==================== serial_cmd_rx
serial_cmd_rx, logic cells by family:
The bar under the picture is 20 um long.
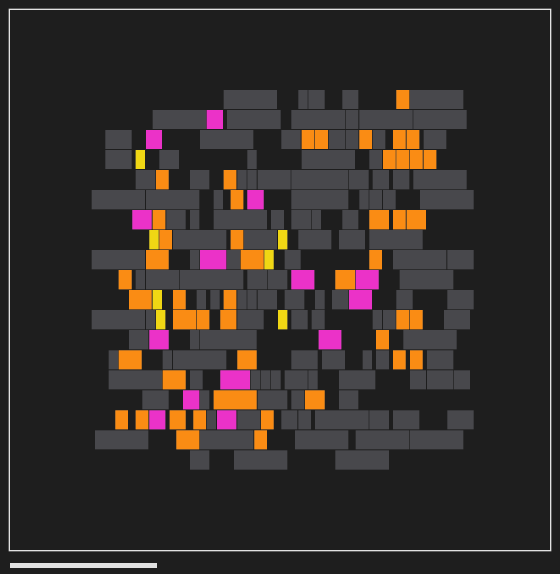

--- config.mk ---
export PLATFORM = sky130hd
export DESIGN_NAME = serial_cmd_rx
export DESIGN_NICKNAME = d
export VERILOG_FILES = /design/src/rtl/serial_cmd_rx.sv
export SDC_FILE = /design/constraint.sdc
export NUM_CORES = 1
export LEC_CHECK = 0
export CORE_MARGIN = 10
export CORE_UTILIZATION = 57
export DETAILED_ROUTE_END_ITERATION = 6
export HOLD_SLACK_MARGIN = 0.08
export MAX_ROUTING_LAYER = met4
export PLACE_DENSITY_LB_ADDON = 0.25
export REMOVE_ABC_BUFFERS = 1
export SYNTH_ARGS = -nofsm -noshare
export SYNTH_HDL_FRONTEND = slang
export SYNTH_SLANG_ARGS = --single-unit
export TNS_END_PERCENT = 30
--- constraint.sdc ---
create_clock -name clk -period 2.3 [get_ports clk]
set_input_delay 0.345 -clock clk [delete_from_list [all_inputs] [get_ports clk]]
set_output_delay 0.345 -clock clk [all_outputs]
set_load 0.01 [all_outputs]
--- src/rtl/serial_cmd_rx.sv ---
// UART (8N1) command receiver: oversampled byte capture, 0xA0-0xA3 decode,
// and a one-entry valid/ready holding register with sticky overrun.
module serial_cmd_rx #(
    parameter int CLK_HZ = 50_000_000,
    parameter int BAUD   = 115_200
) (
    input  logic       clk,
    input  logic       rst,
    input  logic       RxD,
    input  logic       cmd_ready,
    output logic       cmd_valid,
    output logic [1:0] cmd_opcode,
    output logic       frame_err,
    output logic       bad_cmd,
    output logic       overrun
);
    localparam int DIV = CLK_HZ / BAUD;
    localparam int CW  = $clog2(DIV);
    localparam logic [CW-1:0] HALF = CW'(DIV / 2 - 1);
    localparam logic [CW-1:0] FULL = CW'(DIV - 1);
    localparam logic [CW-1:0] ONE  = CW'(1);

    typedef enum logic [2:0] {IDLE, START, DATA, STOP, WAIT_HIGH} state_t;

    state_t          state_q;
    logic [1:0]      sync_q;
    logic [CW-1:0]   cnt_q;
    logic [2:0]      idx_q;
    logic [7:0]      shreg_q;
    logic            frame_err_q;
    logic            bad_cmd_q;
    logic            valid_q, valid_d;
    logic [1:0]      op_q, op_d;
    logic            ovr_q, ovr_d;

    logic rxs, tick, stop_ok, good, new_cmd, bad, accept;

    assign rxs     = sync_q[1];
    assign tick    = (cnt_q == '0);
    assign stop_ok = (state_q == STOP) && tick && rxs;
    assign good    = (shreg_q[7:4] == 4'hA) && (shreg_q[3:2] == 2'b00);
    assign new_cmd = stop_ok && good;
    assign bad     = stop_ok && !good;
    assign accept  = valid_q && cmd_ready;

    always_ff @(posedge clk) begin
        if (rst) sync_q <= 2'b11;
        else     sync_q <= {sync_q[0], RxD};
    end

    always_ff @(posedge clk) begin
        if (rst) begin
            state_q     <= IDLE;
            cnt_q       <= '0;
            idx_q       <= '0;
            shreg_q     <= '0;
            frame_err_q <= 1'b0;
        end else begin
            frame_err_q <= 1'b0;
            case (state_q)
                IDLE: begin
                    if (!rxs) begin
                        state_q <= START;
                        cnt_q   <= HALF;
                    end
                end
                START: begin
                    if (tick) begin
                        cnt_q <= FULL;
                        if (rxs) begin
                            state_q <= IDLE;
                        end else begin
                            state_q <= DATA;
                            idx_q   <= '0;
                        end
                    end else begin
                        cnt_q <= cnt_q - ONE;
                    end
                end
                DATA: begin
                    if (tick) begin
                        cnt_q          <= FULL;
                        shreg_q[idx_q] <= rxs;
                        if (idx_q == 3'd7) state_q <= STOP;
                        else               idx_q   <= idx_q + 3'd1;
                    end else begin
                        cnt_q <= cnt_q - ONE;
                    end
                end
                STOP: begin
                    if (tick) begin
                        cnt_q <= FULL;
                        if (rxs) begin
                            state_q <= IDLE;
                        end else begin
                            state_q     <= WAIT_HIGH;
                            frame_err_q <= 1'b1;
                        end
                    end else begin
                        cnt_q <= cnt_q - ONE;
                    end
                end
                WAIT_HIGH: begin
                    if (rxs) state_q <= IDLE;
                end
                default: state_q <= IDLE;
            endcase
        end
    end

    // A new command lands only if the slot is empty or being drained this cycle.
    always_comb begin
        valid_d = valid_q;
        op_d    = op_q;
        ovr_d   = ovr_q;
        if (new_cmd) begin
            if (!valid_q || accept) begin
                valid_d = 1'b1;
                op_d    = shreg_q[1:0];
            end else begin
                ovr_d = 1'b1;
            end
        end else if (accept) begin
            valid_d = 1'b0;
        end
    end

    always_ff @(posedge clk) begin
        if (rst) begin
            valid_q   <= 1'b0;
            op_q      <= 2'b00;
            ovr_q     <= 1'b0;
            bad_cmd_q <= 1'b0;
        end else begin
            valid_q   <= valid_d;
            op_q      <= op_d;
            ovr_q     <= ovr_d;
            bad_cmd_q <= bad;
        end
    end

    assign cmd_valid  = valid_q;
    assign cmd_opcode = op_q;
    assign frame_err  = frame_err_q;
    assign bad_cmd    = bad_cmd_q;
    assign overrun    = ovr_q;
endmodule

==================== z380_dram_refresh_arb
## config.mk

```make
export PLATFORM = sky130hd
export DESIGN_NAME = z380_dram_refresh_arb
export DESIGN_NICKNAME = d
export VERILOG_FILES = /design/src/rtl/z380_dram_refresh_arb.sv
export SDC_FILE = /design/constraint.sdc
export NUM_CORES = 1
export LEC_CHECK = 0
export ABC_AREA = 1
export ABC_CLOCK_PERIOD_IN_PS = 2900
export CAP_MARGIN = 40
export CORE_UTILIZATION = 40
export DETAILED_ROUTE_END_ITERATION = 10
export PLACE_DENSITY = 0.76
export SLEW_MARGIN = 15
export SYNTH_ARGS = -nofsm -noshare
export SYNTH_HDL_FRONTEND = slang
export SYNTH_SLANG_ARGS = --single-unit
```

## constraint.sdc

```tcl
create_clock -name clk -period 2.9 [get_ports clk]
set_clock_uncertainty 0.2 [all_clocks]
set_input_delay 0.435 -clock clk [delete_from_list [all_inputs] [get_ports clk]]
set_output_delay 0.435 -clock clk [all_outputs]
set_load 0.05 [all_outputs]
```

## src/rtl/z380_dram_refresh_arb.sv

```systemverilog
// z380_dram_refresh_arb
//   Refresh consumer for the Z380 platform uncore. Counts refresh_tick pulses
//   as owed refreshes. Each owed refresh is arbitrated against CPU memory
//   traffic and then issued to the DRAM sequencer over ref_req/ref_ack.
//   A refresh runs opportunistically while the CPU is idle. It is forced once
//   the backlog reaches URGENT_THRESH.
//
// Ports
//   clk, rst          clock, synchronous active-high reset
//   refresh_tick      one-cycle pulse: one more refresh owed
//   ovf_clr           clears the sticky refresh_overflow flag
//   cpu_req_valid/ready   CPU request side of the pass-through
//   mem_req_valid/ready   DRAM sequencer side of the pass-through
//   mem_busy          a CPU access is still in flight at the sequencer
//   ref_req/ref_ack   refresh command handshake (fire = ref_req && ref_ack)
//   pending_cnt       owed refreshes
//   refresh_busy      arbiter is not in IDLE
//   refresh_overflow  sticky: a tick was dropped because the count was saturated
module z380_dram_refresh_arb #(
  parameter int PEND_W         = 4,
  parameter int MAX_PENDING    = 8,
  parameter int URGENT_THRESH  = 4,
  parameter int RECOVER_CYCLES = 3
) (
  input  logic              clk,
  input  logic              rst,
  input  logic              refresh_tick,
  input  logic              ovf_clr,
  input  logic              cpu_req_valid,
  output logic              cpu_req_ready,
  output logic              mem_req_valid,
  input  logic              mem_req_ready,
  input  logic              mem_busy,
  output logic              ref_req,
  input  logic              ref_ack,
  output logic [PEND_W-1:0] pending_cnt,
  output logic              refresh_busy,
  output logic              refresh_overflow
);

  localparam int REC_W = (RECOVER_CYCLES > 1) ? $clog2(RECOVER_CYCLES) : 1;
  localparam logic [REC_W-1:0]  REC_INIT = (RECOVER_CYCLES > 0) ? REC_W'(RECOVER_CYCLES - 1) : '0;
  localparam logic [PEND_W-1:0] PEND_MAX = PEND_W'(MAX_PENDING);
  localparam logic [PEND_W-1:0] PEND_URG = PEND_W'(URGENT_THRESH);
  localparam logic [PEND_W-1:0] PEND_ONE = PEND_W'(1);

  typedef enum logic [1:0] {
    S_IDLE    = 2'd0,
    S_DRAIN   = 2'd1,
    S_REQ     = 2'd2,
    S_RECOVER = 2'd3
  } state_t;

  state_t            state_q, state_d;
  logic [PEND_W-1:0] pending_q, pending_d;
  logic [REC_W-1:0]  rec_cnt_q, rec_cnt_d;
  logic              ovf_q, ovf_d;
  logic              fire;
  logic              ovf_set;

  // A refresh is consumed only while actually in REQ; stray acks are ignored.
  assign fire = (state_q == S_REQ) && ref_ack;

  // State register
  always_ff @(posedge clk) begin
    if (rst) begin
      state_q   <= S_IDLE;
      pending_q <= '0;
      rec_cnt_q <= '0;
      ovf_q     <= 1'b0;
    end else begin
      state_q   <= state_d;
      pending_q <= pending_d;
      rec_cnt_q <= rec_cnt_d;
      ovf_q     <= ovf_d;
    end
  end

  // Pending counter and overflow flag
  always_comb begin
    pending_d = pending_q;
    ovf_set   = 1'b0;
    if (refresh_tick && !fire) begin
      if (pending_q == PEND_MAX) begin
        ovf_set = 1'b1;
      end else begin
        pending_d = pending_q + PEND_ONE;
      end
    end else if (fire && !refresh_tick) begin
      pending_d = pending_q - PEND_ONE;
    end
    // A new overflow in the same cycle as ovf_clr must not be lost.
    ovf_d = ovf_set ? 1'b1 : (ovf_clr ? 1'b0 : ovf_q);
  end

  // Next-state logic
  always_comb begin
    state_d   = state_q;
    rec_cnt_d = rec_cnt_q;
    case (state_q)
      S_IDLE: begin
        if ((pending_q != '0) && ((pending_q >= PEND_URG) || !cpu_req_valid)) begin
          state_d = S_DRAIN;
        end
      end
      // Always spends at least one cycle here so that mem_busy from an access
      // accepted on the IDLE exit cycle is observed before issuing.
      S_DRAIN: begin
        if (!mem_busy) begin
          state_d = S_REQ;
        end
      end
      S_REQ: begin
        if (fire) begin
          if (RECOVER_CYCLES == 0) begin
            state_d = S_IDLE;
          end else begin
            state_d   = S_RECOVER;
            rec_cnt_d = REC_INIT;
          end
        end
      end
      S_RECOVER: begin
        if (rec_cnt_q == '0) begin
          state_d = S_IDLE;
        end else begin
          rec_cnt_d = rec_cnt_q - 1'b1;
        end
      end
      default: state_d = S_IDLE;
    endcase
  end

  // Outputs depend on registered state only; IDLE passes the CPU through.
  always_comb begin
    ref_req          = (state_q == S_REQ);
    refresh_busy     = (state_q != S_IDLE);
    mem_req_valid    = (state_q == S_IDLE) ? cpu_req_valid : 1'b0;
    cpu_req_ready    = (state_q == S_IDLE) ? mem_req_ready : 1'b0;
    pending_cnt      = pending_q;
    refresh_overflow = ovf_q;
  end

endmodule

```

==================== lfsr_round_sequencer
$ cat config.mk
export PLATFORM = sky130hd
export DESIGN_NAME = lfsr_round_sequencer
export DESIGN_NICKNAME = d
export VERILOG_FILES = /design/src/rtl/lfsr_round_sequencer_pkg.sv /design/src/rtl/lfsr_round_sequencer_lfsr16_load.sv /design/src/rtl/lfsr_round_sequencer.sv
export SDC_FILE = /design/constraint.sdc
export NUM_CORES = 1
export LEC_CHECK = 0
export CAP_MARGIN = 30
export CORE_MARGIN = 10
export CORE_UTILIZATION = 52
export CTS_CLUSTER_SIZE = 25
export DETAILED_ROUTE_END_ITERATION = 16
export PLACE_DENSITY = 0.76
export SYNTH_ARGS = -nofsm -noshare
export SYNTH_HDL_FRONTEND = slang
export SYNTH_SLANG_ARGS = --single-unit
$ cat constraint.sdc
create_clock -name clock -period 2.2 [get_ports clock]
set_input_delay 0.44 -clock clock [delete_from_list [all_inputs] [get_ports clock]]
set_output_delay 0.44 -clock clock [all_outputs]
set_load 0.05 [all_outputs]
$ cat src/rtl/lfsr_round_sequencer_pkg.sv
`default_nettype none
// ============================================================================
//  Module      : lfsr_round_sequencer_pkg
//  Description : Shared types and constants for the memory-game sequencer:
//                controller state encoding, LFSR taps/reset value and the
//                single-step Galois LFSR function.
//  Revision    : 1.0 - initial release
// ============================================================================
package lfsr_round_sequencer_pkg;

  // Controller states
  typedef enum logic [2:0] {
    IDLE       = 3'd0,
    SHOW_LOAD  = 3'd1,
    SHOW       = 3'd2,
    INPUT_LOAD = 3'd3,
    INPUT      = 3'd4,
    ROUND_OK   = 3'd5,
    OVER       = 3'd6
  } state_e;

  // Bit 15 feeds back into bits 2, 3 and 5 (and wraps into bit 0)
  localparam logic [15:0] LFSR_TAPS  = 16'h002C;
  localparam logic [15:0] LFSR_RESET = 16'h0001;

  // One left-shifting Galois step: x^16 + x^5 + x^3 + x^2 + 1
  function automatic logic [15:0] lfsr_next(input logic [15:0] x);
    return {x[14:0], x[15]} ^ (x[15] ? LFSR_TAPS : 16'h0000);
  endfunction

endpackage
`default_nettype wire

$ cat src/rtl/lfsr_round_sequencer_lfsr16_load.sv
`default_nettype none
// ============================================================================
//  Module      : lfsr16_load
//  Description : 16-bit Galois LFSR with parallel load and step enable.
//                Load takes priority over step.
//  Revision    : 1.0 - initial release
// ============================================================================
module lfsr16_load
  import lfsr_round_sequencer_pkg::*;
(
  input  logic        clk,
  input  logic        rst,
  input  logic        i_load,
  input  logic [15:0] i_load_val,
  input  logic        i_step,
  output logic [15:0] o_q
);

  logic [15:0] lfsr_q;
  logic [15:0] lfsr_d;

  // Select load value, stepped value or hold
  always_comb begin
    lfsr_d = lfsr_q;
    if (i_load) begin
      lfsr_d = i_load_val;
    end else if (i_step) begin
      lfsr_d = lfsr_next(lfsr_q);
    end
  end

  // LFSR register, never allowed to reset to the all-zero lock-up state
  always_ff @(posedge clk or posedge rst) begin
    if (rst) begin
      lfsr_q <= LFSR_RESET;
    end else begin
      lfsr_q <= lfsr_d;
    end
  end

  assign o_q = lfsr_q;

endmodule
`default_nettype wire

$ cat src/rtl/lfsr_round_sequencer.sv
`default_nettype none
// ============================================================================
//  Module      : lfsr_round_sequencer
//  Description : Two-player memory game controller. Captures a seed from a
//                free-running LFSR at game start, replays the seeded symbol
//                sequence for display and for each player's input check,
//                enforces a per-symbol timeout and reports the result.
//  Revision    : 1.0 - initial release
// ============================================================================
module lfsr_round_sequencer
  import lfsr_round_sequencer_pkg::*;
#(
  parameter int SYM_W         = 2,
  parameter int MAX_LEN       = 16,
  parameter int SHOW_TICKS    = 4,
  parameter int TIMEOUT_TICKS = 8,
  parameter int LEN_W         = $clog2(MAX_LEN + 1)
) (
  input  logic             clock,
  input  logic             reset,
  input  logic             tick,
  input  logic             start,
  input  logic             btn_valid,
  input  logic [SYM_W-1:0] btn_sym,
  output logic             show_valid,
  output logic [SYM_W-1:0] show_sym,
  output logic             expect_input,
  output logic             player,
  output logic [LEN_W-1:0] round_len,
  output logic             round_done,
  output logic             game_over,
  output logic             loser,
  output logic             timeout_flag,
  output logic             draw
);

  // Timer must count up to the larger of the two tick limits
  localparam int TMR_MAX = (SHOW_TICKS > TIMEOUT_TICKS) ? SHOW_TICKS : TIMEOUT_TICKS;
  localparam int TMR_W   = $clog2(TMR_MAX + 1);

  localparam logic [TMR_W-1:0] SHOW_LAST    = TMR_W'(SHOW_TICKS - 1);
  localparam logic [TMR_W-1:0] TIMEOUT_LAST = TMR_W'(TIMEOUT_TICKS - 1);
  localparam logic [LEN_W-1:0] LEN_ONE      = LEN_W'(1);
  localparam logic [LEN_W-1:0] LEN_MAX      = LEN_W'(MAX_LEN);

  state_e           state_q,     state_d;
  logic [15:0]      seed_q,      seed_d;
  logic [LEN_W-1:0] idx_q,       idx_d;
  logic [TMR_W-1:0] timer_q,     timer_d;
  logic [LEN_W-1:0] round_len_q, round_len_d;
  logic             player_q,    player_d;
  logic             loser_q,     loser_d;
  logic             timeout_q,   timeout_d;
  logic             draw_q,      draw_d;

  logic             lfsr_load;
  logic [15:0]      lfsr_load_val;
  logic             lfsr_step;
  logic [15:0]      lfsr;
  logic             last_idx;
  logic [SYM_W-1:0] cur_sym;

  lfsr16_load u_lfsr (
    .clk        (clock),
    .rst        (reset),
    .i_load     (lfsr_load),
    .i_load_val (lfsr_load_val),
    .i_step     (lfsr_step),
    .o_q        (lfsr)
  );

  assign cur_sym  = lfsr[SYM_W-1:0];
  assign last_idx = (idx_q == (round_len_q - LEN_ONE));

  // Next-state, counter and LFSR control decode
  always_comb begin
    state_d       = state_q;
    seed_d        = seed_q;
    idx_d         = idx_q;
    timer_d       = timer_q;
    round_len_d   = round_len_q;
    player_d      = player_q;
    loser_d       = loser_q;
    timeout_d     = timeout_q;
    draw_d        = draw_q;
    lfsr_load     = 1'b0;
    lfsr_load_val = lfsr_next(seed_q);
    lfsr_step     = 1'b0;

    case (state_q)
      IDLE, OVER: begin
        // LFSR free-runs here so the seed depends on when start arrives
        lfsr_step = 1'b1;
        if (start) begin
          seed_d      = lfsr;
          round_len_d = LEN_ONE;
          player_d    = 1'b0;
          loser_d     = 1'b0;
          timeout_d   = 1'b0;
          draw_d      = 1'b0;
          state_d     = SHOW_LOAD;
        end
      end

      SHOW_LOAD: begin
        lfsr_load = 1'b1;
        idx_d     = '0;
        timer_d   = '0;
        state_d   = SHOW;
      end

      SHOW: begin
        if (tick) begin
          if (timer_q == SHOW_LAST) begin
            if (last_idx) begin
              state_d = INPUT_LOAD;
            end else begin
              idx_d     = idx_q + LEN_ONE;
              lfsr_step = 1'b1;
              timer_d   = '0;
            end
          end else begin
            timer_d = timer_q + 1'b1;
          end
        end
      end

      INPUT_LOAD: begin
        lfsr_load = 1'b1;
        idx_d     = '0;
        timer_d   = '0;
        state_d   = INPUT;
      end

      INPUT: begin
        // A press in the same cycle as the final tick wins over the timeout
        if (btn_valid) begin
          if (btn_sym == cur_sym) begin
            if (last_idx) begin
              state_d = ROUND_OK;
            end else begin
              idx_d     = idx_q + LEN_ONE;
              lfsr_step = 1'b1;
              timer_d   = '0;
            end
          end else begin
            loser_d = player_q;
            state_d = OVER;
          end
        end else if (tick) begin
          if (timer_q == TIMEOUT_LAST) begin
            loser_d   = player_q;
            timeout_d = 1'b1;
            state_d   = OVER;
          end else begin
            timer_d = timer_q + 1'b1;
          end
        end
      end

      ROUND_OK: begin
        player_d = ~player_q;
        state_d  = SHOW_LOAD;
        // Length grows only after both players have cleared it
        if (player_q) begin
          if (round_len_q == LEN_MAX) begin
            draw_d  = 1'b1;
            state_d = OVER;
          end else begin
            round_len_d = round_len_q + LEN_ONE;
          end
        end
      end

      default: begin
        state_d = IDLE;
      end
    endcase
  end

  // Controller registers
  always_ff @(posedge clock or posedge reset) begin
    if (reset) begin
      state_q     <= IDLE;
      seed_q      <= '0;
      idx_q       <= '0;
      timer_q     <= '0;
      round_len_q <= '0;
      player_q    <= 1'b0;
      loser_q     <= 1'b0;
      timeout_q   <= 1'b0;
      draw_q      <= 1'b0;
    end else begin
      state_q     <= state_d;
      seed_q      <= seed_d;
      idx_q       <= idx_d;
      timer_q     <= timer_d;
      round_len_q <= round_len_d;
      player_q    <= player_d;
      loser_q     <= loser_d;
      timeout_q   <= timeout_d;
      draw_q      <= draw_d;
    end
  end

  // Phase strobes are pure decodes of the registered state
  assign show_valid   = (state_q == SHOW);
  assign show_sym     = show_valid ? cur_sym : '0;
  assign expect_input = (state_q == INPUT);
  assign round_done   = (state_q == ROUND_OK);
  assign game_over    = (state_q == OVER);
  assign player       = player_q;
  assign round_len    = round_len_q;
  assign loser        = loser_q;
  assign timeout_flag = timeout_q;
  assign draw         = draw_q;

endmodule
`default_nettype wire

==================== load_store_unit
--- src/rtl/load_store_unit.sv ---
// load_store_unit: MEM-stage initiator for a byte-lane data memory.
// Checks alignment, drives a word-aligned memory access with lane-replicated
// store data and a byte mask, then extracts and extends the loaded data on
// the cycle the memory returns it.
module load_store_unit #(
  parameter int AW = 32,
  parameter int DW = 32
) (
  input  logic          clk,
  input  logic          rst,
  input  logic          flush,
  input  logic          req_valid,
  output logic          req_ready,
  input  logic          req_we,
  input  logic [1:0]    req_size,
  input  logic          req_unsigned,
  input  logic [AW-1:0] req_addr,
  input  logic [DW-1:0] req_wdata,
  output logic          resp_valid,
  output logic [DW-1:0] resp_rdata,
  output logic          resp_misalign,
  output logic          mem_en,
  output logic          mem_clr,
  output logic          mem_wr_en,
  output logic [AW-1:0] mem_addr,
  output logic [DW-1:0] mem_wr_data,
  output logic [3:0]    mem_byte_ctrl,
  input  logic [DW-1:0] mem_rd_data
);

  typedef enum logic [1:0] {
    IDLE  = 2'd0,
    ISSUE = 2'd1,
    RESP  = 2'd2
  } state_t;

  localparam logic [1:0] SZ_WORD = 2'b00;
  localparam logic [1:0] SZ_HALF = 2'b01;
  localparam logic [1:0] SZ_BYTE = 2'b10;

  state_t        state_q, state_d;
  logic          we_q, we_d;
  logic [1:0]    size_q, size_d;
  logic          uns_q, uns_d;
  logic [1:0]    off_q, off_d;
  logic          err_q, err_d;
  logic          kill_q, kill_d;
  logic [AW-1:0] addr_q, addr_d;
  logic [DW-1:0] wdata_q, wdata_d;
  logic [3:0]    mask_q, mask_d;

  logic          accept;
  logic          misalign_in;
  logic [DW-1:0] fmt_wdata;
  logic [3:0]    fmt_mask;
  logic [7:0]    rd_byte;
  logic [15:0]   rd_half;
  logic [DW-1:0] load_data;

  // Request decode: alignment check, lane replication and byte-lane mask.
  always_comb begin
    req_ready   = (state_q == IDLE) || (state_q == RESP);
    accept      = req_valid && req_ready && !rst;
    misalign_in = (req_size == 2'b11) ||
                  ((req_size == SZ_HALF) && req_addr[0]) ||
                  ((req_size == SZ_WORD) && (req_addr[1:0] != 2'b00));
    fmt_wdata   = {4{req_wdata[7:0]}};
    fmt_mask    = 4'b0000;
    case (req_size)
      SZ_WORD: begin
        fmt_wdata = req_wdata;
        fmt_mask  = 4'b1111;
      end
      SZ_HALF: begin
        fmt_wdata = {2{req_wdata[15:0]}};
        fmt_mask  = req_addr[1] ? 4'b1100 : 4'b0011;
      end
      SZ_BYTE: begin
        fmt_wdata = {4{req_wdata[7:0]}};
        fmt_mask  = 4'b0001 << req_addr[1:0];
      end
      default: begin
        fmt_wdata = {4{req_wdata[7:0]}};
        fmt_mask  = 4'b0000;
      end
    endcase
    // Loads never write a lane.
    if (!req_we) begin
      fmt_mask = 4'b0000;
    end
  end

  // Next-state logic and request capture.
  always_comb begin
    state_d = state_q;
    we_d    = we_q;
    size_d  = size_q;
    uns_d   = uns_q;
    off_d   = off_q;
    err_d   = err_q;
    kill_d  = 1'b0;
    addr_d  = addr_q;
    wdata_d = wdata_q;
    mask_d  = mask_q;
    case (state_q)
      IDLE: begin
        if (accept) begin
          state_d = misalign_in ? RESP : ISSUE;
        end
      end
      ISSUE: begin
        state_d = RESP;
        // A flush here lets the access finish but hides its response.
        kill_d  = flush;
      end
      RESP: begin
        if (accept) begin
          state_d = misalign_in ? RESP : ISSUE;
        end else begin
          state_d = IDLE;
        end
      end
      default: state_d = IDLE;
    endcase
    if (accept) begin
      we_d    = req_we;
      size_d  = req_size;
      uns_d   = req_unsigned;
      off_d   = req_addr[1:0];
      err_d   = misalign_in;
      addr_d  = {req_addr[AW-1:2], 2'b00};
      wdata_d = fmt_wdata;
      mask_d  = fmt_mask;
    end
  end

  // State and captured-request registers.
  always_ff @(posedge clk) begin
    if (rst) begin
      state_q <= IDLE;
      we_q    <= 1'b0;
      size_q  <= 2'b00;
      uns_q   <= 1'b0;
      off_q   <= 2'b00;
      err_q   <= 1'b0;
      kill_q  <= 1'b0;
      addr_q  <= '0;
      wdata_q <= '0;
      mask_q  <= 4'b0000;
    end else begin
      state_q <= state_d;
      we_q    <= we_d;
      size_q  <= size_d;
      uns_q   <= uns_d;
      off_q   <= off_d;
      err_q   <= err_d;
      kill_q  <= kill_d;
      addr_q  <= addr_d;
      wdata_q <= wdata_d;
      mask_q  <= mask_d;
    end
  end

  // Memory port: only driven in ISSUE, and reset blocks a write in flight.
  always_comb begin
    mem_clr       = rst;
    mem_en        = (state_q == ISSUE) && !rst;
    mem_wr_en     = mem_en && we_q;
    mem_addr      = mem_en ? addr_q : '0;
    mem_wr_data   = mem_en ? wdata_q : '0;
    mem_byte_ctrl = mem_en ? mask_q : 4'b0000;
  end

  // Response: pick the addressed lane(s) from the returned word and extend.
  always_comb begin
    rd_byte   = mem_rd_data[{off_q, 3'b000} +: 8];
    rd_half   = off_q[1] ? mem_rd_data[31:16] : mem_rd_data[15:0];
    load_data = mem_rd_data;
    case (size_q)
      SZ_HALF: load_data = uns_q ? {{(DW-16){1'b0}}, rd_half}
                                 : {{(DW-16){rd_half[15]}}, rd_half};
      SZ_BYTE: load_data = uns_q ? {{(DW-8){1'b0}}, rd_byte}
                                 : {{(DW-8){rd_byte[7]}}, rd_byte};
      default: load_data = mem_rd_data;
    endcase
    resp_valid    = (state_q == RESP) && !flush && !kill_q && !rst;
    resp_misalign = resp_valid && err_q;
    resp_rdata    = (resp_valid && !err_q && !we_q) ? load_data : '0;
  end

endmodule

--- config.mk ---
export PLATFORM = sky130hd
export DESIGN_NAME = load_store_unit
export DESIGN_NICKNAME = d
export VERILOG_FILES = /design/src/rtl/load_store_unit.sv
export SDC_FILE = /design/constraint.sdc
export NUM_CORES = 1
export LEC_CHECK = 0
export CAP_MARGIN = 20
export CORE_ASPECT_RATIO = 2
export CORE_MARGIN = 2
export CORE_UTILIZATION = 38
export DETAILED_ROUTE_END_ITERATION = 7
export PLACE_DENSITY_LB_ADDON = 0.1
export SLEW_MARGIN = 20
export SYNTH_ARGS = -nofsm -noshare
export SYNTH_HDL_FRONTEND = slang
export SYNTH_SLANG_ARGS = --single-unit
--- constraint.sdc ---
create_clock -name clk -period 2.2 [get_ports clk]
set_clock_uncertainty 0.15 [all_clocks]
set_input_delay 0.44 -clock clk [delete_from_list [all_inputs] [get_ports clk]]
set_output_delay 0.44 -clock clk [all_outputs]
set_load 0.01 [all_outputs]
==================== operand_select_unit
## src/rtl/operand_select_unit.sv

```systemverilog
// Operand select mux with a registered valid/ready output stage.
// A two-entry skid buffer absorbs one extra operand when the ALU stalls.
module operand_select_unit #(
    parameter int WIDTH    = 8,
    parameter int CHANNELS = 4,
    parameter int CNT_W    = 16,
    localparam int SEL_W   = ($clog2(CHANNELS) > 1) ? $clog2(CHANNELS) : 1
) (
    input  logic                      clk,
    input  logic                      rst,
    input  logic [CHANNELS*WIDTH-1:0] d,
    input  logic [SEL_W-1:0]          sel,
    input  logic                      in_valid,
    output logic                      in_ready,
    output logic [WIDTH-1:0]          op,
    output logic [SEL_W-1:0]          op_sel,
    output logic                      sel_err,
    output logic                      out_valid,
    input  logic                      out_ready,
    output logic [CNT_W-1:0]          xfer_cnt
);

    logic [WIDTH-1:0] mux_data;
    logic             mux_err;

    logic [WIDTH-1:0] out_data;
    logic [SEL_W-1:0] out_sel;
    logic             out_err;
    logic             out_v;

    logic [WIDTH-1:0] skid_data;
    logic [SEL_W-1:0] skid_sel;
    logic             skid_err;
    logic             skid_v;

    logic [CNT_W-1:0] cnt;
    logic             acc;
    logic             xfer;

    // Unmatched selects yield zero data with the error flag set.
    always_comb begin
        mux_data = '0;
        mux_err  = 1'b1;
        for (int k = 0; k < CHANNELS; k++) begin
            if (sel == SEL_W'(k)) begin
                mux_data = d[k*WIDTH +: WIDTH];
                mux_err  = 1'b0;
            end
        end
    end

    assign acc  = in_valid && !skid_v;
    assign xfer = out_v && out_ready;

    always_ff @(posedge clk or posedge rst) begin
        if (rst) begin
            out_data  <= '0;
            out_sel   <= '0;
            out_err   <= 1'b0;
            out_v     <= 1'b0;
            skid_data <= '0;
            skid_sel  <= '0;
            skid_err  <= 1'b0;
            skid_v    <= 1'b0;
            cnt       <= '0;
        end else begin
            if (xfer) begin
                cnt <= cnt + CNT_W'(1);
            end
            if (!out_v || xfer) begin
                if (skid_v) begin
                    out_data <= skid_data;
                    out_sel  <= skid_sel;
                    out_err  <= skid_err;
                    out_v    <= 1'b1;
                    skid_v   <= 1'b0;
                end else if (acc) begin
                    out_data <= mux_data;
                    out_sel  <= sel;
                    out_err  <= mux_err;
                    out_v    <= 1'b1;
                end else begin
                    out_v <= 1'b0;
                end
            end else if (acc) begin
                skid_data <= mux_data;
                skid_sel  <= sel;
                skid_err  <= mux_err;
                skid_v    <= 1'b1;
            end
        end
    end

    assign in_ready  = !skid_v;
    assign op        = out_data;
    assign op_sel    = out_sel;
    assign sel_err   = out_err;
    assign out_valid = out_v;
    assign xfer_cnt  = cnt;

endmodule

```

## config.mk

```make
export PLATFORM = sky130hd
export DESIGN_NAME = operand_select_unit
export DESIGN_NICKNAME = d
export VERILOG_FILES = /design/src/rtl/operand_select_unit.sv
export SDC_FILE = /design/constraint.sdc
export NUM_CORES = 1
export LEC_CHECK = 0
export CORE_MARGIN = 3
export CORE_UTILIZATION = 45
export DETAILED_ROUTE_END_ITERATION = 8
export PLACE_DENSITY = 0.8
export SYNTH_ARGS = -nofsm -noshare
export SYNTH_HDL_FRONTEND = slang
export SYNTH_SLANG_ARGS = --single-unit
```

## constraint.sdc

```tcl
create_clock -name clk -period 1.74 [get_ports clk]
set_clock_uncertainty 0.2 [all_clocks]
set_input_delay 0.435 -clock clk [delete_from_list [all_inputs] [get_ports clk]]
set_output_delay 0.435 -clock clk [all_outputs]
set_load 0.02 [all_outputs]
```

lfsr_round_sequencer, logic cells by family:
The bar under the picture is 20 um long.
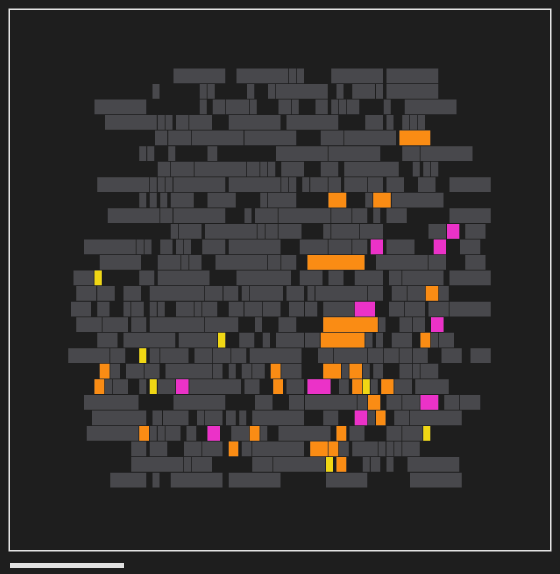
- AND and OR gates: magenta (cells 10)
- inverting AOI/OAI gates: orange (cells 25)
- inverters: yellow (cells 7)
most frequent logic cell in the layout: nand2_1
Comb area share: 42.51%
Non-Filler Instances: 419

==> impl_metrics.json, lfsr_round_sequencer <==
{
  "outcome": "finished, violations left",
  "crit_slowest_cell": "dfrtp_2",
  "post-cts-setup-buffers": 5,
  "tritoncts": "done",
  "grt_pass1_wl_mm": 11.00,
  "vias": 2294,
  "gp_congestion": 0.8434,
  "worst_hold_slack_ps": 475.1,
  "bufAreaShareNonClock_pct": 15.55,
  "slew_headroom_pct": 65.96,
  "cts_root_buffer": "clkbuf_8",
  "violations": "negative setup slack",
  "final.setup.worst_slack_ps": -8.664,
  "wl_met2_mm": 3.157,
  "setup_viol": 1,
  "worst_pin_slew_ps": 509.0,
  "ir_drop_v": 0.001032,
  "cts_hold_buf": 0,
  "diodes": 0,
  "min_period_ps": 2209,
  "io_buffers": 21,
  "crit_path_cell_trace": "inv_2 -> ha_4 -> buf_6 -> xnor3_1 -> nand3_4 -> nor3_4 -> a221oi_4 -> buf_6 -> mux2i_2 -> o221ai_2"
}
## lfsr_round_sequencer: power breakdown
group	internal [W]	switching, W
clock	0.000227	0.000327
sequential	0.00143	0.000440
combinational	0.00189	0.00208
## lfsr_round_sequencer: cells by family (layout without fill, tap and decap cells)
family	count (synthesis)	after routing	synth area share (%)
simple gates	140	140	23.86
compound gates	51	51	15.88
xor+xnor	23	23	7.462
flops	53	53	46.03
buf+inv	21	71	3.297
mux	5	5	1.735
fa+ha+maj	4	4	1.735
## lfsr_round_sequencer: per-stage QoR
| step | util, % | cell area, um2 | std cells | setup TNS, ps | power (W) |
|---|---|---|---|---|---|
| after detailed placement | 63.91 | 3476 | 404 | -1933 | 0.005498 |
| after CTS | 66.30 | 3606 | 417 | -49.96 | 0.006117 |
| after global placement | 63.91 | 3476 | 404 | -1627 | 0.005355 |
| final | 67.59 | 3676 | 419 | -8.664 | 0.006388 |
| after floorplan | - | 2949 | 297 | -963.0 | 0.004428 |
| after global routing | 67.59 | 3676 | 419 | -1013 | 0.006841 |
## lfsr_round_sequencer: tightest hold or removal path, cell delays in order, from the launching register on
cell and delay [ps]:
dfrtp_1 350, nand2_1 50, nand2_1 60
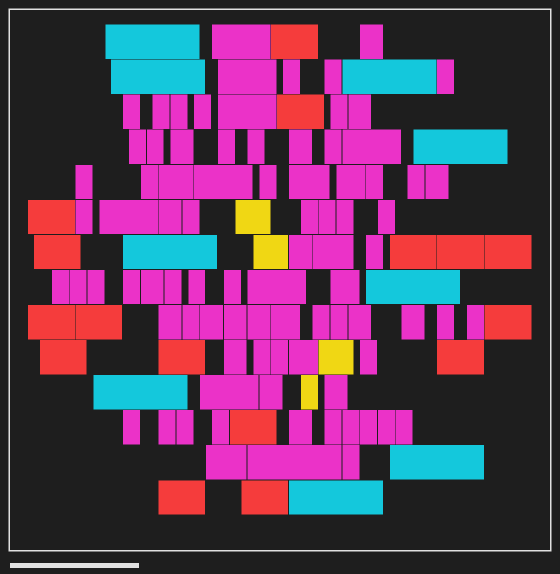
z380_dram_refresh_arb: placed cells, one color a class
The bar under the picture is 10 um long.
- flops: cyan (cells 9)
- all other logic: magenta (cells 85)
- clock drivers and dummy loads: yellow (cells 4)
- other buffers and delay cells: red (cells 16)

==> impl_metrics.json, z380_dram_refresh_arb <==
{
  "final_core_util_pct": 56.64,
  "tritoncts": "done",
  "n_all_inverters": 19,
  "cts_root_buffer": "clkbuf_4",
  "insertion_delay_ps": 260,
  "top_layer_used": "met4",
  "logic_gates": 66,
  "drtIter0Drc": 7,
  "warnings": 30,
  "met1_usage_pct": 19.09,
  "synth-adder-area-share_pct": 18.86,
  "rsz0062_at_grt": "false",
  "slew_headroom_pct": 66.34,
  "edf_count": 0,
  "seq-cell-share_pct": 21.37,
  "mostFrequentLayoutCells": "inv_1, nand2_1, clkdlybuf4s50_1",
  "final.setup.tns_ps": 0,
  "logic_area_um2": 385.4,
  "largest_class": "logic gates",
  "p_total_w": 0.0008127,
  "flop-count": 9,
  "grt.overflow.total": 0,
  "synth_cell_types": 18,
  "yosysTopAreaCell": "dfxtp_1",
  "worst_pin_slew_ps": 503.4,
  "fmax_mhz": 401.5,
  "xor_area_share_pct": 1.375,
  "outcome": "finished clean",
  "aoi_share_pct": 10.61,
  "topCombFamilyByArea": "simple AND/OR/NAND/NOR gates",
  "worst_hold_slack_ps": 262.2
}
-- z380_dram_refresh_arb: path summary, 6_finish.rpt --
kind         slack, ps                           from                       endpoint  cells after the start
max                410        state_q[0]$_SDFFE_PP0P_                   refresh_busy                      4
min                260  refresh_overflow$_SDFFE_PP0P_  refresh_overflow$_SDFFE_PP0P_                      2
max reg2reg        660        state_q[0]$_SDFFE_PP0P_    pending_cnt[3]$_SDFFE_PP0P_                      9
min reg2reg        260  refresh_overflow$_SDFFE_PP0P_  refresh_overflow$_SDFFE_PP0P_                      2
-- z380_dram_refresh_arb: sequential cells by signal (all words and copies together), names as in the netlist --
register          flops
rec_cnt_q             2
refresh_overflow      1
state_q               2
pending_cnt           4
-- z380_dram_refresh_arb: power breakdown --
part	internal, W	switching, W
clock network	0.0000531	0.0000476
logic	0.000185	0.000326
registers	0.000160	0.0000411
total	0.000398	0.000415
-- z380_dram_refresh_arb: synth_stat cells (2+ instances only) --
cell type,number
o21ai_0,4
a21oi_1,6
nand3_1,7
ha_1,8
dfxtp_1,9
inv_1,18
nor2_1,13
nand2_1,18
nand2_2,2
load_store_unit, placed cells, one color a class:
The bar under the picture is 20 um long.
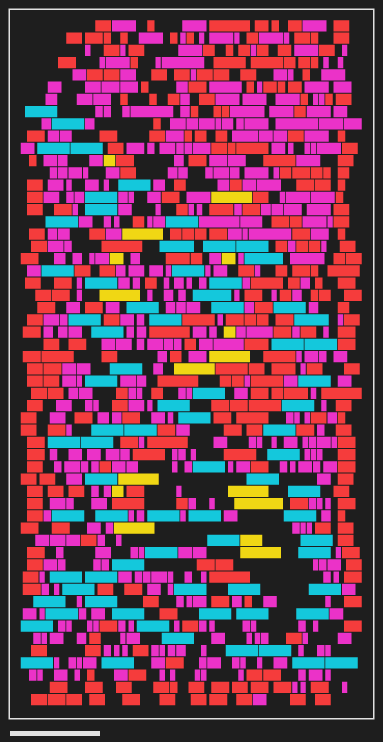
- clock drivers and dummy loads: yellow (cells 16)
- other buffers and delay cells: red (cells 295)
- all other logic: magenta (cells 430)
- flops: cyan (cells 76)
Design Area, Final: 8124 um2
core box area: 11560 um2
Rows: 56

load_store_unit, clock wiring as the flow saved it:
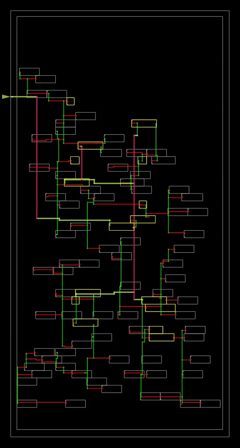
# clk buffers: 10
CTS Buf Count: 9

==> impl_metrics.json, load_store_unit <==
{
  "ys_async_sr_fraction_pct": 0,
  "synth-adder-area-share_pct": 0.5612,
  "p_switching_w": 0.001132,
  "outcome": "finished, violations left",
  "reg2reg_to": "wdata_q[30]$_SDFFE_PP0P_",
  "final.setup.worst_slack_ps": -357.8,
  "sequentialPower_w": 0.00154,
  "grt_usage_pct": 23.33,
  "post-route-drc-count": 0,
  "grt.overflow.total": 0,
  "yosysWarnings": 0,
  "violations": "negative setup slack",
  "syn_area_um2": 4459,
  "ys.flops": 76,
  "setup_viol": 99,
  "ys_sh_simple_pct": 27.69,
  "arrival_ps": 1970,
  "whs_path_depth": 2,
  "dp_hpwl_mm": 10.41,
  "topCombFamilyByArea": "simple AND/OR/NAND/NOR gates",
  "top_cell_area_share_pct": 34.12,
  "io_buffers": 207,
  "post_route_cells_drive_above_1_share_pct": 41.25
}
[load_store_unit: area by class of cell]
class,count,area [um2]
fill,942,3437
timing repair buffer,295,3037
multi-input combinational,398,2935
sequential,76,1531
clock buffer,10,239.0
tap,145,181.4
inverter,31,122.6
clock inverter,6,70.07
timing repair inverter,1,7.507
[load_store_unit: routing by layer]
| layer | up-vias | track usage (%) | wire, um |
|---|---|---|---|
| li1 | 2434 | - | - |
| met1 | 2323 | 28.92 | 7003 |
| met2 | 157 | 39.40 | 8475 |
| met3 | 21 | 5.046 | 861 |
| met4 | 0 | 8.071 | 299 |
| met5 | - | 0 | 0 |
[load_store_unit: critical path: cells and delay by family, from the launching register on]
| kind | cells | cell delay [ps] |
|---|---|---|
| buf+inv | 4 | 610 |
| fa+ha+maj | 1 | 280 |
| flops | 1 | 330 |
| compound gates | 2 | 410 |
[load_store_unit: what timing repair did]
item / CTS / global route
buffers inserted: 21 / 17
gates cloned: 4 / 8
pin swaps: 10 / 57
endpoints found under the setup margin: 103 / 103
hold buffers: 0 / 0
gates resized: 389 / 252
hold endpoints to repair: 0 / 0
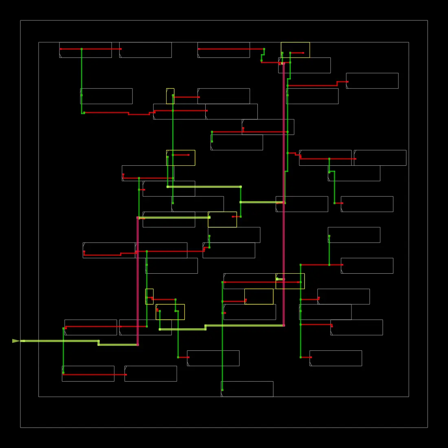
operand_select_unit: clock wiring as the flow saved it
# clk buffers: 8
CTS sink count: 40
clk latency of the worst-skew pair: 300 ps
CTS Buf Count: 5

==> impl_metrics.json, operand_select_unit <==
{
  "outcome": "finished clean",
  "drtIter0Drc": 63,
  "clock_cell_area_share_pct": 3.023,
  "intPower_w": 0.001973,
  "first_global_vias": 1602,
  "grt.overflow.total": 0,
  "arrival_ps": 1690,
  "htreeDepth": 2,
  "synth_cell_types": 33,
  "num-nonclk-buffers": 97,
  "rsz0062_at_grt": "false",
  "n_all_inverters": 5,
  "synthToLayoutAreaGrowth_pct": 52.69,
  "ys_area_um2": 1952,
  "finish.instance_area_um2": 2980,
  "synth_nets": 197,
  "post-cts-setup-buffers": 2,
  "post_route_cells_drive_above_1_share_pct": 24.61,
  "post-route-drc-count": 0,
  "min_period_ps": 1711,
  "clkPwrFrac_pct": 22.0,
  "num_rows": 23,
  "aoi_share_pct": 3.718,
  "logic_area_um2": 885.9,
  "comb_power_share_pct": 35.5,
  "routed_wl_mm": 4.338,
  "ant_nets": 0,
  "endpoint_kind": "flop",
  "whs_path_depth": 1,
  "seq_area_um2": 1001,
  "diodes": 0,
  "die_w_um": 71.86,
  "synth-adder-area-share_pct": 0.6410,
  "die_y_um": 71.86,
  "cts_root_buffer": "clkbuf_8",
  "syn_area_um2": 1952,
  "flop-count": 40
}
operand_select_unit: synth_stat cells, drive strengths merged (4+ instances only):
master / count
a31oi: 8
buf: 5
dfrtp: 40
inv: 4
mux2: 11
mux4: 8
nand2: 22
nand3: 7
nand4: 4
nor2: 18
xnor2: 9
xor2: 6
operand_select_unit: per-layer routing:
metal,part of all wire (%),vias to the layer above,GRT usage (%)
li1,-,740,-
met5,0,-,0
met3,7.0,6,5.750
met4,1.6,0,6.263
met2,48,63,30.20
met1,44,726,24.17
operand_select_unit: power groups by stage:
stage	clock network, W	registers (W)	logic, W
floorplan	0	0.00143	0.000377
global placement	0	0.00125	0.00108
detailed placement	0	0.00126	0.00112
CTS	0.000658	0.00124	0.00104
global route	0.000686	0.00126	0.00111
finish	0.000638	0.00123	0.00103
operand_select_unit: worst max-delay path: stages:
cell,delay [ps]
clkdlybuf4s50_1,480
nor3b_4,190
buf_6,150
buf_12,120
mux2_1,310
operand_select_unit: cell families after synthesis:
| group | count (synthesis) |
|---|---|
| buffers and inverters | 12 |
| XOR/XNOR | 15 |
| AND-OR/OR-AND | 12 |
| flip-flops | 40 |
| adder cells (fa/ha/maj) | 1 |
| AND/OR/NAND/NOR | 57 |
| multiplexers | 21 |
serial_cmd_rx, placed cells, one color a class:
The bar under the picture is 20 um long.
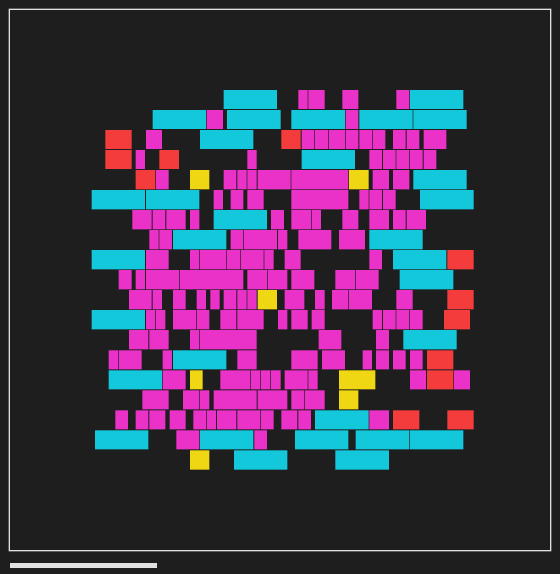
- clock drivers and dummy loads: yellow (cells 7)
- other buffers and delay cells: red (cells 12)
- all other logic: magenta (cells 145)
- flops: cyan (cells 31)

serial_cmd_rx, clock distribution:
The bar under the picture is 20 um long.
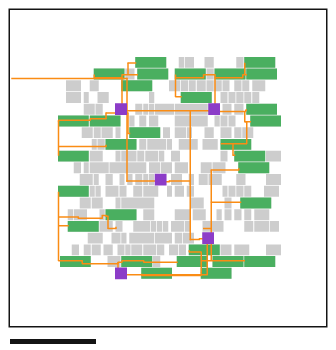
- clock wires: orange (length 413 um)
- flip-flops: green (count 31)
- cells driving clock nets: purple (count 5)
- routed clock nets: 6

Notes on 'logic cells by family' of serial_cmd_rx above:
- inverters: yellow (cells 7; where middle left)
- inverting AOI/OAI gates: orange (cells 47)
- AND and OR gates: magenta (cells 14)
Comb area share: 51.90%
most frequent logic cell in the layout: dfxtp_1

==> impl_metrics.json, serial_cmd_rx <==
{
  "syn_area_um2": 1623,
  "rsz0062_at_grt": "false",
  "setup_viol": 0,
  "p_leak_nw": 0.5994,
  "p_switching_w": 0.0008029,
  "layout.cells.non_filler": 226,
  "die_area_um2": 5381,
  "seq_area_um2": 620.6,
  "top_cell_area_share_pct": 38.24,
  "fp_util_pct": 59.36,
  "post_route_cells_drive_above_1_share_pct": 11.79,
  "sequentialPower_w": 0.000724,
  "outcome": "finished clean",
  "maxSlewViolCount": 0,
  "min_period_ps": 2069,
  "edf_count": 0,
  "cts_hold_buf": 0,
  "largest_class": "logic gates"
}
==> serial_cmd_rx: worst max-delay path by stage <==
stage / depth (start not counted) / endpoint
2_1_floorplan: 6 / shreg_q[6]$_SDFFE_PP0P_
3_3_place_gp: 6 / shreg_q[6]$_SDFFE_PP0P_
3_5_place_dp: 6 / cnt_q[5]$_SDFFE_PP0P_
4_1_cts: 6 / cnt_q[5]$_SDFFE_PP0P_
5_1_grt: 6 / shreg_q[5]$_SDFFE_PP0P_
6_report: 6 / cmd_opcode[1]$_SDFFE_PP0P_
==> serial_cmd_rx: layer usage <==
metal  share of wire, %  vias to the layer above
met5                  0                        -
met4                1.5                        0
met3                6.6                        5
met2                 48                       36
met1                 44                      697
li1                   -                      711
==> serial_cmd_rx: logic make-up (layout without fill, tap and decap cells) <==
logic type	count (synthesis)	in the layout	synth area share, %
compound gates	52	52	20.59
xor+xnor	1	1	0.5398
fa+ha+maj	3	3	2.313
buf+inv	19	26	4.935
flops	31	31	38.24
mux	2	2	1.234
simple gates	80	80	32.15

==> screenshots <==
Supply network.
Pins as bars on the die edge. Tap cells in gray.
picture 1
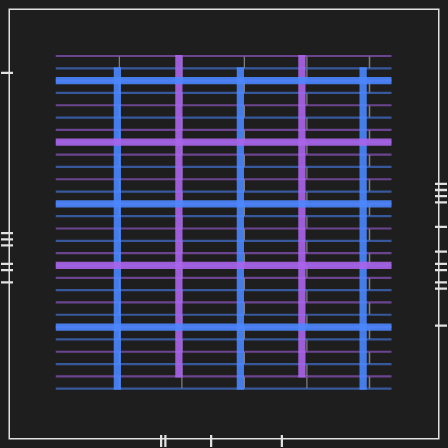
picture 2
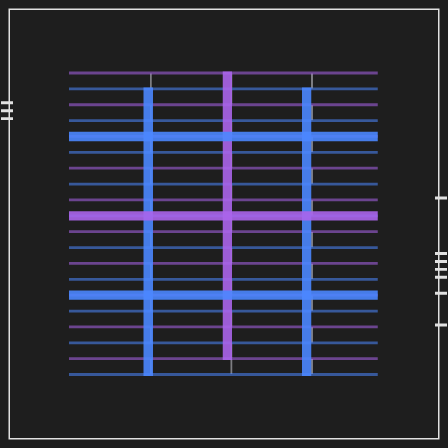
picture 3
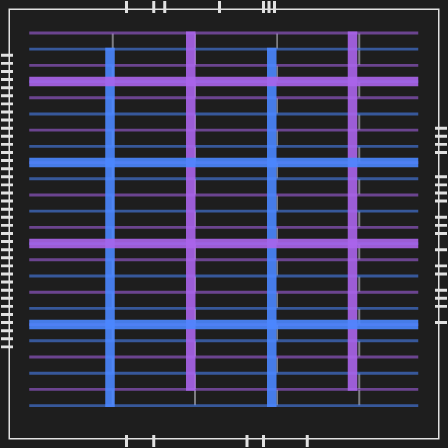
picture 4
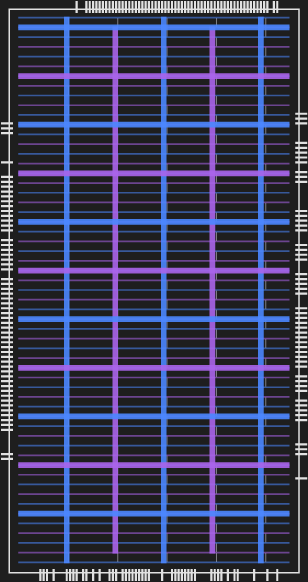
picture 5
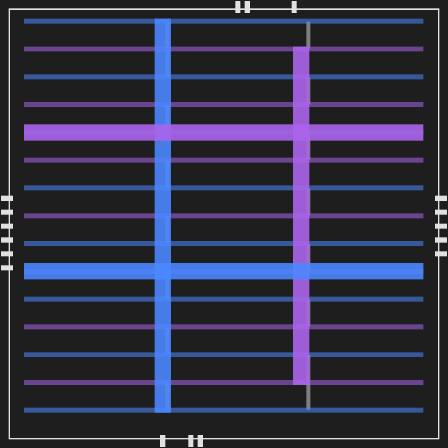
Picture 2 comes from serial_cmd_rx.
Picture 3 comes from operand_select_unit.
Picture 1 comes from lfsr_round_sequencer.
Picture 5 comes from z380_dram_refresh_arb.
Picture 4 comes from load_store_unit.
- largest die: picture 4
- fewest pins: picture 2

Key to picture 3:
- VDD: purple
- VSS: blue
- rows: 23
- met5 straps: 4
- met1 rails: 24


==================== sc_cc_sequencer
==> src/rtl/sc_cc_sequencer_pkg.sv <==
// Shared encodings for the SPARC-subset control sequencer:
// FSM states, instruction field codes, condition codes and PC select codes.
package sc_cc_sequencer_pkg;

    typedef enum logic [2:0] {
        ST_FETCH,
        ST_DECODE,
        ST_EXEC,
        ST_WB,
        ST_MEM,
        ST_BRANCH,
        ST_RETIRE
    } state_e;

    localparam logic [1:0] OP_BRANCH = 2'b00;
    localparam logic [1:0] OP_CALL   = 2'b01;
    localparam logic [1:0] OP_ALU    = 2'b10;
    localparam logic [1:0] OP_MEM    = 2'b11;

    localparam logic [2:0] OP2_BICC  = 3'b010;

    localparam logic [1:0] PCSEL_SEQ    = 2'b00;
    localparam logic [1:0] PCSEL_BRANCH = 2'b01;
    localparam logic [1:0] PCSEL_CALL   = 2'b10;

    // Low three bits of the Bicc cond field; bit 3 inverts the sense.
    localparam logic [2:0] CC_NEVER = 3'd0;
    localparam logic [2:0] CC_E     = 3'd1;
    localparam logic [2:0] CC_LE    = 3'd2;
    localparam logic [2:0] CC_L     = 3'd3;
    localparam logic [2:0] CC_LEU   = 3'd4;
    localparam logic [2:0] CC_CS    = 3'd5;
    localparam logic [2:0] CC_NEG   = 3'd6;
    localparam logic [2:0] CC_VS    = 3'd7;

    localparam int FLAG_N = 3;
    localparam int FLAG_Z = 2;
    localparam int FLAG_V = 1;
    localparam int FLAG_C = 0;

endpackage

==> src/rtl/sc_cc_sequencer_cond_eval.sv <==
// Bicc condition evaluator: (cond, {N,Z,V,C}) -> taken.
// Purely combinational so later pipeline stages can reuse it.
module sc_cc_sequencer_cond_eval
    import sc_cc_sequencer_pkg::*;
(
    input  logic [3:0] cond,
    input  logic [3:0] flags,
    output logic       taken
);

    logic n;
    logic z;
    logic v;
    logic c;
    logic base;

    assign n = flags[FLAG_N];
    assign z = flags[FLAG_Z];
    assign v = flags[FLAG_V];
    assign c = flags[FLAG_C];

    always_comb begin
        base = 1'b0;
        unique case (cond[2:0])
            CC_NEVER: base = 1'b0;
            CC_E:     base = z;
            CC_LE:    base = z | (n ^ v);
            CC_L:     base = n ^ v;
            CC_LEU:   base = c | z;
            CC_CS:    base = c;
            CC_NEG:   base = n;
            CC_VS:    base = v;
            default:  base = 1'b0;
        endcase
    end

    assign taken = cond[3] ^ base;

endmodule

==> src/rtl/sc_cc_sequencer.sv <==
// Multicycle control sequencer for the SPARC-subset datapath.
// Outputs are a Moore decode of the state and the latched instruction fields.
module sc_cc_sequencer
    import sc_cc_sequencer_pkg::*;
#(
    parameter int DATAWIDTH_ALU_SELECTION = 4,
    parameter int DATAWIDTH_INSTR         = 32,
    parameter int MEM_TIMEOUT             = 15,
    parameter int TIMEOUT_WIDTH           = 4
) (
    input  logic                               SC_CcSeq_CLOCK_50,
    input  logic                               SC_CcSeq_RESET_InHigh,
    input  logic [DATAWIDTH_INSTR-1:0]         SC_CcSeq_Instr_In,
    input  logic                               SC_CcSeq_InstrValid_In,
    output logic                               SC_CcSeq_InstrReady_Out,
    input  logic [3:0]                         SC_CcSeq_Psr_In,
    input  logic                               SC_CcSeq_MemAck_In,
    output logic [DATAWIDTH_ALU_SELECTION-1:0] SC_CcSeq_AluSel_Out,
    output logic                               SC_CcSeq_PsrWrite_OutLow,
    output logic                               SC_CcSeq_RegWrite_OutLow,
    output logic                               SC_CcSeq_MemReq_Out,
    output logic                               SC_CcSeq_MemWrite_Out,
    output logic                               SC_CcSeq_PcLoad_OutLow,
    output logic [1:0]                         SC_CcSeq_PcSel_Out,
    output logic                               SC_CcSeq_Illegal_Out,
    output logic                               SC_CcSeq_Timeout_Out
);

    localparam logic [TIMEOUT_WIDTH-1:0] CNT_LAST =
        TIMEOUT_WIDTH'(MEM_TIMEOUT - 1);

    state_e                   state;
    logic [1:0]               op_q;
    logic [3:0]               cond_q;
    logic [5:0]               op3_q;
    logic [TIMEOUT_WIDTH-1:0] cnt;
    logic [1:0]               pc_sel;
    logic                     illegal;
    logic                     timeout;

    logic [2:0] op2;
    logic       is_alu;
    logic       is_bicc;
    logic       is_mem;
    logic       is_call;
    logic       is_store;
    logic       taken;
    logic       unused_instr_bits;

    // Only op, cond and op3 (op2 is its top three bits) steer the sequencer.
    assign unused_instr_bits = ^{SC_CcSeq_Instr_In[29],
                                 SC_CcSeq_Instr_In[18:0]};

    assign op2      = op3_q[5:3];
    assign is_alu   = (op_q == OP_ALU) && !op3_q[5];
    assign is_bicc  = (op_q == OP_BRANCH) && (op2 == OP2_BICC);
    assign is_mem   = (op_q == OP_MEM);
    assign is_call  = (op_q == OP_CALL);
    assign is_store = op3_q[2];

    sc_cc_sequencer_cond_eval u_cond_eval (
        .cond  (cond_q),
        .flags (SC_CcSeq_Psr_In),
        .taken (taken)
    );

    always_ff @(posedge SC_CcSeq_CLOCK_50 or posedge SC_CcSeq_RESET_InHigh) begin
        if (SC_CcSeq_RESET_InHigh) begin
            state   <= ST_FETCH;
            op_q    <= '0;
            cond_q  <= '0;
            op3_q   <= '0;
            cnt     <= '0;
            pc_sel  <= PCSEL_SEQ;
            illegal <= 1'b0;
            timeout <= 1'b0;
        end else begin
            unique case (state)
                ST_FETCH: begin
                    if (SC_CcSeq_InstrValid_In) begin
                        op_q   <= SC_CcSeq_Instr_In[31:30];
                        cond_q <= SC_CcSeq_Instr_In[28:25];
                        op3_q  <= SC_CcSeq_Instr_In[24:19];
                        state  <= ST_DECODE;
                    end
                end
                ST_DECODE: begin
                    unique case (1'b1)
                        is_alu:  state <= ST_EXEC;
                        is_bicc: state <= ST_BRANCH;
                        is_mem: begin
                            cnt   <= '0;
                            state <= ST_MEM;
                        end
                        is_call: begin
                            pc_sel <= PCSEL_CALL;
                            state  <= ST_RETIRE;
                        end
                        default: begin
                            illegal <= 1'b1;
                            pc_sel  <= PCSEL_SEQ;
                            state   <= ST_RETIRE;
                        end
                    endcase
                end
                ST_EXEC: state <= ST_WB;
                ST_WB:   state <= ST_RETIRE;
                ST_MEM: begin
                    // An ack on the final wait cycle still wins over the abort.
                    if (SC_CcSeq_MemAck_In) begin
                        state <= is_store ? ST_RETIRE : ST_WB;
                    end else if (cnt == CNT_LAST) begin
                        timeout <= 1'b1;
                        state   <= ST_RETIRE;
                    end else begin
                        cnt <= cnt + 1'b1;
                    end
                end
                ST_BRANCH: begin
                    pc_sel <= taken ? PCSEL_BRANCH : PCSEL_SEQ;
                    state  <= ST_RETIRE;
                end
                ST_RETIRE: begin
                    pc_sel <= PCSEL_SEQ;
                    state  <= ST_FETCH;
                end
                default: state <= ST_FETCH;
            endcase
        end
    end

    assign SC_CcSeq_InstrReady_Out  = (state == ST_FETCH) &&
                                      !SC_CcSeq_RESET_InHigh;
    assign SC_CcSeq_AluSel_Out      = (state == ST_EXEC) ? op3_q[3:0] : '0;
    assign SC_CcSeq_RegWrite_OutLow = !(state == ST_WB);
    // Loads also pass through WB, but only cc-variant ALU ops touch the PSR.
    assign SC_CcSeq_PsrWrite_OutLow = !((state == ST_WB) &&
                                        (op_q == OP_ALU) && op3_q[4]);
    assign SC_CcSeq_MemReq_Out      = (state == ST_MEM);
    assign SC_CcSeq_MemWrite_Out    = (state == ST_MEM) && is_store;
    assign SC_CcSeq_PcLoad_OutLow   = !(state == ST_RETIRE);
    assign SC_CcSeq_PcSel_Out       = pc_sel;
    assign SC_CcSeq_Illegal_Out     = illegal;
    assign SC_CcSeq_Timeout_Out     = timeout;

endmodule

==> config.mk <==
export PLATFORM = sky130hd
export DESIGN_NAME = sc_cc_sequencer
export DESIGN_NICKNAME = d
export VERILOG_FILES = /design/src/rtl/sc_cc_sequencer_pkg.sv /design/src/rtl/sc_cc_sequencer_cond_eval.sv /design/src/rtl/sc_cc_sequencer.sv
export SDC_FILE = /design/constraint.sdc
export NUM_CORES = 1
export LEC_CHECK = 0
export ABC_AREA = 1
export CORE_UTILIZATION = 47
export CTS_BUF_LIST = sky130_fd_sc_hd__clkbuf_8
export CTS_CLUSTER_DIAMETER = 60
export DETAILED_ROUTE_END_ITERATION = 8
export PLACE_DENSITY = 0.87
export SKIP_CTS_REPAIR_TIMING = 1
export SYNTH_ARGS = -nofsm -noshare
export SYNTH_HDL_FRONTEND = slang
export SYNTH_SLANG_ARGS = --single-unit
export TNS_END_PERCENT = 10
==> constraint.sdc <==
create_clock -name SC_CcSeq_CLOCK_50 -period 3.3 [get_ports SC_CcSeq_CLOCK_50]
set_clock_uncertainty 0.2 [all_clocks]
set_input_delay 0.495 -clock SC_CcSeq_CLOCK_50 [delete_from_list [all_inputs] [get_ports SC_CcSeq_CLOCK_50]]
set_output_delay 0.495 -clock SC_CcSeq_CLOCK_50 [all_outputs]
set_load 0.01 [all_outputs]
==================== an_sec_locator_corrector
<file path="src/rtl/an_sec_locator_corrector_pkg.sv">
// an_sec_pkg: shared constants, FSM states and status codes for the AN-code single-error corrector.
package an_sec_pkg;
  localparam int N_BITS = 68;
  localparam int A = 50861;
  localparam int R_W = 16;
  localparam int L_W = 8;
  typedef enum logic [2:0] {IDLE, RESID, CHECK, SEARCH, CORRECT, DONE} state_e;
  localparam logic [1:0] ST_CLEAN = 2'b00;
  localparam logic [1:0] ST_CORR = 2'b01;
  localparam logic [1:0] ST_UNCORR = 2'b10;
endpackage

</file>
<file path="src/rtl/an_sec_locator_corrector_residue_serial.sv">
// an_residue_serial: MSB-first bit-serial reduction mod A; 2r+bit < 2A so one conditional subtract suffices.
module an_residue_serial
  import an_sec_pkg::*;
(
  input  logic           clk,
  input  logic           rst_n,
  input  logic           start,
  input  logic           en,
  input  logic           bit_in,
  output logic [R_W-1:0] r_out
);
  logic [R_W-1:0] r_q, r_d;
  logic [R_W:0] s;
  always_comb begin
    s = {r_q, bit_in};
    r_d = start ? '0 : en ? (s >= (R_W+1)'(A) ? R_W'(s - (R_W+1)'(A)) : s[R_W-1:0]) : r_q;
  end
  always_ff @(posedge clk or negedge rst_n)
    if (!rst_n) r_q <= '0;
    else r_q <= r_d;
  assign r_out = r_q;
endmodule

</file>
<file path="src/rtl/an_sec_locator_corrector.sv">
// an_sec_locator_corrector: computes the mod-A residue of a received AN codeword, locates a single
// +/-2^k error by regenerating powers of two mod A, and emits the corrected word with location and status.
module an_sec_locator_corrector
  import an_sec_pkg::*;
(
  input  logic                  clk,
  input  logic                  rst_n,
  input  logic                  in_valid,
  output logic                  in_ready,
  input  logic [N_BITS-1:0]     cw_in,
  output logic                  out_valid,
  input  logic                  out_ready,
  output logic [N_BITS-1:0]     cw_out,
  output logic signed [L_W-1:0] err_loc,
  output logic [1:0]            status,
  output logic                  busy
);
  state_e state_q, state_d;
  logic [N_BITS-1:0] cw_q, cw_d, cw_out_q, cw_out_d, one_hot;
  logic [6:0] cnt_q, cnt_d, mag_q, mag_d;
  logic [R_W-1:0] p_q, p_d, r;
  logic [R_W:0] p2;
  logic neg_q, neg_d, hit_p, hit_n;
  logic signed [L_W-1:0] err_loc_q, err_loc_d;
  logic [1:0] status_q, status_d;
  an_residue_serial u_res (
    .clk   (clk),
    .rst_n (rst_n),
    .start (state_q == IDLE && in_valid),
    .en    (state_q == RESID),
    .bit_in(cw_q[cnt_q]),
    .r_out (r)
  );
  assign p2 = {p_q, 1'b0};
  assign hit_p = r == p_q;
  assign hit_n = r == R_W'(A) - p_q;
  assign one_hot = {{(N_BITS-1){1'b0}}, 1'b1} << (mag_q - 7'd1);
  always_comb begin
    state_d = state_q;
    cw_d = cw_q;
    cnt_d = cnt_q;
    p_d = p_q;
    mag_d = mag_q;
    neg_d = neg_q;
    cw_out_d = cw_out_q;
    err_loc_d = err_loc_q;
    status_d = status_q;
    case (state_q)
      IDLE: if (in_valid) begin
        state_d = RESID;
        cw_d = cw_in;
        cnt_d = 7'(N_BITS - 1);
      end
      RESID: begin
        cnt_d = cnt_q - 7'd1;
        state_d = cnt_q == 7'd0 ? CHECK : RESID;
      end
      CHECK: if (r == '0) begin
        state_d = DONE;
        status_d = ST_CLEAN;
        err_loc_d = '0;
        cw_out_d = cw_q;
      end else begin
        state_d = SEARCH;
        cnt_d = 7'd1;
        p_d = R_W'(1);
      end
      SEARCH: if (hit_p || hit_n) begin
        state_d = CORRECT;
        mag_d = cnt_q;
        neg_d = !hit_p;
      end else if (cnt_q == 7'(N_BITS)) begin
        state_d = DONE;
        status_d = ST_UNCORR;
        err_loc_d = '0;
        cw_out_d = cw_q;
      end else begin
        p_d = p2 >= (R_W+1)'(A) ? R_W'(p2 - (R_W+1)'(A)) : p2[R_W-1:0];
        cnt_d = cnt_q + 7'd1;
      end
      // Correction wraps mod 2^N_BITS; a wrapped result is a silent miscorrection.
      CORRECT: begin
        state_d = DONE;
        status_d = ST_CORR;
        err_loc_d = neg_q ? -L_W'(mag_q) : L_W'(mag_q);
        cw_out_d = neg_q ? cw_q + one_hot : cw_q - one_hot;
      end
      DONE: state_d = out_ready ? IDLE : DONE;
      default: state_d = IDLE;
    endcase
  end
  always_ff @(posedge clk or negedge rst_n)
    if (!rst_n) begin
      state_q <= IDLE;
      cw_q <= '0;
      cnt_q <= '0;
      p_q <= '0;
      mag_q <= '0;
      neg_q <= 1'b0;
      cw_out_q <= '0;
      err_loc_q <= '0;
      status_q <= ST_CLEAN;
    end else begin
      state_q <= state_d;
      cw_q <= cw_d;
      cnt_q <= cnt_d;
      p_q <= p_d;
      mag_q <= mag_d;
      neg_q <= neg_d;
      cw_out_q <= cw_out_d;
      err_loc_q <= err_loc_d;
      status_q <= status_d;
    end
  assign in_ready = state_q == IDLE;
  assign busy = state_q != IDLE;
  assign out_valid = state_q == DONE;
  assign cw_out = cw_out_q;
  assign err_loc = err_loc_q;
  assign status = status_q;
endmodule

</file>
<file path="config.mk">
export PLATFORM = sky130hd
export DESIGN_NAME = an_sec_locator_corrector
export DESIGN_NICKNAME = d
export VERILOG_FILES = /design/src/rtl/an_sec_locator_corrector_pkg.sv /design/src/rtl/an_sec_locator_corrector_residue_serial.sv /design/src/rtl/an_sec_locator_corrector.sv
export SDC_FILE = /design/constraint.sdc
export NUM_CORES = 1
export LEC_CHECK = 0
export ABC_CLOCK_PERIOD_IN_PS = 7090
export CELL_PAD_IN_SITES_DETAIL_PLACEMENT = 1
export CELL_PAD_IN_SITES_GLOBAL_PLACEMENT = 1
export CORE_MARGIN = 2
export CORE_UTILIZATION = 45
export CTS_CLUSTER_DIAMETER = 100
export DETAILED_ROUTE_END_ITERATION = 10
export PLACE_DENSITY = 0.87
export REMOVE_ABC_BUFFERS = 1
export SLEW_MARGIN = 25
export SYNTH_ARGS = -nofsm -noshare
export SYNTH_HDL_FRONTEND = slang
export SYNTH_SLANG_ARGS = --single-unit
export TNS_END_PERCENT = 30
</file>
<file path="constraint.sdc">
create_clock -name clk -period 7.09 [get_ports clk]
set_input_delay 1.418 -clock clk [delete_from_list [all_inputs] [get_ports clk]]
set_output_delay 1.418 -clock clk [all_outputs]
set_load 0.005 [all_outputs]
</file>
sc_cc_sequencer, clock wiring as the flow saved it:
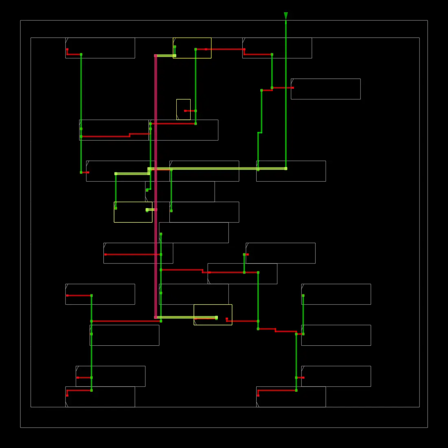
CTS Buf Count: 3
clock-net power: 0.000180 W

==> impl_metrics.json, sc_cc_sequencer <==
{
  "outcome": "finished clean",
  "worst_pin_slew_ps": 861.5,
  "avgSynthCellArea_um2": 7.697,
  "diodes": 0,
  "top_cells_by_area": "dfrtp_1, nand2_1, inv_1",
  "maxSlewViolCount": 0,
  "layout.cells.non_filler": 230,
  "hold_start": "SC_CcSeq_Timeout_Out$_DFFE_PP0P_",
  "firstDrtPassIters": 4,
  "lay_top_count": "nand2_1",
  "core-area_um2": 2522,
  "insertion_delay_ps": 270,
  "avgRoutedWirePerCell_um": 12.13,
  "synthToLayoutAreaGrowth_pct": 30.84,
  "routed_wl_mm": 2.791,
  "fmax_mhz": 404.7,
  "path_class": "reg2out",
  "cts.clk_slew.worst_paths_ps": 80,
  "grt_usage_pct": 22.49,
  "reg2reg_to": "op3_q[4]$_DFFE_PP0P_",
  "wl_met2_mm": 1.448,
  "dp_slack_ps": 1048,
  "slew_headroom_pct": 42.51,
  "crit_slowest_cell": "clkdlybuf4s50_1",
  "synth_nets": 207,
  "r2r-start": "state[0]$_DFFE_PP0P_"
}
-- sc_cc_sequencer: final cells by class --
| type | instances | share of cell area, % |
|---|---|---|
| inverter | 27 | 6.099 |
| timing repair buffer | 33 | 19.88 |
| tap | 30 | 2.259 |
| clock inverter | 1 | 0.3012 |
| clock buffer | 3 | 2.485 |
| multi-input combinational | 113 | 34.34 |
| sequential | 23 | 34.64 |
-- sc_cc_sequencer: registers in the layout, summed over array words and instances, names as in the netlist --
name	count
op3_q	6
cnt	4
cond_q	4
state	3
SC_CcSeq_PcSel_Out	2
op_q	2
SC_CcSeq_Illegal_Out	1
SC_CcSeq_Timeout_Out	1
-- sc_cc_sequencer: worst reg2reg max path, cell delays in order (launching register included) --
cell,delay [ps]
dfrtp_1,430
inv_2,100
nand2_4,70
nor2_1,140
nand2_2,270
mux2_2,360
-- sc_cc_sequencer: power by group through the flow --
stage / sequential [W] / combinational [W] / clock [W]
floorplan: 0.000459 / 0.000442 / 0
global placement: 0.000467 / 0.000604 / 0
detailed placement: 0.000478 / 0.000628 / 0
CTS: 0.000473 / 0.000635 / 0.000181
global route: 0.000489 / 0.000711 / 0.000190
finish: 0.000475 / 0.000632 / 0.000180
an_sec_locator_corrector, supply network:
Pins as bars on the die edge. Tap cells in gray.
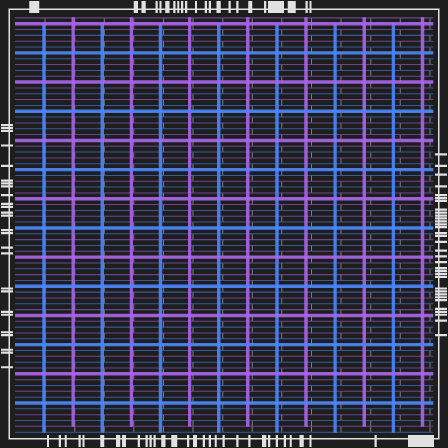
- VSS: blue
- VDD: purple
- tap cells: 511
- met1 rails: 72
- rows: 71
- met4 straps: 14
- signal pins: 153
VDD IR max: 0.0001768 V
DIE HEIGHT: 199.5 um
die width: 199.5 um

==> impl_metrics.json, an_sec_locator_corrector <==
{
  "p_switching_w": 0.003039,
  "avgRoutedWirePerCell_um": 23.61,
  "cts.clk_slew.worst_paths_ps": 80,
  "min_path_type": "reg2reg",
  "num-nets-final": 2342,
  "mostFrequentLayoutCells": "nand2_1, a21oi_1, nor2_1",
  "clkPwrFrac_pct": 15.3,
  "slowest_delay_ps": 400,
  "tritoncts": "done",
  "outcome": "finished clean",
  "antenna_found_initial": 3,
  "final_core_util_pct": 52.74,
  "first_global_vias": 17620,
  "top_cells_by_area": "dfrtp_1, a21oi_1, ha_1",
  "yosysTopAreaCell": "dfrtp_1",
  "postSynthSeqShare_pct": 28.51,
  "setup.worst_path.start": "mag_q[0]$_DFFE_PN0P_"
}
## an_sec_locator_corrector: layer usage
| layer | global-route usage [%] | share of wire [%] | vias up |
|---|---|---|---|
| li1 | - | - | 7778 |
| met1 | 42.46 | 44 | 8600 |
| met2 | 52.85 | 47 | 530 |
| met4 | 12.78 | 2.8 | 0 |
| met3 | 6.616 | 6.1 | 109 |
| met5 | 0 | 0 | - |
## an_sec_locator_corrector: area by class of cell
type | count | area share [%]
tap | 511 | 3.219
clock inverter | 13 | 0.8818
multi-input combinational | 1709 | 57.89
inverter | 40 | 0.7559
antenna | 1 | 0.01260
sequential | 196 | 24.70
clock buffer | 17 | 2.142
timing repair buffer | 221 | 10.40
## an_sec_locator_corrector: sequential cells by signal, summed over array words and instances (netlist names), 2 cells and up
register	cells
cw_q	68
state_q	3
status	2
err_loc	8
p_q	16
u_res.r_out	16
cnt_q	7
cw_out	68
mag_q	7
## an_sec_locator_corrector: through the flow
step / hold slack (ps) / std cells / total power, W
floorplan: 471.1 / 1945 / 0.004239
global placement: 464.2 / 2676 / 0.005539
detailed placement: 468.7 / 2676 / 0.005731
CTS: 487.8 / 2706 / 0.006827
global route: 509.5 / 2707 / 0.007277
finish: 482.5 / 2708 / 0.006835

==> notes/layouts.md <==
Pictures saved along the way, in no particular order.

Placed cells, one color a class.
shot_01.png
The bar under the picture is 20 um long.
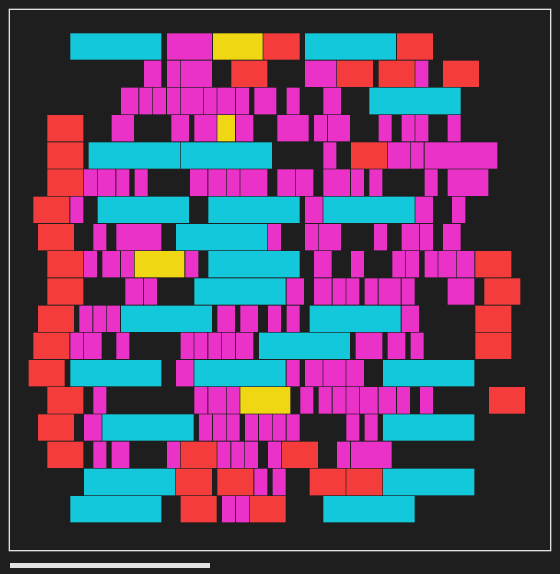
shot_02.png
The bar under the picture is 50 um long.
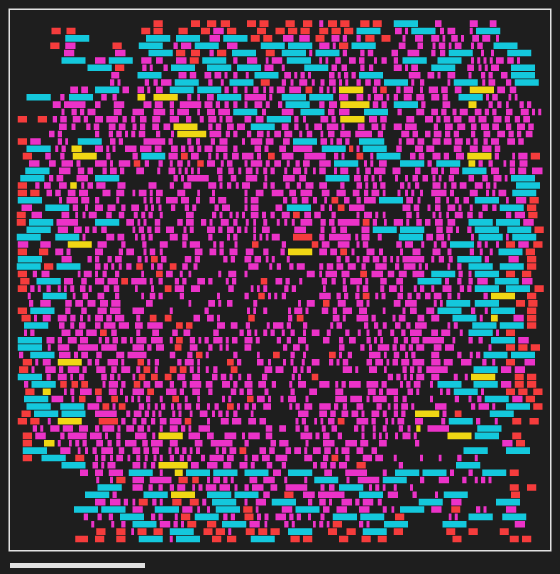
- most cells: shot_02.png
- largest die: shot_02.png
- an_sec_locator_corrector = shot_02.png
- sc_cc_sequencer = shot_01.png

Key to shot_02.png:
- clock drivers and dummy loads: yellow (cells 30)
- all other logic: magenta (cells 1749)
- flops: cyan (cells 196)
- other buffers and delay cells: red (cells 221)


==================== score_tally_flat
score_tally_flat, placed cells, one color a class:
The bar under the picture is 20 um long.
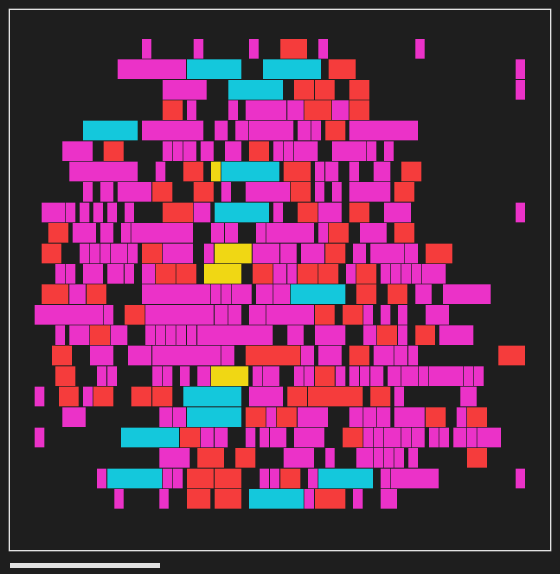

`src/rtl/score_tally_if.sv`:
```
// score_tally_if: links the score-keeper to score_tally.
// The score-keeper drives the add1/add2/sub2 levels. The tally drives the
// BCD score, the win and clamp flags and the seven-segment patterns.
interface score_tally_if;
  logic       add1;
  logic       add2;
  logic       sub2;
  logic [3:0] ones;
  logic [3:0] tens;
  logic       win;
  logic       clamped;
  logic [6:0] HEX0;
  logic [6:0] HEX1;

  modport master (
    output add1, add2, sub2,
    input  ones, tens, win, clamped, HEX0, HEX1
  );

  modport slave (
    input  add1, add2, sub2,
    output ones, tens, win, clamped, HEX0, HEX1
  );
endinterface

```
`src/rtl/score_tally.sv`:
```
// score_tally: a two-digit BCD running score fed by +1/+2/-2 level requests.
// A request counts once, on its rising edge. The score saturates at 99 and
// floors at 00. Once the score reaches WIN_SCORE it freezes and win latches.
// Optional feature macro: SCORE_TALLY_SEG_EN. It enables the seven-segment
// decoder and blinks the display after a win. Without it, HEX0 and HEX1
// stay blank (7'h7F).
//
// state | meaning
// PLAY  | events update the score
// WON   | win asserted, score frozen until Reset
module score_tally #(
  parameter int WIN_SCORE = 21
) (
  input logic          Clock,
  input logic          Reset,
  score_tally_if.slave st
);

  typedef enum logic {PLAY, WON} state_t;

  localparam logic [7:0] WIN_BIN = 8'(WIN_SCORE);

  state_t     state_q, state_d;
  logic [3:0] ones_q, ones_d;
  logic [3:0] tens_q, tens_d;
  logic       clamped_q, clamped_d;
  logic [2:0] hist_q, hist_d;
  logic [2:0] evt;
  logic [7:0] score_d;

  // Edge detection, BCD update with priority sub2 > add2 > add1, and the win FSM.
  always_comb begin
    state_d   = state_q;
    ones_d    = ones_q;
    tens_d    = tens_q;
    clamped_d = 1'b0;
    hist_d    = {st.sub2, st.add2, st.add1};
    evt       = {st.sub2, st.add2, st.add1} & ~hist_q;
    score_d   = 8'd0;

    if (state_q == PLAY) begin
      if (evt[2]) begin
        if (tens_q == 4'd0 && ones_q < 4'd2) begin
          ones_d    = 4'd0;
          clamped_d = 1'b1;
        end else if (ones_q >= 4'd2) begin
          ones_d = ones_q - 4'd2;
        end else begin
          ones_d = ones_q + 4'd8;
          tens_d = tens_q - 4'd1;
        end
      end else if (evt[1]) begin
        if (tens_q == 4'd9 && ones_q >= 4'd8) begin
          ones_d = 4'd9;
        end else if (ones_q >= 4'd8) begin
          ones_d = ones_q - 4'd8;
          tens_d = tens_q + 4'd1;
        end else begin
          ones_d = ones_q + 4'd2;
        end
      end else if (evt[0]) begin
        if (tens_q == 4'd9 && ones_q == 4'd9) begin
          ones_d = 4'd9;
        end else if (ones_q == 4'd9) begin
          ones_d = 4'd0;
          tens_d = tens_q + 4'd1;
        end else begin
          ones_d = ones_q + 4'd1;
        end
      end
      score_d = ({4'd0, tens_d} * 8'd10) + {4'd0, ones_d};
      if (score_d >= WIN_BIN) state_d = WON;
    end
  end

  // Score, history and FSM registers with synchronous active-low reset.
  always_ff @(posedge Clock) begin
    if (!Reset) begin
      state_q   <= PLAY;
      ones_q    <= 4'd0;
      tens_q    <= 4'd0;
      clamped_q <= 1'b0;
      hist_q    <= 3'b000;
    end else begin
      state_q   <= state_d;
      ones_q    <= ones_d;
      tens_q    <= tens_d;
      clamped_q <= clamped_d;
      hist_q    <= hist_d;
    end
  end

  assign st.ones    = ones_q;
  assign st.tens    = tens_q;
  assign st.win     = (state_q == WON);
  assign st.clamped = clamped_q;

`ifdef SCORE_TALLY_SEG_EN
  logic [23:0] blink_q, blink_d;
  logic        blank;

  function automatic logic [6:0] seg7(input logic [3:0] d);
    case (d)
      4'd0:    seg7 = 7'b1000000;
      4'd1:    seg7 = 7'b1111001;
      4'd2:    seg7 = 7'b0100100;
      4'd3:    seg7 = 7'b0110000;
      4'd4:    seg7 = 7'b0011001;
      4'd5:    seg7 = 7'b0010010;
      4'd6:    seg7 = 7'b0000010;
      4'd7:    seg7 = 7'b1111000;
      4'd8:    seg7 = 7'b0000000;
      4'd9:    seg7 = 7'b0010000;
      default: seg7 = 7'h7F;
    endcase
  endfunction

  // Free-running counter; its top bit selects the blanked half of the blink.
  always_comb begin
    blink_d = blink_q + 24'd1;
  end

  // Blink counter register.
  always_ff @(posedge Clock) begin
    if (!Reset) blink_q <= 24'd0;
    else        blink_q <= blink_d;
  end

  assign blank   = (state_q == WON) && blink_q[23];
  assign st.HEX0 = blank ? 7'h7F : seg7(ones_q);
  assign st.HEX1 = blank ? 7'h7F : seg7(tens_q);
`else
  assign st.HEX0 = 7'h7F;
  assign st.HEX1 = 7'h7F;
`endif

endmodule

```
`src/flat_wrapper.sv`:
```
// flat-port wrapper written by rule: the top's interface ports become plain ports
module score_tally_flat 
#(
  parameter int WIN_SCORE = 21
)
  (Clock, Reset, st_add1, st_add2, st_sub2, st_ones, st_tens, st_win, st_clamped, st_HEX0, st_HEX1);
  score_tally_if st_i ();
  input logic Clock;
  input logic Reset;
  input wire logic [$bits(st_i.add1)-1:0] st_add1;
  input wire logic [$bits(st_i.add2)-1:0] st_add2;
  input wire logic [$bits(st_i.sub2)-1:0] st_sub2;
  output wire logic [$bits(st_i.ones)-1:0] st_ones;
  output wire logic [$bits(st_i.tens)-1:0] st_tens;
  output wire logic [$bits(st_i.win)-1:0] st_win;
  output wire logic [$bits(st_i.clamped)-1:0] st_clamped;
  output wire logic [$bits(st_i.HEX0)-1:0] st_HEX0;
  output wire logic [$bits(st_i.HEX1)-1:0] st_HEX1;
  assign st_i.add1 = st_add1;
  assign st_i.add2 = st_add2;
  assign st_i.sub2 = st_sub2;
  assign st_ones = st_i.ones;
  assign st_tens = st_i.tens;
  assign st_win = st_i.win;
  assign st_clamped = st_i.clamped;
  assign st_HEX0 = st_i.HEX0;
  assign st_HEX1 = st_i.HEX1;
  score_tally #(.WIN_SCORE(WIN_SCORE)) u_core (.Clock(Clock), .Reset(Reset), .st(st_i));
endmodule
```
`config.mk`:
```
export PLATFORM = sky130hd
export DESIGN_NAME = score_tally_flat
export DESIGN_NICKNAME = d
export VERILOG_FILES = /design/src/rtl/score_tally_if.sv /design/src/rtl/score_tally.sv /design/src/flat_wrapper.sv
export SDC_FILE = /design/constraint.sdc
export NUM_CORES = 1
export LEC_CHECK = 0
export ABC_AREA = 1
export CAP_MARGIN = 20
export CORE_MARGIN = 3
export CORE_UTILIZATION = 35
export CTS_CLUSTER_SIZE = 40
export DETAILED_ROUTE_END_ITERATION = 10
export GPL_TIMING_DRIVEN = 1
export PLACE_DENSITY = 0.68
export SYNTH_ARGS = -nofsm -noshare
export SYNTH_HDL_FRONTEND = slang
export SYNTH_SLANG_ARGS = --single-unit
```
`constraint.sdc`:
```
create_clock -name Clock -period 2.79 [get_ports Clock]
set_input_delay 0.558 -clock Clock [delete_from_list [all_inputs] [get_ports Clock]]
set_output_delay 0.558 -clock Clock [all_outputs]
set_load 0.005 [all_outputs]
```
==================== sipo_rx
==> config.mk <==
export PLATFORM = sky130hd
export DESIGN_NAME = sipo_rx
export DESIGN_NICKNAME = d
export VERILOG_FILES = /design/src/rtl/sipo_pkg.sv /design/src/rtl/sipo_out_slot.sv /design/src/rtl/sipo_rx.sv
export SDC_FILE = /design/constraint.sdc
export NUM_CORES = 1
export LEC_CHECK = 0
export ABC_AREA = 1
export CAP_MARGIN = 20
export CORE_UTILIZATION = 55
export CTS_BUF_LIST = sky130_fd_sc_hd__clkbuf_16
export CTS_CLUSTER_DIAMETER = 60
export DETAILED_ROUTE_END_ITERATION = 10
export PLACE_DENSITY = 0.81
export SYNTH_ARGS = -nofsm -noshare
export SYNTH_HDL_FRONTEND = slang
export SYNTH_SLANG_ARGS = --single-unit
==> constraint.sdc <==
create_clock -name clk -period 1.6 [get_ports clk]
set_input_delay 0.32 -clock clk [delete_from_list [all_inputs] [get_ports clk]]
set_output_delay 0.32 -clock clk [all_outputs]
set_load 0.02 [all_outputs]
==> src/rtl/sipo_pkg.sv <==
// Shared types and helpers for the serial-in/parallel-out receiver.
// Optional feature macro: SIPO_PARITY_EN (adds a trailing even-parity bit per frame).
package sipo_pkg;

    // Default parallel word width; matches the upstream serializer.
    localparam int SIPO_WIDTH = 8;

    typedef enum logic {
        IDLE,
        SHIFT
    } sipo_state_t;

    typedef enum bit {
        MSB_FIRST,
        LSB_FIRST
    } sipo_order_t;

    // Number of serial bits that make up one frame.
    function automatic int frame_len(input int width);
`ifdef SIPO_PARITY_EN
        return width + 1;
`else
        return width;
`endif
    endfunction

endpackage

==> src/rtl/sipo_out_slot.sv <==
// One-entry output holding register with valid/ready handshake.
// A load while the slot is full and not draining is dropped and flagged (sticky).
// Optional feature macro: SIPO_PARITY_EN (carries a parity-error flag with the word).
module sipo_out_slot #(
    parameter int WIDTH = 8
) (
    input  logic             clk,
    input  logic             reset,
    input  logic             load_i,
    input  logic [WIDTH-1:0] data_i,
`ifdef SIPO_PARITY_EN
    input  logic             perr_i,
    output logic             perr_o,
`endif
    input  logic             ready_i,
    output logic [WIDTH-1:0] data_o,
    output logic             valid_o,
    output logic             overflow_o
);

    logic [WIDTH-1:0] data_q, data_d;
    logic             valid_q, valid_d;
    logic             ovf_q, ovf_d;
`ifdef SIPO_PARITY_EN
    logic             perr_q, perr_d;
`endif

    // Next-state: drain on transfer, load when empty or draining, else drop and flag.
    always_comb begin
        data_d  = data_q;
        valid_d = valid_q;
        ovf_d   = ovf_q;
`ifdef SIPO_PARITY_EN
        perr_d  = perr_q;
`endif
        if (valid_q && ready_i) begin
            valid_d = 1'b0;
        end
        if (load_i) begin
            if (!valid_q || ready_i) begin
                data_d  = data_i;
                valid_d = 1'b1;
`ifdef SIPO_PARITY_EN
                perr_d  = perr_i;
`endif
            end else begin
                ovf_d = 1'b1;
            end
        end
    end

    // Slot registers with synchronous reset.
    always_ff @(posedge clk) begin
        if (reset) begin
            data_q  <= '0;
            valid_q <= 1'b0;
            ovf_q   <= 1'b0;
`ifdef SIPO_PARITY_EN
            perr_q  <= 1'b0;
`endif
        end else begin
            data_q  <= data_d;
            valid_q <= valid_d;
            ovf_q   <= ovf_d;
`ifdef SIPO_PARITY_EN
            perr_q  <= perr_d;
`endif
        end
    end

    assign data_o     = data_q;
    assign valid_o    = valid_q;
    assign overflow_o = ovf_q;
`ifdef SIPO_PARITY_EN
    assign perr_o     = perr_q;
`endif

endmodule

==> src/rtl/sipo_rx.sv <==
// Serial-in/parallel-out receiver: collects qualified bits MSB- or LSB-first into a
// WIDTH-bit word and hands it to a one-entry valid/ready output slot one clock after
// the last bit of the frame.
// Optional feature macro: SIPO_PARITY_EN (frame gains a trailing even-parity bit and a
// parity_err output registered alongside sipo_out).
module sipo_rx
    import sipo_pkg::*;
#(
    parameter int WIDTH = SIPO_WIDTH
) (
    input  logic             clk,
    input  logic             reset,
    input  logic             sipo_in,
    input  logic             sipo_valid,
    input  logic             LSB,
    output logic [WIDTH-1:0] sipo_out,
    output logic             out_valid,
    input  logic             out_ready,
`ifdef SIPO_PARITY_EN
    output logic             overflow,
    output logic             parity_err
`else
    output logic             overflow
`endif
);

    localparam int               FRAME     = frame_len(WIDTH);
    localparam int               CNT_W     = $clog2(FRAME + 1);
    localparam logic [CNT_W-1:0] LAST_IDX  = CNT_W'(FRAME - 1);
    localparam logic [CNT_W-1:0] DATA_BITS = CNT_W'(WIDTH);

    sipo_state_t      state_q, state_d;
    logic [CNT_W-1:0] bit_cnt_q, bit_cnt_d;
    logic [WIDTH-1:0] sh_q, sh_d;
    sipo_order_t      ord_q, ord_d;
    sipo_order_t      ord_eff;
    logic             done_q, done_d;
`ifdef SIPO_PARITY_EN
    logic             perr_q, perr_d;
`endif

    // Frame FSM, bit counter and shift register next-state.
    always_comb begin
        state_d   = state_q;
        bit_cnt_d = bit_cnt_q;
        sh_d      = sh_q;
        ord_d     = ord_q;
        done_d    = 1'b0;
`ifdef SIPO_PARITY_EN
        perr_d    = perr_q;
`endif
        // The first bit of a frame already uses the freshly sampled order.
        ord_eff   = (state_q == IDLE) ? sipo_order_t'(LSB) : ord_q;

        case (state_q)
            IDLE: begin
                if (sipo_valid) begin
                    ord_d     = sipo_order_t'(LSB);
                    bit_cnt_d = CNT_W'(1);
                    state_d   = SHIFT;
                end
            end
            SHIFT: begin
                if (sipo_valid) begin
                    if (bit_cnt_q == LAST_IDX) begin
                        bit_cnt_d = '0;
                        state_d   = IDLE;
                        done_d    = 1'b1;
`ifdef SIPO_PARITY_EN
                        // Data is complete in sh_q; sipo_in is the parity bit.
                        perr_d    = ^{sh_q, sipo_in};
`endif
                    end else begin
                        bit_cnt_d = bit_cnt_q + CNT_W'(1);
                    end
                end
            end
            default: begin
                state_d   = IDLE;
                bit_cnt_d = '0;
            end
        endcase

        // Only data bits enter the shift register; a trailing parity bit does not.
        if (sipo_valid && (bit_cnt_q < DATA_BITS)) begin
            if (ord_eff == LSB_FIRST) begin
                sh_d = {sipo_in, sh_q[WIDTH-1:1]};
            end else begin
                sh_d = {sh_q[WIDTH-2:0], sipo_in};
            end
        end
    end

    // Receiver state registers with synchronous reset; reset drops any partial frame.
    always_ff @(posedge clk) begin
        if (reset) begin
            state_q   <= IDLE;
            bit_cnt_q <= '0;
            sh_q      <= '0;
            ord_q     <= MSB_FIRST;
            done_q    <= 1'b0;
`ifdef SIPO_PARITY_EN
            perr_q    <= 1'b0;
`endif
        end else begin
            state_q   <= state_d;
            bit_cnt_q <= bit_cnt_d;
            sh_q      <= sh_d;
            ord_q     <= ord_d;
            done_q    <= done_d;
`ifdef SIPO_PARITY_EN
            perr_q    <= perr_d;
`endif
        end
    end

    // done_q marks the cycle after the last bit, when sh_q holds the finished word.
    // A new frame may start shifting on that same edge; the slot samples the old value.
    sipo_out_slot #(
        .WIDTH (WIDTH)
    ) u_slot (
        .clk        (clk),
        .reset      (reset),
        .load_i     (done_q),
        .data_i     (sh_q),
`ifdef SIPO_PARITY_EN
        .perr_i     (perr_q),
        .perr_o     (parity_err),
`endif
        .ready_i    (out_ready),
        .data_o     (sipo_out),
        .valid_o    (out_valid),
        .overflow_o (overflow)
    );

endmodule


==> layout pictures side by side <==
Logic cells by family.
Plate I
The bar under the picture is 20 um long.
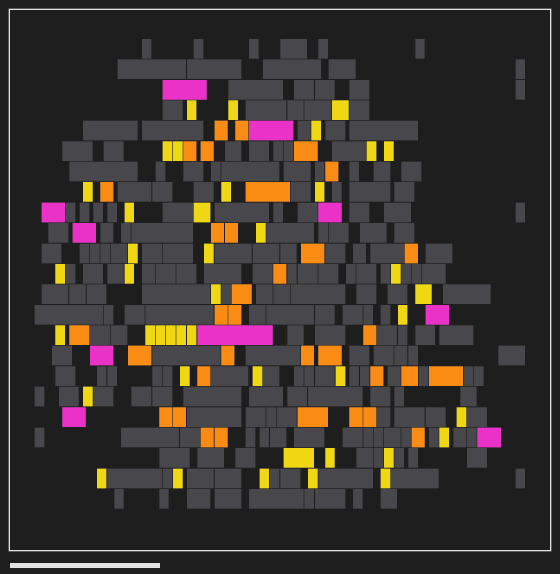
Plate II
The bar under the picture is 10 um long.
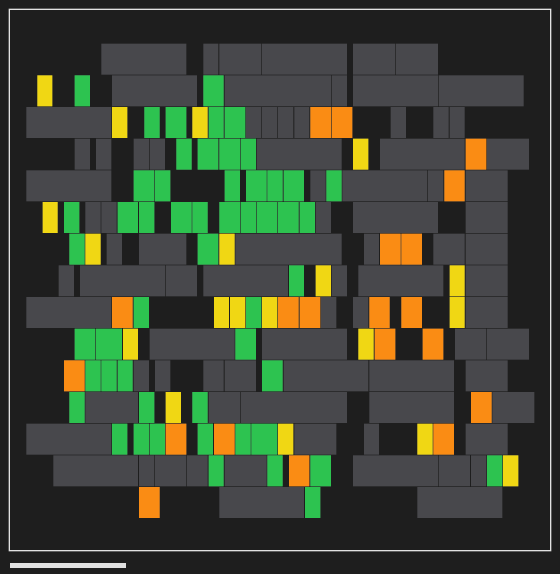
sipo_rx: Plate II
score_tally_flat: Plate I
The one with the largest die is Plate I.
The one with the most cells is Plate I.

Key to Plate I:
- XOR/XNOR gates: magenta (cells 10)
- inverting AOI/OAI gates: orange (cells 34)
- inverters: yellow (cells 42)

sipo_rx, clock wiring as the flow saved it:
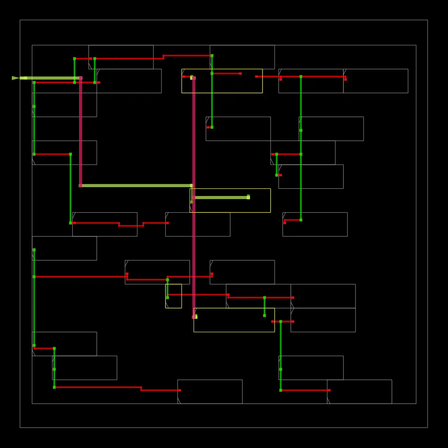
clk latency of the worst-skew pair: 260 ps
# clk buffers: 3

==> impl_metrics.json, sipo_rx <==
{
  "min_period_ps": 1528,
  "syn_area_um2": 1084,
  "synth_cell_types": 17,
  "p_total_w": 0.001315,
  "post-route-drc-count": 0,
  "cp-endpoint": "out_valid",
  "num_rows": 15,
  "endpoint_kind": "output port",
  "synth_cells": 155,
  "bufAreaShareNonClock_pct": 13.90,
  "die_area_um2": 2152,
  "lay_top_count": "nand2_1",
  "post-cts-setup-buffers": 0,
  "seq-cell-share_pct": 37.07,
  "dp_hpwl_mm": 1.515,
  "ant_nets": 0,
  "met1_usage_pct": 31.31,
  "layout.cells.non_filler": 200,
  "clock-sinks": 25,
  "arrival_ps": 1210,
  "top_cell_area_share_pct": 46.19,
  "htreeDepth": 1,
  "reg2reg_depth": 6,
  "grt_pass1_wl_mm": 3.539,
  "core-area_um2": 1783,
  "dp.cells": 196,
  "cts.clk_slew.worst_paths_ps": 60,
  "num-nonclk-buffers": 20,
  "numCtsBuffers": 3,
  "slew_headroom_pct": 78.86,
  "grt_max_degree": 15,
  "outcome": "finished clean",
  "tritoncts": "done",
  "n_fill_cell": 136,
  "first_global_vias": 838,
  "fp_util_pct": 60.77,
  "worst_pin_slew_ps": 316.8,
  "period_used_pct": 95.52,
  "antenna_found_initial": 0,
  "cts-resized-gates": 0,
  "min_to": "u_slot.overflow_o$_SDFFE_PP0P_",
  "finish.instance_area_um2": 1350,
  "clock_path_buffers": 2,
  "gp_congestion": 0.8514,
  "num-nets-final": 183
}
sipo_rx: layer usage:
| layer | up-vias | wire, um |
|---|---|---|
| li1 | 530 | - |
| met1 | 445 | 1016 |
| met2 | 32 | 931 |
| met3 | 5 | 115 |
| met4 | 0 | 39 |
| met5 | - | 0 |
sipo_rx: cell families (layout without fill, tap and decap cells):
logic type / after synthesis / in the layout / synth area share [%]
adders and majority gates: 1 / 1 / 1.155
and+or+nand+nor: 85 / 85 / 33.14
AOI/OAI and AO/OA: 21 / 21 / 9.931
buffers and inverters: 23 / 43 / 9.583
DFF: 25 / 25 / 46.19
sipo_rx: registers in the layout, summed over array words and instances, names as in the netlist:
| register | count |
|---|---|
| sh_q | 8 |
| u_slot.data_o | 8 |
| bit_cnt_q | 4 |
| done_q | 1 |
| ord_q | 1 |
| state_q | 1 |
| u_slot.overflow_o | 1 |
| u_slot.valid_o | 1 |
sipo_rx: power breakdown:
group	internal [W]	total (W)	switching, W
registers	0.000643	0.000662	0.0000189
logic	0.0000472	0.000113	0.0000655
clock network	0.000336	0.000540	0.000204
total	0.00103	0.00131	0.000289
score_tally_flat, clock distribution:
The bar under the picture is 20 um long.
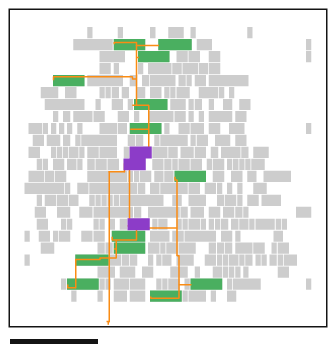
- cells driving clock nets: purple (count 3)
- flip-flops: green (count 13)
- clock wires: orange (length 206 um)
- routed clock nets: 4

score_tally_flat, supply network:
Pins as bars on the die edge. Tap cells in gray.
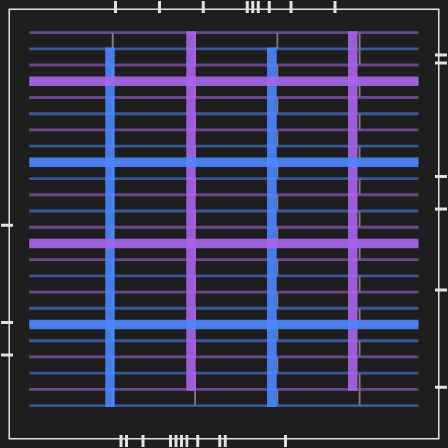
- VDD: purple
- VSS: blue
- tap cells: 50
- met4 straps: 4
- signal pins: 29
- met1 rails: 24
- met5 straps: 4

Notes on 'placed cells, one color a class' of score_tally_flat above:
- all other logic: magenta (cells 212)
- other buffers and delay cells: red (cells 72)
- flops: cyan (cells 13)
- clock drivers and dummy loads: yellow (cells 4)

==> impl_metrics.json, score_tally_flat <==
{
  "outcome": "finished, violations left",
  "violations": "negative setup slack",
  "bufAreaShareNonClock_pct": 25.10,
  "min_to": "u_core.hist_q[0]$_SDFF_PN0_",
  "min_path_type": "in2reg",
  "setup_viol": 1,
  "cp-endpoint": "u_core.st.win$_SDFF_PN0_",
  "warnings": 32,
  "crit_cells": 22,
  "n_clock_buffer": 4,
  "path_class": "reg2reg",
  "clock_net_power_w": 0.000171,
  "fmax_mhz": 354.7,
  "crit_required_ps": 2970,
  "firstDrtPassIters": 4,
  "n_all_inverters": 42,
  "use_met2_pct": 26.43,
  "final.setup.worst_slack_ps": -28.96,
  "hold_violations": 0,
  "largest_class": "logic gates",
  "dp_hpwl_mm": 3.171,
  "reg2reg_to": "u_core.st.win$_SDFF_PN0_",
  "flop-count": 13,
  "num-nets-final": 322,
  "first_global_vias": 1477,
  "intPower_w": 0.001788,
  "comb_power_share_pct": 84.2,
  "p_switching_w": 0.001437,
  "synth_cells": 228
}
## score_tally_flat: cells in the final DEF (no fill, tap or decap), drive strengths merged
master	synthesis	final
xnor2	4	4
nand3b	2	2
or2	1	1
o21ai	16	16
ha	13	13
a31oi	1	1
xor2	6	6
conb	1	14
clkbuf	1	4
o21bai	2	2
nor2	23	23
a21oi	13	13
nand3	14	14
o22ai	1	1
inv	41	42
dfxtp	13	13
a31o	1	1
nand4	5	5
buf	15	60
clkdlybuf4s50	0	11
fa	2	2
nand2	50	50
nor4	1	1
dlygate4sd2	0	1
a211oi	1	1
## score_tally_flat: cells by family (layout without fill, tap and decap cells)
family / count (synthesis) / count (layout) / share of synthesized area [%]
and+or+nand+nor: 96 / 96 / 31.46
buffers and inverters: 58 / 118 / 18.50
AOI/OAI and AO/OA: 35 / 35 / 13.46
adders and majority gates: 15 / 15 / 13.38
DFF: 13 / 13 / 17.18
xor gates and xnor gates: 10 / 10 / 5.780
other: 1 / 14 / 0.2475
## score_tally_flat: repair_timing
action,4_1_cts,5_1_grt
cloned,0,0
setup endpoints to repair,1,1
pin swaps,15,28
resized,25,31
buffers inserted,1,10

==================== hazard_ctrl
hazard_ctrl, placed cells, one color a class:
The bar under the picture is 20 um long.
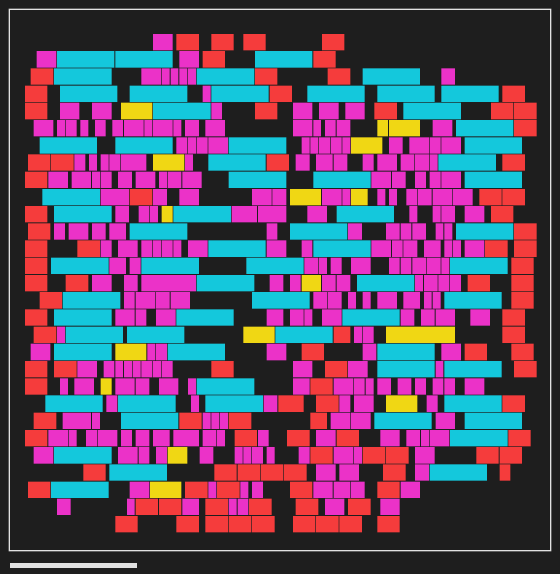

### src/rtl/cpu_types_pkg.sv
// Shared types for the pipeline control logic: hazard FSM states, the
// bundled stage-control word, and the load-use compare.
package cpu_types_pkg;

    // Hazard controller states, kept as plain constants over a 2-bit type
    // so older code that compares raw state bits still works.
    typedef logic [1:0] hz_state_t;
    localparam hz_state_t RUN   = 2'd0;
    localparam hz_state_t DWAIT = 2'd1;
    localparam hz_state_t HALT  = 2'd2;

    // One word carrying every enable/flush the controller drives.
    typedef struct packed {
        logic pcEn;
        logic ifidEn;
        logic ifidFlush;
        logic idW;
        logic idRst;
        logic exmemEn;
        logic exmemFlush;
        logic memwbEn;
    } hzCtrl_t;

    // Free-running pipe: every stage advances, nothing squashed.
    localparam hzCtrl_t CTRL_RUN    = 8'b1101_0101;
    // Whole pipe frozen (data-memory wait, or halted).
    localparam hzCtrl_t CTRL_FREEZE = 8'b0000_0000;
    // Front end held, bubble into ID/EX, back end keeps draining.
    localparam hzCtrl_t CTRL_BUBBLE = 8'b0001_1101;
    // MEM-resolved branch: load target, squash IF/ID and ID/EX.
    localparam hzCtrl_t CTRL_BRANCH = 8'b1111_1101;
    // EX-resolved jump: load target, squash IF/ID only.
    localparam hzCtrl_t CTRL_JUMP   = 8'b1111_0101;

    // True when the load sitting in ID/EX writes a register that the
    // instruction in decode reads. r0 is never a real dependency.
    function automatic logic isLoadUse(
        input logic       exDRE,
        input logic [4:0] exrt,
        input logic [4:0] idrsel1,
        input logic [4:0] idrsel2,
        input logic       iduses2
    );
        return exDRE && (exrt != 5'd0) &&
               ((exrt == idrsel1) || (iduses2 && (exrt == idrsel2)));
    endfunction

endpackage

### src/rtl/sat_counter.sv
// Saturating up-counter used for the hazard performance counters.
module sat_counter #(
    parameter int W = 32
) (
    input  logic         CLK,
    input  logic         nRST,
    input  logic         inc,
    input  logic         clear,
    output logic [W-1:0] count
);

    // Count up on inc, stick at all-ones instead of wrapping.
    // NOTE: clocked state uses non-blocking assignments so every flop
    // samples pre-edge values regardless of block ordering.
    always_ff @(posedge CLK or negedge nRST) begin
        if (!nRST) begin
            count <= '0;
        end else if (clear) begin
            count <= '0;
        end else if (inc && (count != '1)) begin
            count <= count + 1'b1;
        end
    end

endmodule

### src/rtl/hazard_ctrl.sv
// Hazard controller for the 5-stage pipeline: resolves halt, data-memory
// wait, branch/jump redirects, load-use and I-fetch stalls into stage
// register enables/flushes, and keeps stall/flush performance counters.
module hazard_ctrl
    import cpu_types_pkg::*;
#(
    parameter int CNT_W    = 32,
    parameter int BR_FLUSH = 2
) (
    input  logic             CLK,
    input  logic             nRST,
    input  logic             ihit,
    input  logic             dhit,
    input  logic             memREN,
    input  logic             memWEN,
    input  logic             exDRE,
    input  logic [4:0]       exrt,
    input  logic [4:0]       idrsel1,
    input  logic [4:0]       idrsel2,
    input  logic             iduses2,
    input  logic             brtaken,
    input  logic             jmp,
    input  logic             memHALT,
    output logic             pc_en,
    output logic             ifid_en,
    output logic             ifid_flush,
    output logic             idW,
    output logic             idRST,
    output logic             exmem_en,
    output logic             exmem_flush,
    output logic             memwb_en,
    output logic             halted,
    output logic [CNT_W-1:0] stall_cnt,
    output logic [CNT_W-1:0] flush_cnt
);

    hz_state_t state;
    hz_state_t nextState;
    hzCtrl_t   ctrl;
    logic      dwait;
    logic      loadUse;
    logic      redirect;

    assign dwait   = (memREN | memWEN) & ~dhit;
    assign loadUse = isLoadUse(exDRE, exrt, idrsel1, idrsel2, iduses2);

    // Priority resolver: HALT > dwait > brtaken > jmp > load-use > I-miss.
    // NOTE: every output of this block gets a default first, so no path
    // leaves a value unassigned and no latch is inferred.
    always_comb begin
        nextState = state;
        ctrl      = CTRL_RUN;
        redirect  = 1'b0;
        if ((state == HALT) || memHALT) begin
            // Let the halting instruction retire once, then freeze forever.
            ctrl         = CTRL_FREEZE;
            ctrl.memwbEn = (state != HALT);
            nextState    = HALT;
        end else if (dwait) begin
            // Any pending branch stays parked in the frozen EX/MEM.
            ctrl      = CTRL_FREEZE;
            nextState = DWAIT;
        end else begin
            nextState = RUN;
            if (brtaken) begin
                ctrl            = CTRL_BRANCH;
                ctrl.exmemFlush = (BR_FLUSH == 2);
                redirect        = 1'b1;
            end else if (jmp) begin
                ctrl     = CTRL_JUMP;
                redirect = 1'b1;
            end else if (loadUse || !ihit) begin
                ctrl = CTRL_BUBBLE;
            end
        end
    end

    // Hazard FSM state; HALT is only left through reset.
    always_ff @(posedge CLK or negedge nRST) begin
        if (!nRST) begin
            state <= RUN;
        end else begin
            state <= nextState;
        end
    end

    // Outputs are forced low while reset is held, whatever the decode says.
    assign pc_en       = nRST & ctrl.pcEn;
    assign ifid_en     = nRST & ctrl.ifidEn;
    assign ifid_flush  = nRST & ctrl.ifidFlush;
    assign idW         = nRST & ctrl.idW;
    assign idRST       = nRST & ctrl.idRst;
    assign exmem_en    = nRST & ctrl.exmemEn;
    assign exmem_flush = nRST & ctrl.exmemFlush;
    assign memwb_en    = nRST & ctrl.memwbEn;
    assign halted      = (state == HALT);

    sat_counter #(.W(CNT_W)) u_stallCnt (
        .CLK   (CLK),
        .nRST  (nRST),
        .inc   (~pc_en & ~halted),
        .clear (1'b0),
        .count (stall_cnt)
    );

    sat_counter #(.W(CNT_W)) u_flushCnt (
        .CLK   (CLK),
        .nRST  (nRST),
        .inc   (redirect),
        .clear (1'b0),
        .count (flush_cnt)
    );

endmodule

### config.mk
export PLATFORM = sky130hd
export DESIGN_NAME = hazard_ctrl
export DESIGN_NICKNAME = d
export VERILOG_FILES = /design/src/rtl/cpu_types_pkg.sv /design/src/rtl/sat_counter.sv /design/src/rtl/hazard_ctrl.sv
export SDC_FILE = /design/constraint.sdc
export NUM_CORES = 1
export LEC_CHECK = 0
export CAP_MARGIN = 40
export CORE_MARGIN = 2
export CORE_UTILIZATION = 51
export CTS_CLUSTER_DIAMETER = 40
export CTS_CLUSTER_SIZE = 10
export DETAILED_ROUTE_END_ITERATION = 8
export GPL_ROUTABILITY_DRIVEN = 0
export PLACE_DENSITY = 0.91
export SLEW_MARGIN = 40
export SYNTH_ARGS = -nofsm -noshare
export SYNTH_HDL_FRONTEND = slang
export SYNTH_SLANG_ARGS = --single-unit
export TNS_END_PERCENT = 50
### constraint.sdc
create_clock -name CLK -period 3.6 [get_ports CLK]
set_clock_uncertainty 0.1 [all_clocks]
set_input_delay 0.54 -clock CLK [delete_from_list [all_inputs] [get_ports CLK]]
set_output_delay 0.54 -clock CLK [all_outputs]
set_load 0.02 [all_outputs]
==================== clock_sequencer
### config.mk
export PLATFORM = sky130hd
export DESIGN_NAME = clock_sequencer
export DESIGN_NICKNAME = d
export VERILOG_FILES = /design/src/rtl/clock_sequencer.sv
export SDC_FILE = /design/constraint.sdc
export NUM_CORES = 1
export LEC_CHECK = 0
export CAP_MARGIN = 40
export CORE_AREA = 5 5 62 64
export CTS_CLUSTER_DIAMETER = 40
export DETAILED_ROUTE_END_ITERATION = 7
export DIE_AREA = 0 0 67 69
export PLACE_DENSITY = 0.77
export SYNTH_ARGS = -nofsm -noshare
export SYNTH_HDL_FRONTEND = slang
export SYNTH_SLANG_ARGS = --single-unit
### constraint.sdc
create_clock -name clkin -period 2.6 [get_ports clkin]
set_input_delay 0.65 -clock clkin [delete_from_list [all_inputs] [get_ports clkin]]
set_output_delay 0.65 -clock clkin [all_outputs]
set_load 0.005 [all_outputs]
### src/rtl/clock_sequencer.sv
// Two-phase non-overlapping CPU clock controller: run/halt, single-step,
// ph1 wait-state stretching and CPU reset sequencing over machine cycles.
module clock_sequencer #(
  parameter int DIVIDE       = 0,
  parameter int RESET_CYCLES = 4
) (
  input  logic        clkin,
  input  logic        rst,
  input  logic        run,
  input  logic        step,
  input  logic        wait_req,
  output logic        ph0,
  output logic        ph1,
  output logic        cycle_start,
  output logic        halted,
  output logic        cpu_rst,
  output logic [15:0] cycle_count
);

  // All-ones of DIVIDE+1 bits shifted right gives L-1.
  localparam logic [DIVIDE:0] LAST = {(DIVIDE+1){1'b1}} >> 1;

  typedef enum logic [2:0] {HALT, P0, G0, P1, G1} state_t;

  state_t          state, nxt;
  logic [DIVIDE:0] qcnt;
  logic            step_pending;
  logic [7:0]      rcnt;
  logic            last, go, cyc_end, consume;

  always_comb begin
    last    = (qcnt == LAST);
    go      = run | step_pending;
    cyc_end = (state == G1) && last;
    nxt     = state;
    unique case (state)
      HALT:    if (go) nxt = P0;
      P0:      if (last) nxt = G0;
      G0:      if (last) nxt = P1;
      P1:      if (last && !wait_req) nxt = G1;
      G1:      if (last) nxt = go ? P0 : HALT;
      default: nxt = HALT;
    endcase
    consume = ((state == HALT) || cyc_end) && go;
  end

  // Outputs are decoded from the next state so they change on the same edge as state.
  always_ff @(posedge clkin) begin
    if (rst) begin
      state        <= HALT;
      qcnt         <= '0;
      step_pending <= 1'b0;
      rcnt         <= 8'(RESET_CYCLES);
      ph0          <= 1'b0;
      ph1          <= 1'b0;
      cycle_start  <= 1'b0;
      halted       <= 1'b1;
      cpu_rst      <= 1'b1;
      cycle_count  <= 16'h0000;
    end else begin
      state        <= nxt;
      qcnt         <= (state == HALT || nxt != state || last) ? '0 : qcnt + 1'b1;
      step_pending <= step | (step_pending & ~consume);
      ph0          <= (nxt == P0);
      ph1          <= (nxt == P1);
      halted       <= (nxt == HALT);
      cycle_start  <= (nxt == P0) && (state != P0);
      if (cyc_end) begin
        cycle_count <= cycle_count + 16'd1;
        if (rcnt != 8'd0) begin
          rcnt <= rcnt - 8'd1;
          if (rcnt == 8'd1) cpu_rst <= 1'b0;
        end
      end
    end
  end

endmodule

hazard_ctrl, clock wiring as the flow saved it:
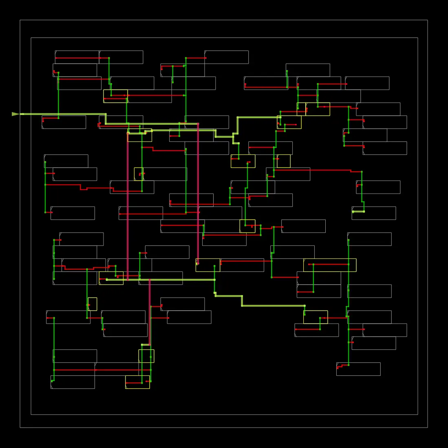
CTS Buf Count: 9
registers: 66
clk latency of the worst-skew pair: 350 ps

## Picture notes: 'placed cells, one color a class' of hazard_ctrl
- clock drivers and dummy loads: yellow (cells 16)
- other buffers and delay cells: red (cells 101)
- flops: cyan (cells 66)
- all other logic: magenta (cells 266)

==> impl_metrics.json, hazard_ctrl <==
{
  "yosysWarnings": 0,
  "largest_class": "logic gates",
  "slew_headroom_pct": 59.35,
  "crit_family": "buffers and inverters",
  "diodes": 0,
  "topCombFamilyByArea": "simple AND/OR/NAND/NOR gates",
  "post-route-drc-count": 0,
  "routed_wl_mm": 8.388,
  "reg2reg_to": "u_stallCnt.count[1]$_DFFE_PN0P_",
  "setup.worst_path.start": "exrt[1]",
  "synthToLayoutAreaGrowth_pct": 37.37,
  "maxSlewViolCount": 0,
  "synth_nets": 366,
  "n_fill_cell": 453,
  "cts-resized-gates": 0,
  "power_frac_seq_pct": 52.2,
  "min_period_ps": 3429,
  "worst_pin_slew_ps": 609.7,
  "clkPwrFrac_pct": 43.4,
  "ys.flops": 66,
  "logic_area_um2": 1654,
  "num_rows": 29,
  "outcome": "finished clean",
  "synth_cells": 338,
  "drtIter0Drc": 175,
  "grt_pass1_wl_mm": 13.79,
  "cp-endpoint": "ifid_en",
  "clock-sinks": 66,
  "seq-cell-share_pct": 35.66,
  "viasPerCell": 5.624,
  "seq_area_um2": 1652,
  "grt_usage_pct": 23.98
}
==> hazard_ctrl: power by group through the flow <==
stage                     Sequential (W)  Combinational (W)  Clock, W
after global placement          0.000755          0.0000602         0
after CTS                       0.000741          0.0000627  0.000622
after detailed placement        0.000755          0.0000625         0
final                           0.000741          0.0000621  0.000616
after floorplan                 0.000756          0.0000128         0
after global routing            0.000741          0.0000684  0.000665
==> hazard_ctrl: flip-flops by register name, summed over array words and instances (netlist names) <==
register / flops
state: 2
u_stallCnt.count: 32
u_flushCnt.count: 32
==> hazard_ctrl: metrics by stage <==
step,area [um2],total power [W],worst slack (ps),instances
after detailed placement,4434,0.0008179,57.71,510
after global placement,4434,0.0008156,189.7,510
after floorplan,3372,0.0007684,914.0,338
final,4632,0.001419,170.7,526
after global routing,4632,0.001474,37.14,526
after CTS,4628,0.001425,50.30,526
==> hazard_ctrl: cells in the mapped netlist (all sizes together) (7+ instances only) <==
library cell   n  area share [%]
xnor2         37             9.6
inv            9             1.0
nor2          23             2.6
xor2          35             9.1
dfrtp         66              49
nor3          15             2.2
nand2         35             3.9
nor4          17             3.3
nand4         11             2.0
nand3         34             5.0
or3            7             1.3
clock_sequencer, clock wiring as the flow saved it:
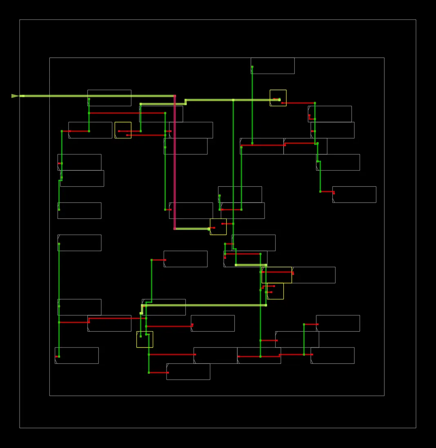
CTS Buf Count: 5
# clk buffers: 6
clk latency of the worst-skew pair: 330 ps

==> impl_metrics.json, clock_sequencer <==
{
  "p_per_area_nw_per_um2": 459.9,
  "synth_nets": 179,
  "comb_power_share_pct": 7.5,
  "most_common_cell": "dfxtp_1",
  "clock-sinks": 34,
  "num_rows": 21,
  "power.group.top": "sequential cells",
  "rsz0062_at_grt": "false",
  "finish.instance_area_um2": 1944,
  "clock_net_power_w": 0.000280,
  "cts-resized-gates": 0,
  "final.setup.tns_ps": 0,
  "post-cts-setup-buffers": 0,
  "grt_max_degree": 16,
  "aoi_share_pct": 13.31,
  "synthToLayoutAreaGrowth_pct": 21.69,
  "vias": 1330,
  "num-nets-final": 208,
  "logic_area_um2": 855.8,
  "synth_cell_types": 47,
  "topCombFamilyByArea": "simple AND/OR/NAND/NOR gates",
  "fp_util_pct": 49.44,
  "io_buffers": 25,
  "use_met2_pct": 26.97,
  "pg_comb_w": 0.0000667,
  "clkPwrFrac_pct": 31.3,
  "p_switching_w": 0.0002007,
  "routed_wl_mm": 3.308,
  "path_class": "reg2reg",
  "crit_required_ps": 2830,
  "hold_start": "cpu_rst$_SDFFE_PP1P_",
  "core-area_um2": 3232,
  "sequentialPower_w": 0.000547,
  "arrival_ps": 2260,
  "largest_reg_flops": 16,
  "slowest_delay_ps": 660,
  "ios": 26,
  "outcome": "finished clean",
  "ys.flops": 34,
  "antenna_found_initial": 0,
  "ys_async_sr_fraction_pct": 0,
  "post_route_cells_drive_above_1_share_pct": 10.61
}
==> clock_sequencer: cells by family (layout without fill, tap and decap cells) <==
logic type / Yosys count / count (layout)
mux: 3 / 3
fa+ha+maj: 4 / 4
other cells: 1 / 1
buf+inv: 12 / 40
flops: 34 / 34
simple gates: 74 / 74
xor+xnor: 14 / 14
compound gates: 28 / 28
==> clock_sequencer: layout make-up <==
type | count | area share (%)
inverter | 5 | 0.9653
multi-input combinational | 124 | 44.02
timing repair buffer | 29 | 14.41
clock buffer | 6 | 2.638
tap | 46 | 2.960
sequential | 34 | 35.01
==> clock_sequencer: how the worst max path moves through the flow <==
stage	from	to	depth (start not counted)	slack, ps
finish	state[0]$_SDFF_PP0_	cycle_count[15]$_SDFFE_PP0P_	4	560
detailed placement	rst	ph1$_SDFF_PP0_	3	510
CTS	state[0]$_SDFF_PP0_	cycle_count[15]$_SDFFE_PP0P_	4	560
global route	state[2]$_SDFF_PP0_	cycle_count[15]$_SDFFE_PP0P_	4	470
global placement	rst	ph1$_SDFF_PP0_	3	560
floorplan	state[0]$_SDFF_PP0_	cycle_count[15]$_SDFFE_PP0P_	6	610


==> gallery <==
Placed cells, one color a class.
image #1
The bar under the picture is 10 um long.
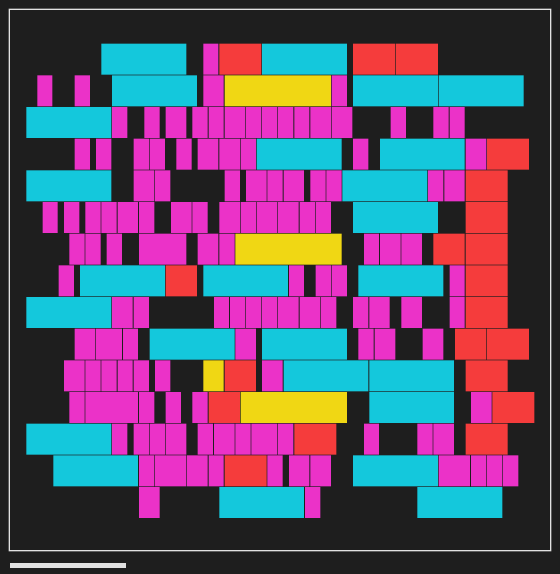
image #2
The bar under the picture is 20 um long.
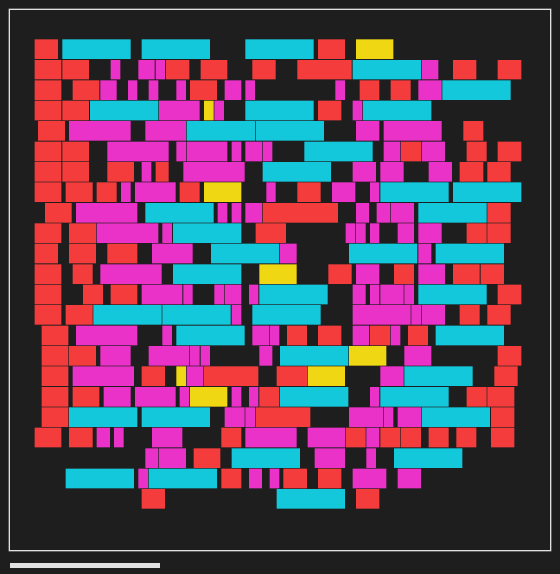
image #3
The bar under the picture is 20 um long.
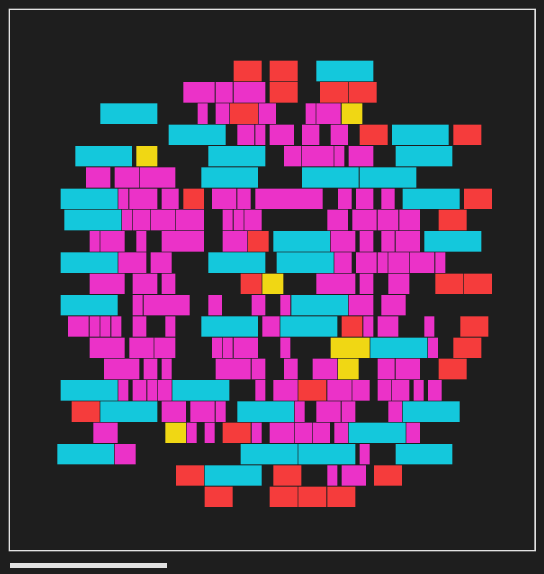
image #4
The bar under the picture is 20 um long.
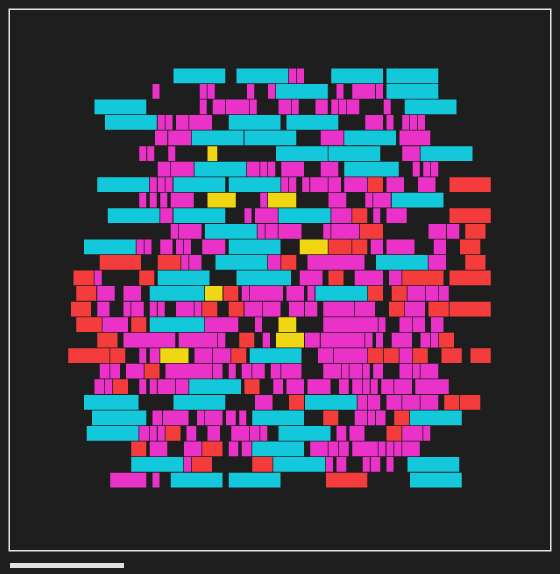
sipo_rx is image #1.
operand_select_unit is image #2.
clock_sequencer is image #3.
lfsr_round_sequencer is image #4.


==> notes/layouts.md <==
Pictures saved along the way, in no particular order.

Clock distribution.
panel A
The bar under the picture is 20 um long.
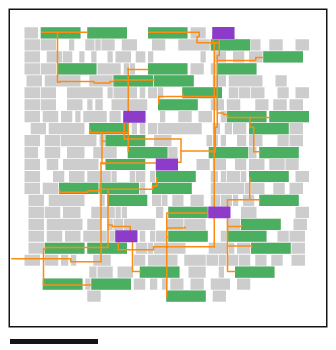
panel B
The bar under the picture is 10 um long.
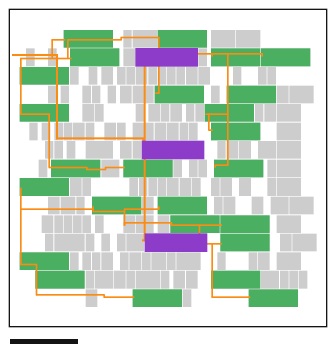
panel C
The bar under the picture is 20 um long.
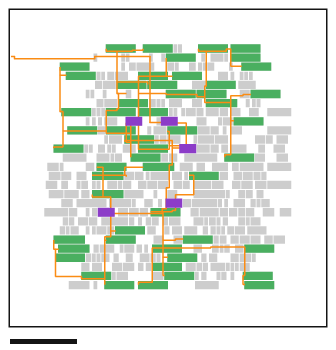
panel D
The bar under the picture is 50 um long.
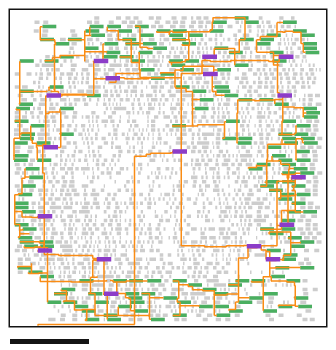
panel E
The bar under the picture is 20 um long.
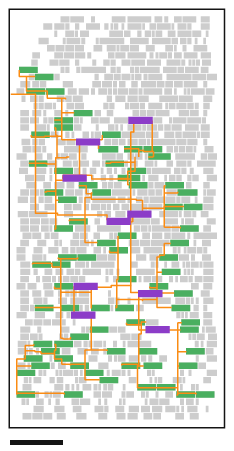
panel F
The bar under the picture is 10 um long.
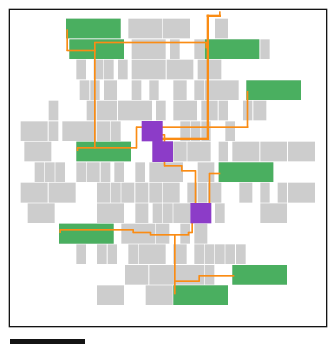
Panel B comes from sipo_rx.
Panel E comes from load_store_unit.
Panel A comes from operand_select_unit.
Panel C comes from lfsr_round_sequencer.
Panel D comes from an_sec_locator_corrector.
Panel F comes from z380_dram_refresh_arb.
The one with the smallest die is panel F.
The one with the largest die is panel D.

Key to panel C:
- clock wires: orange (length 615 um)
- flip-flops: green (count 53)
- cells driving clock nets: purple (count 5)
- routed clock nets: 6

Power and IR drop assume default switching activity.
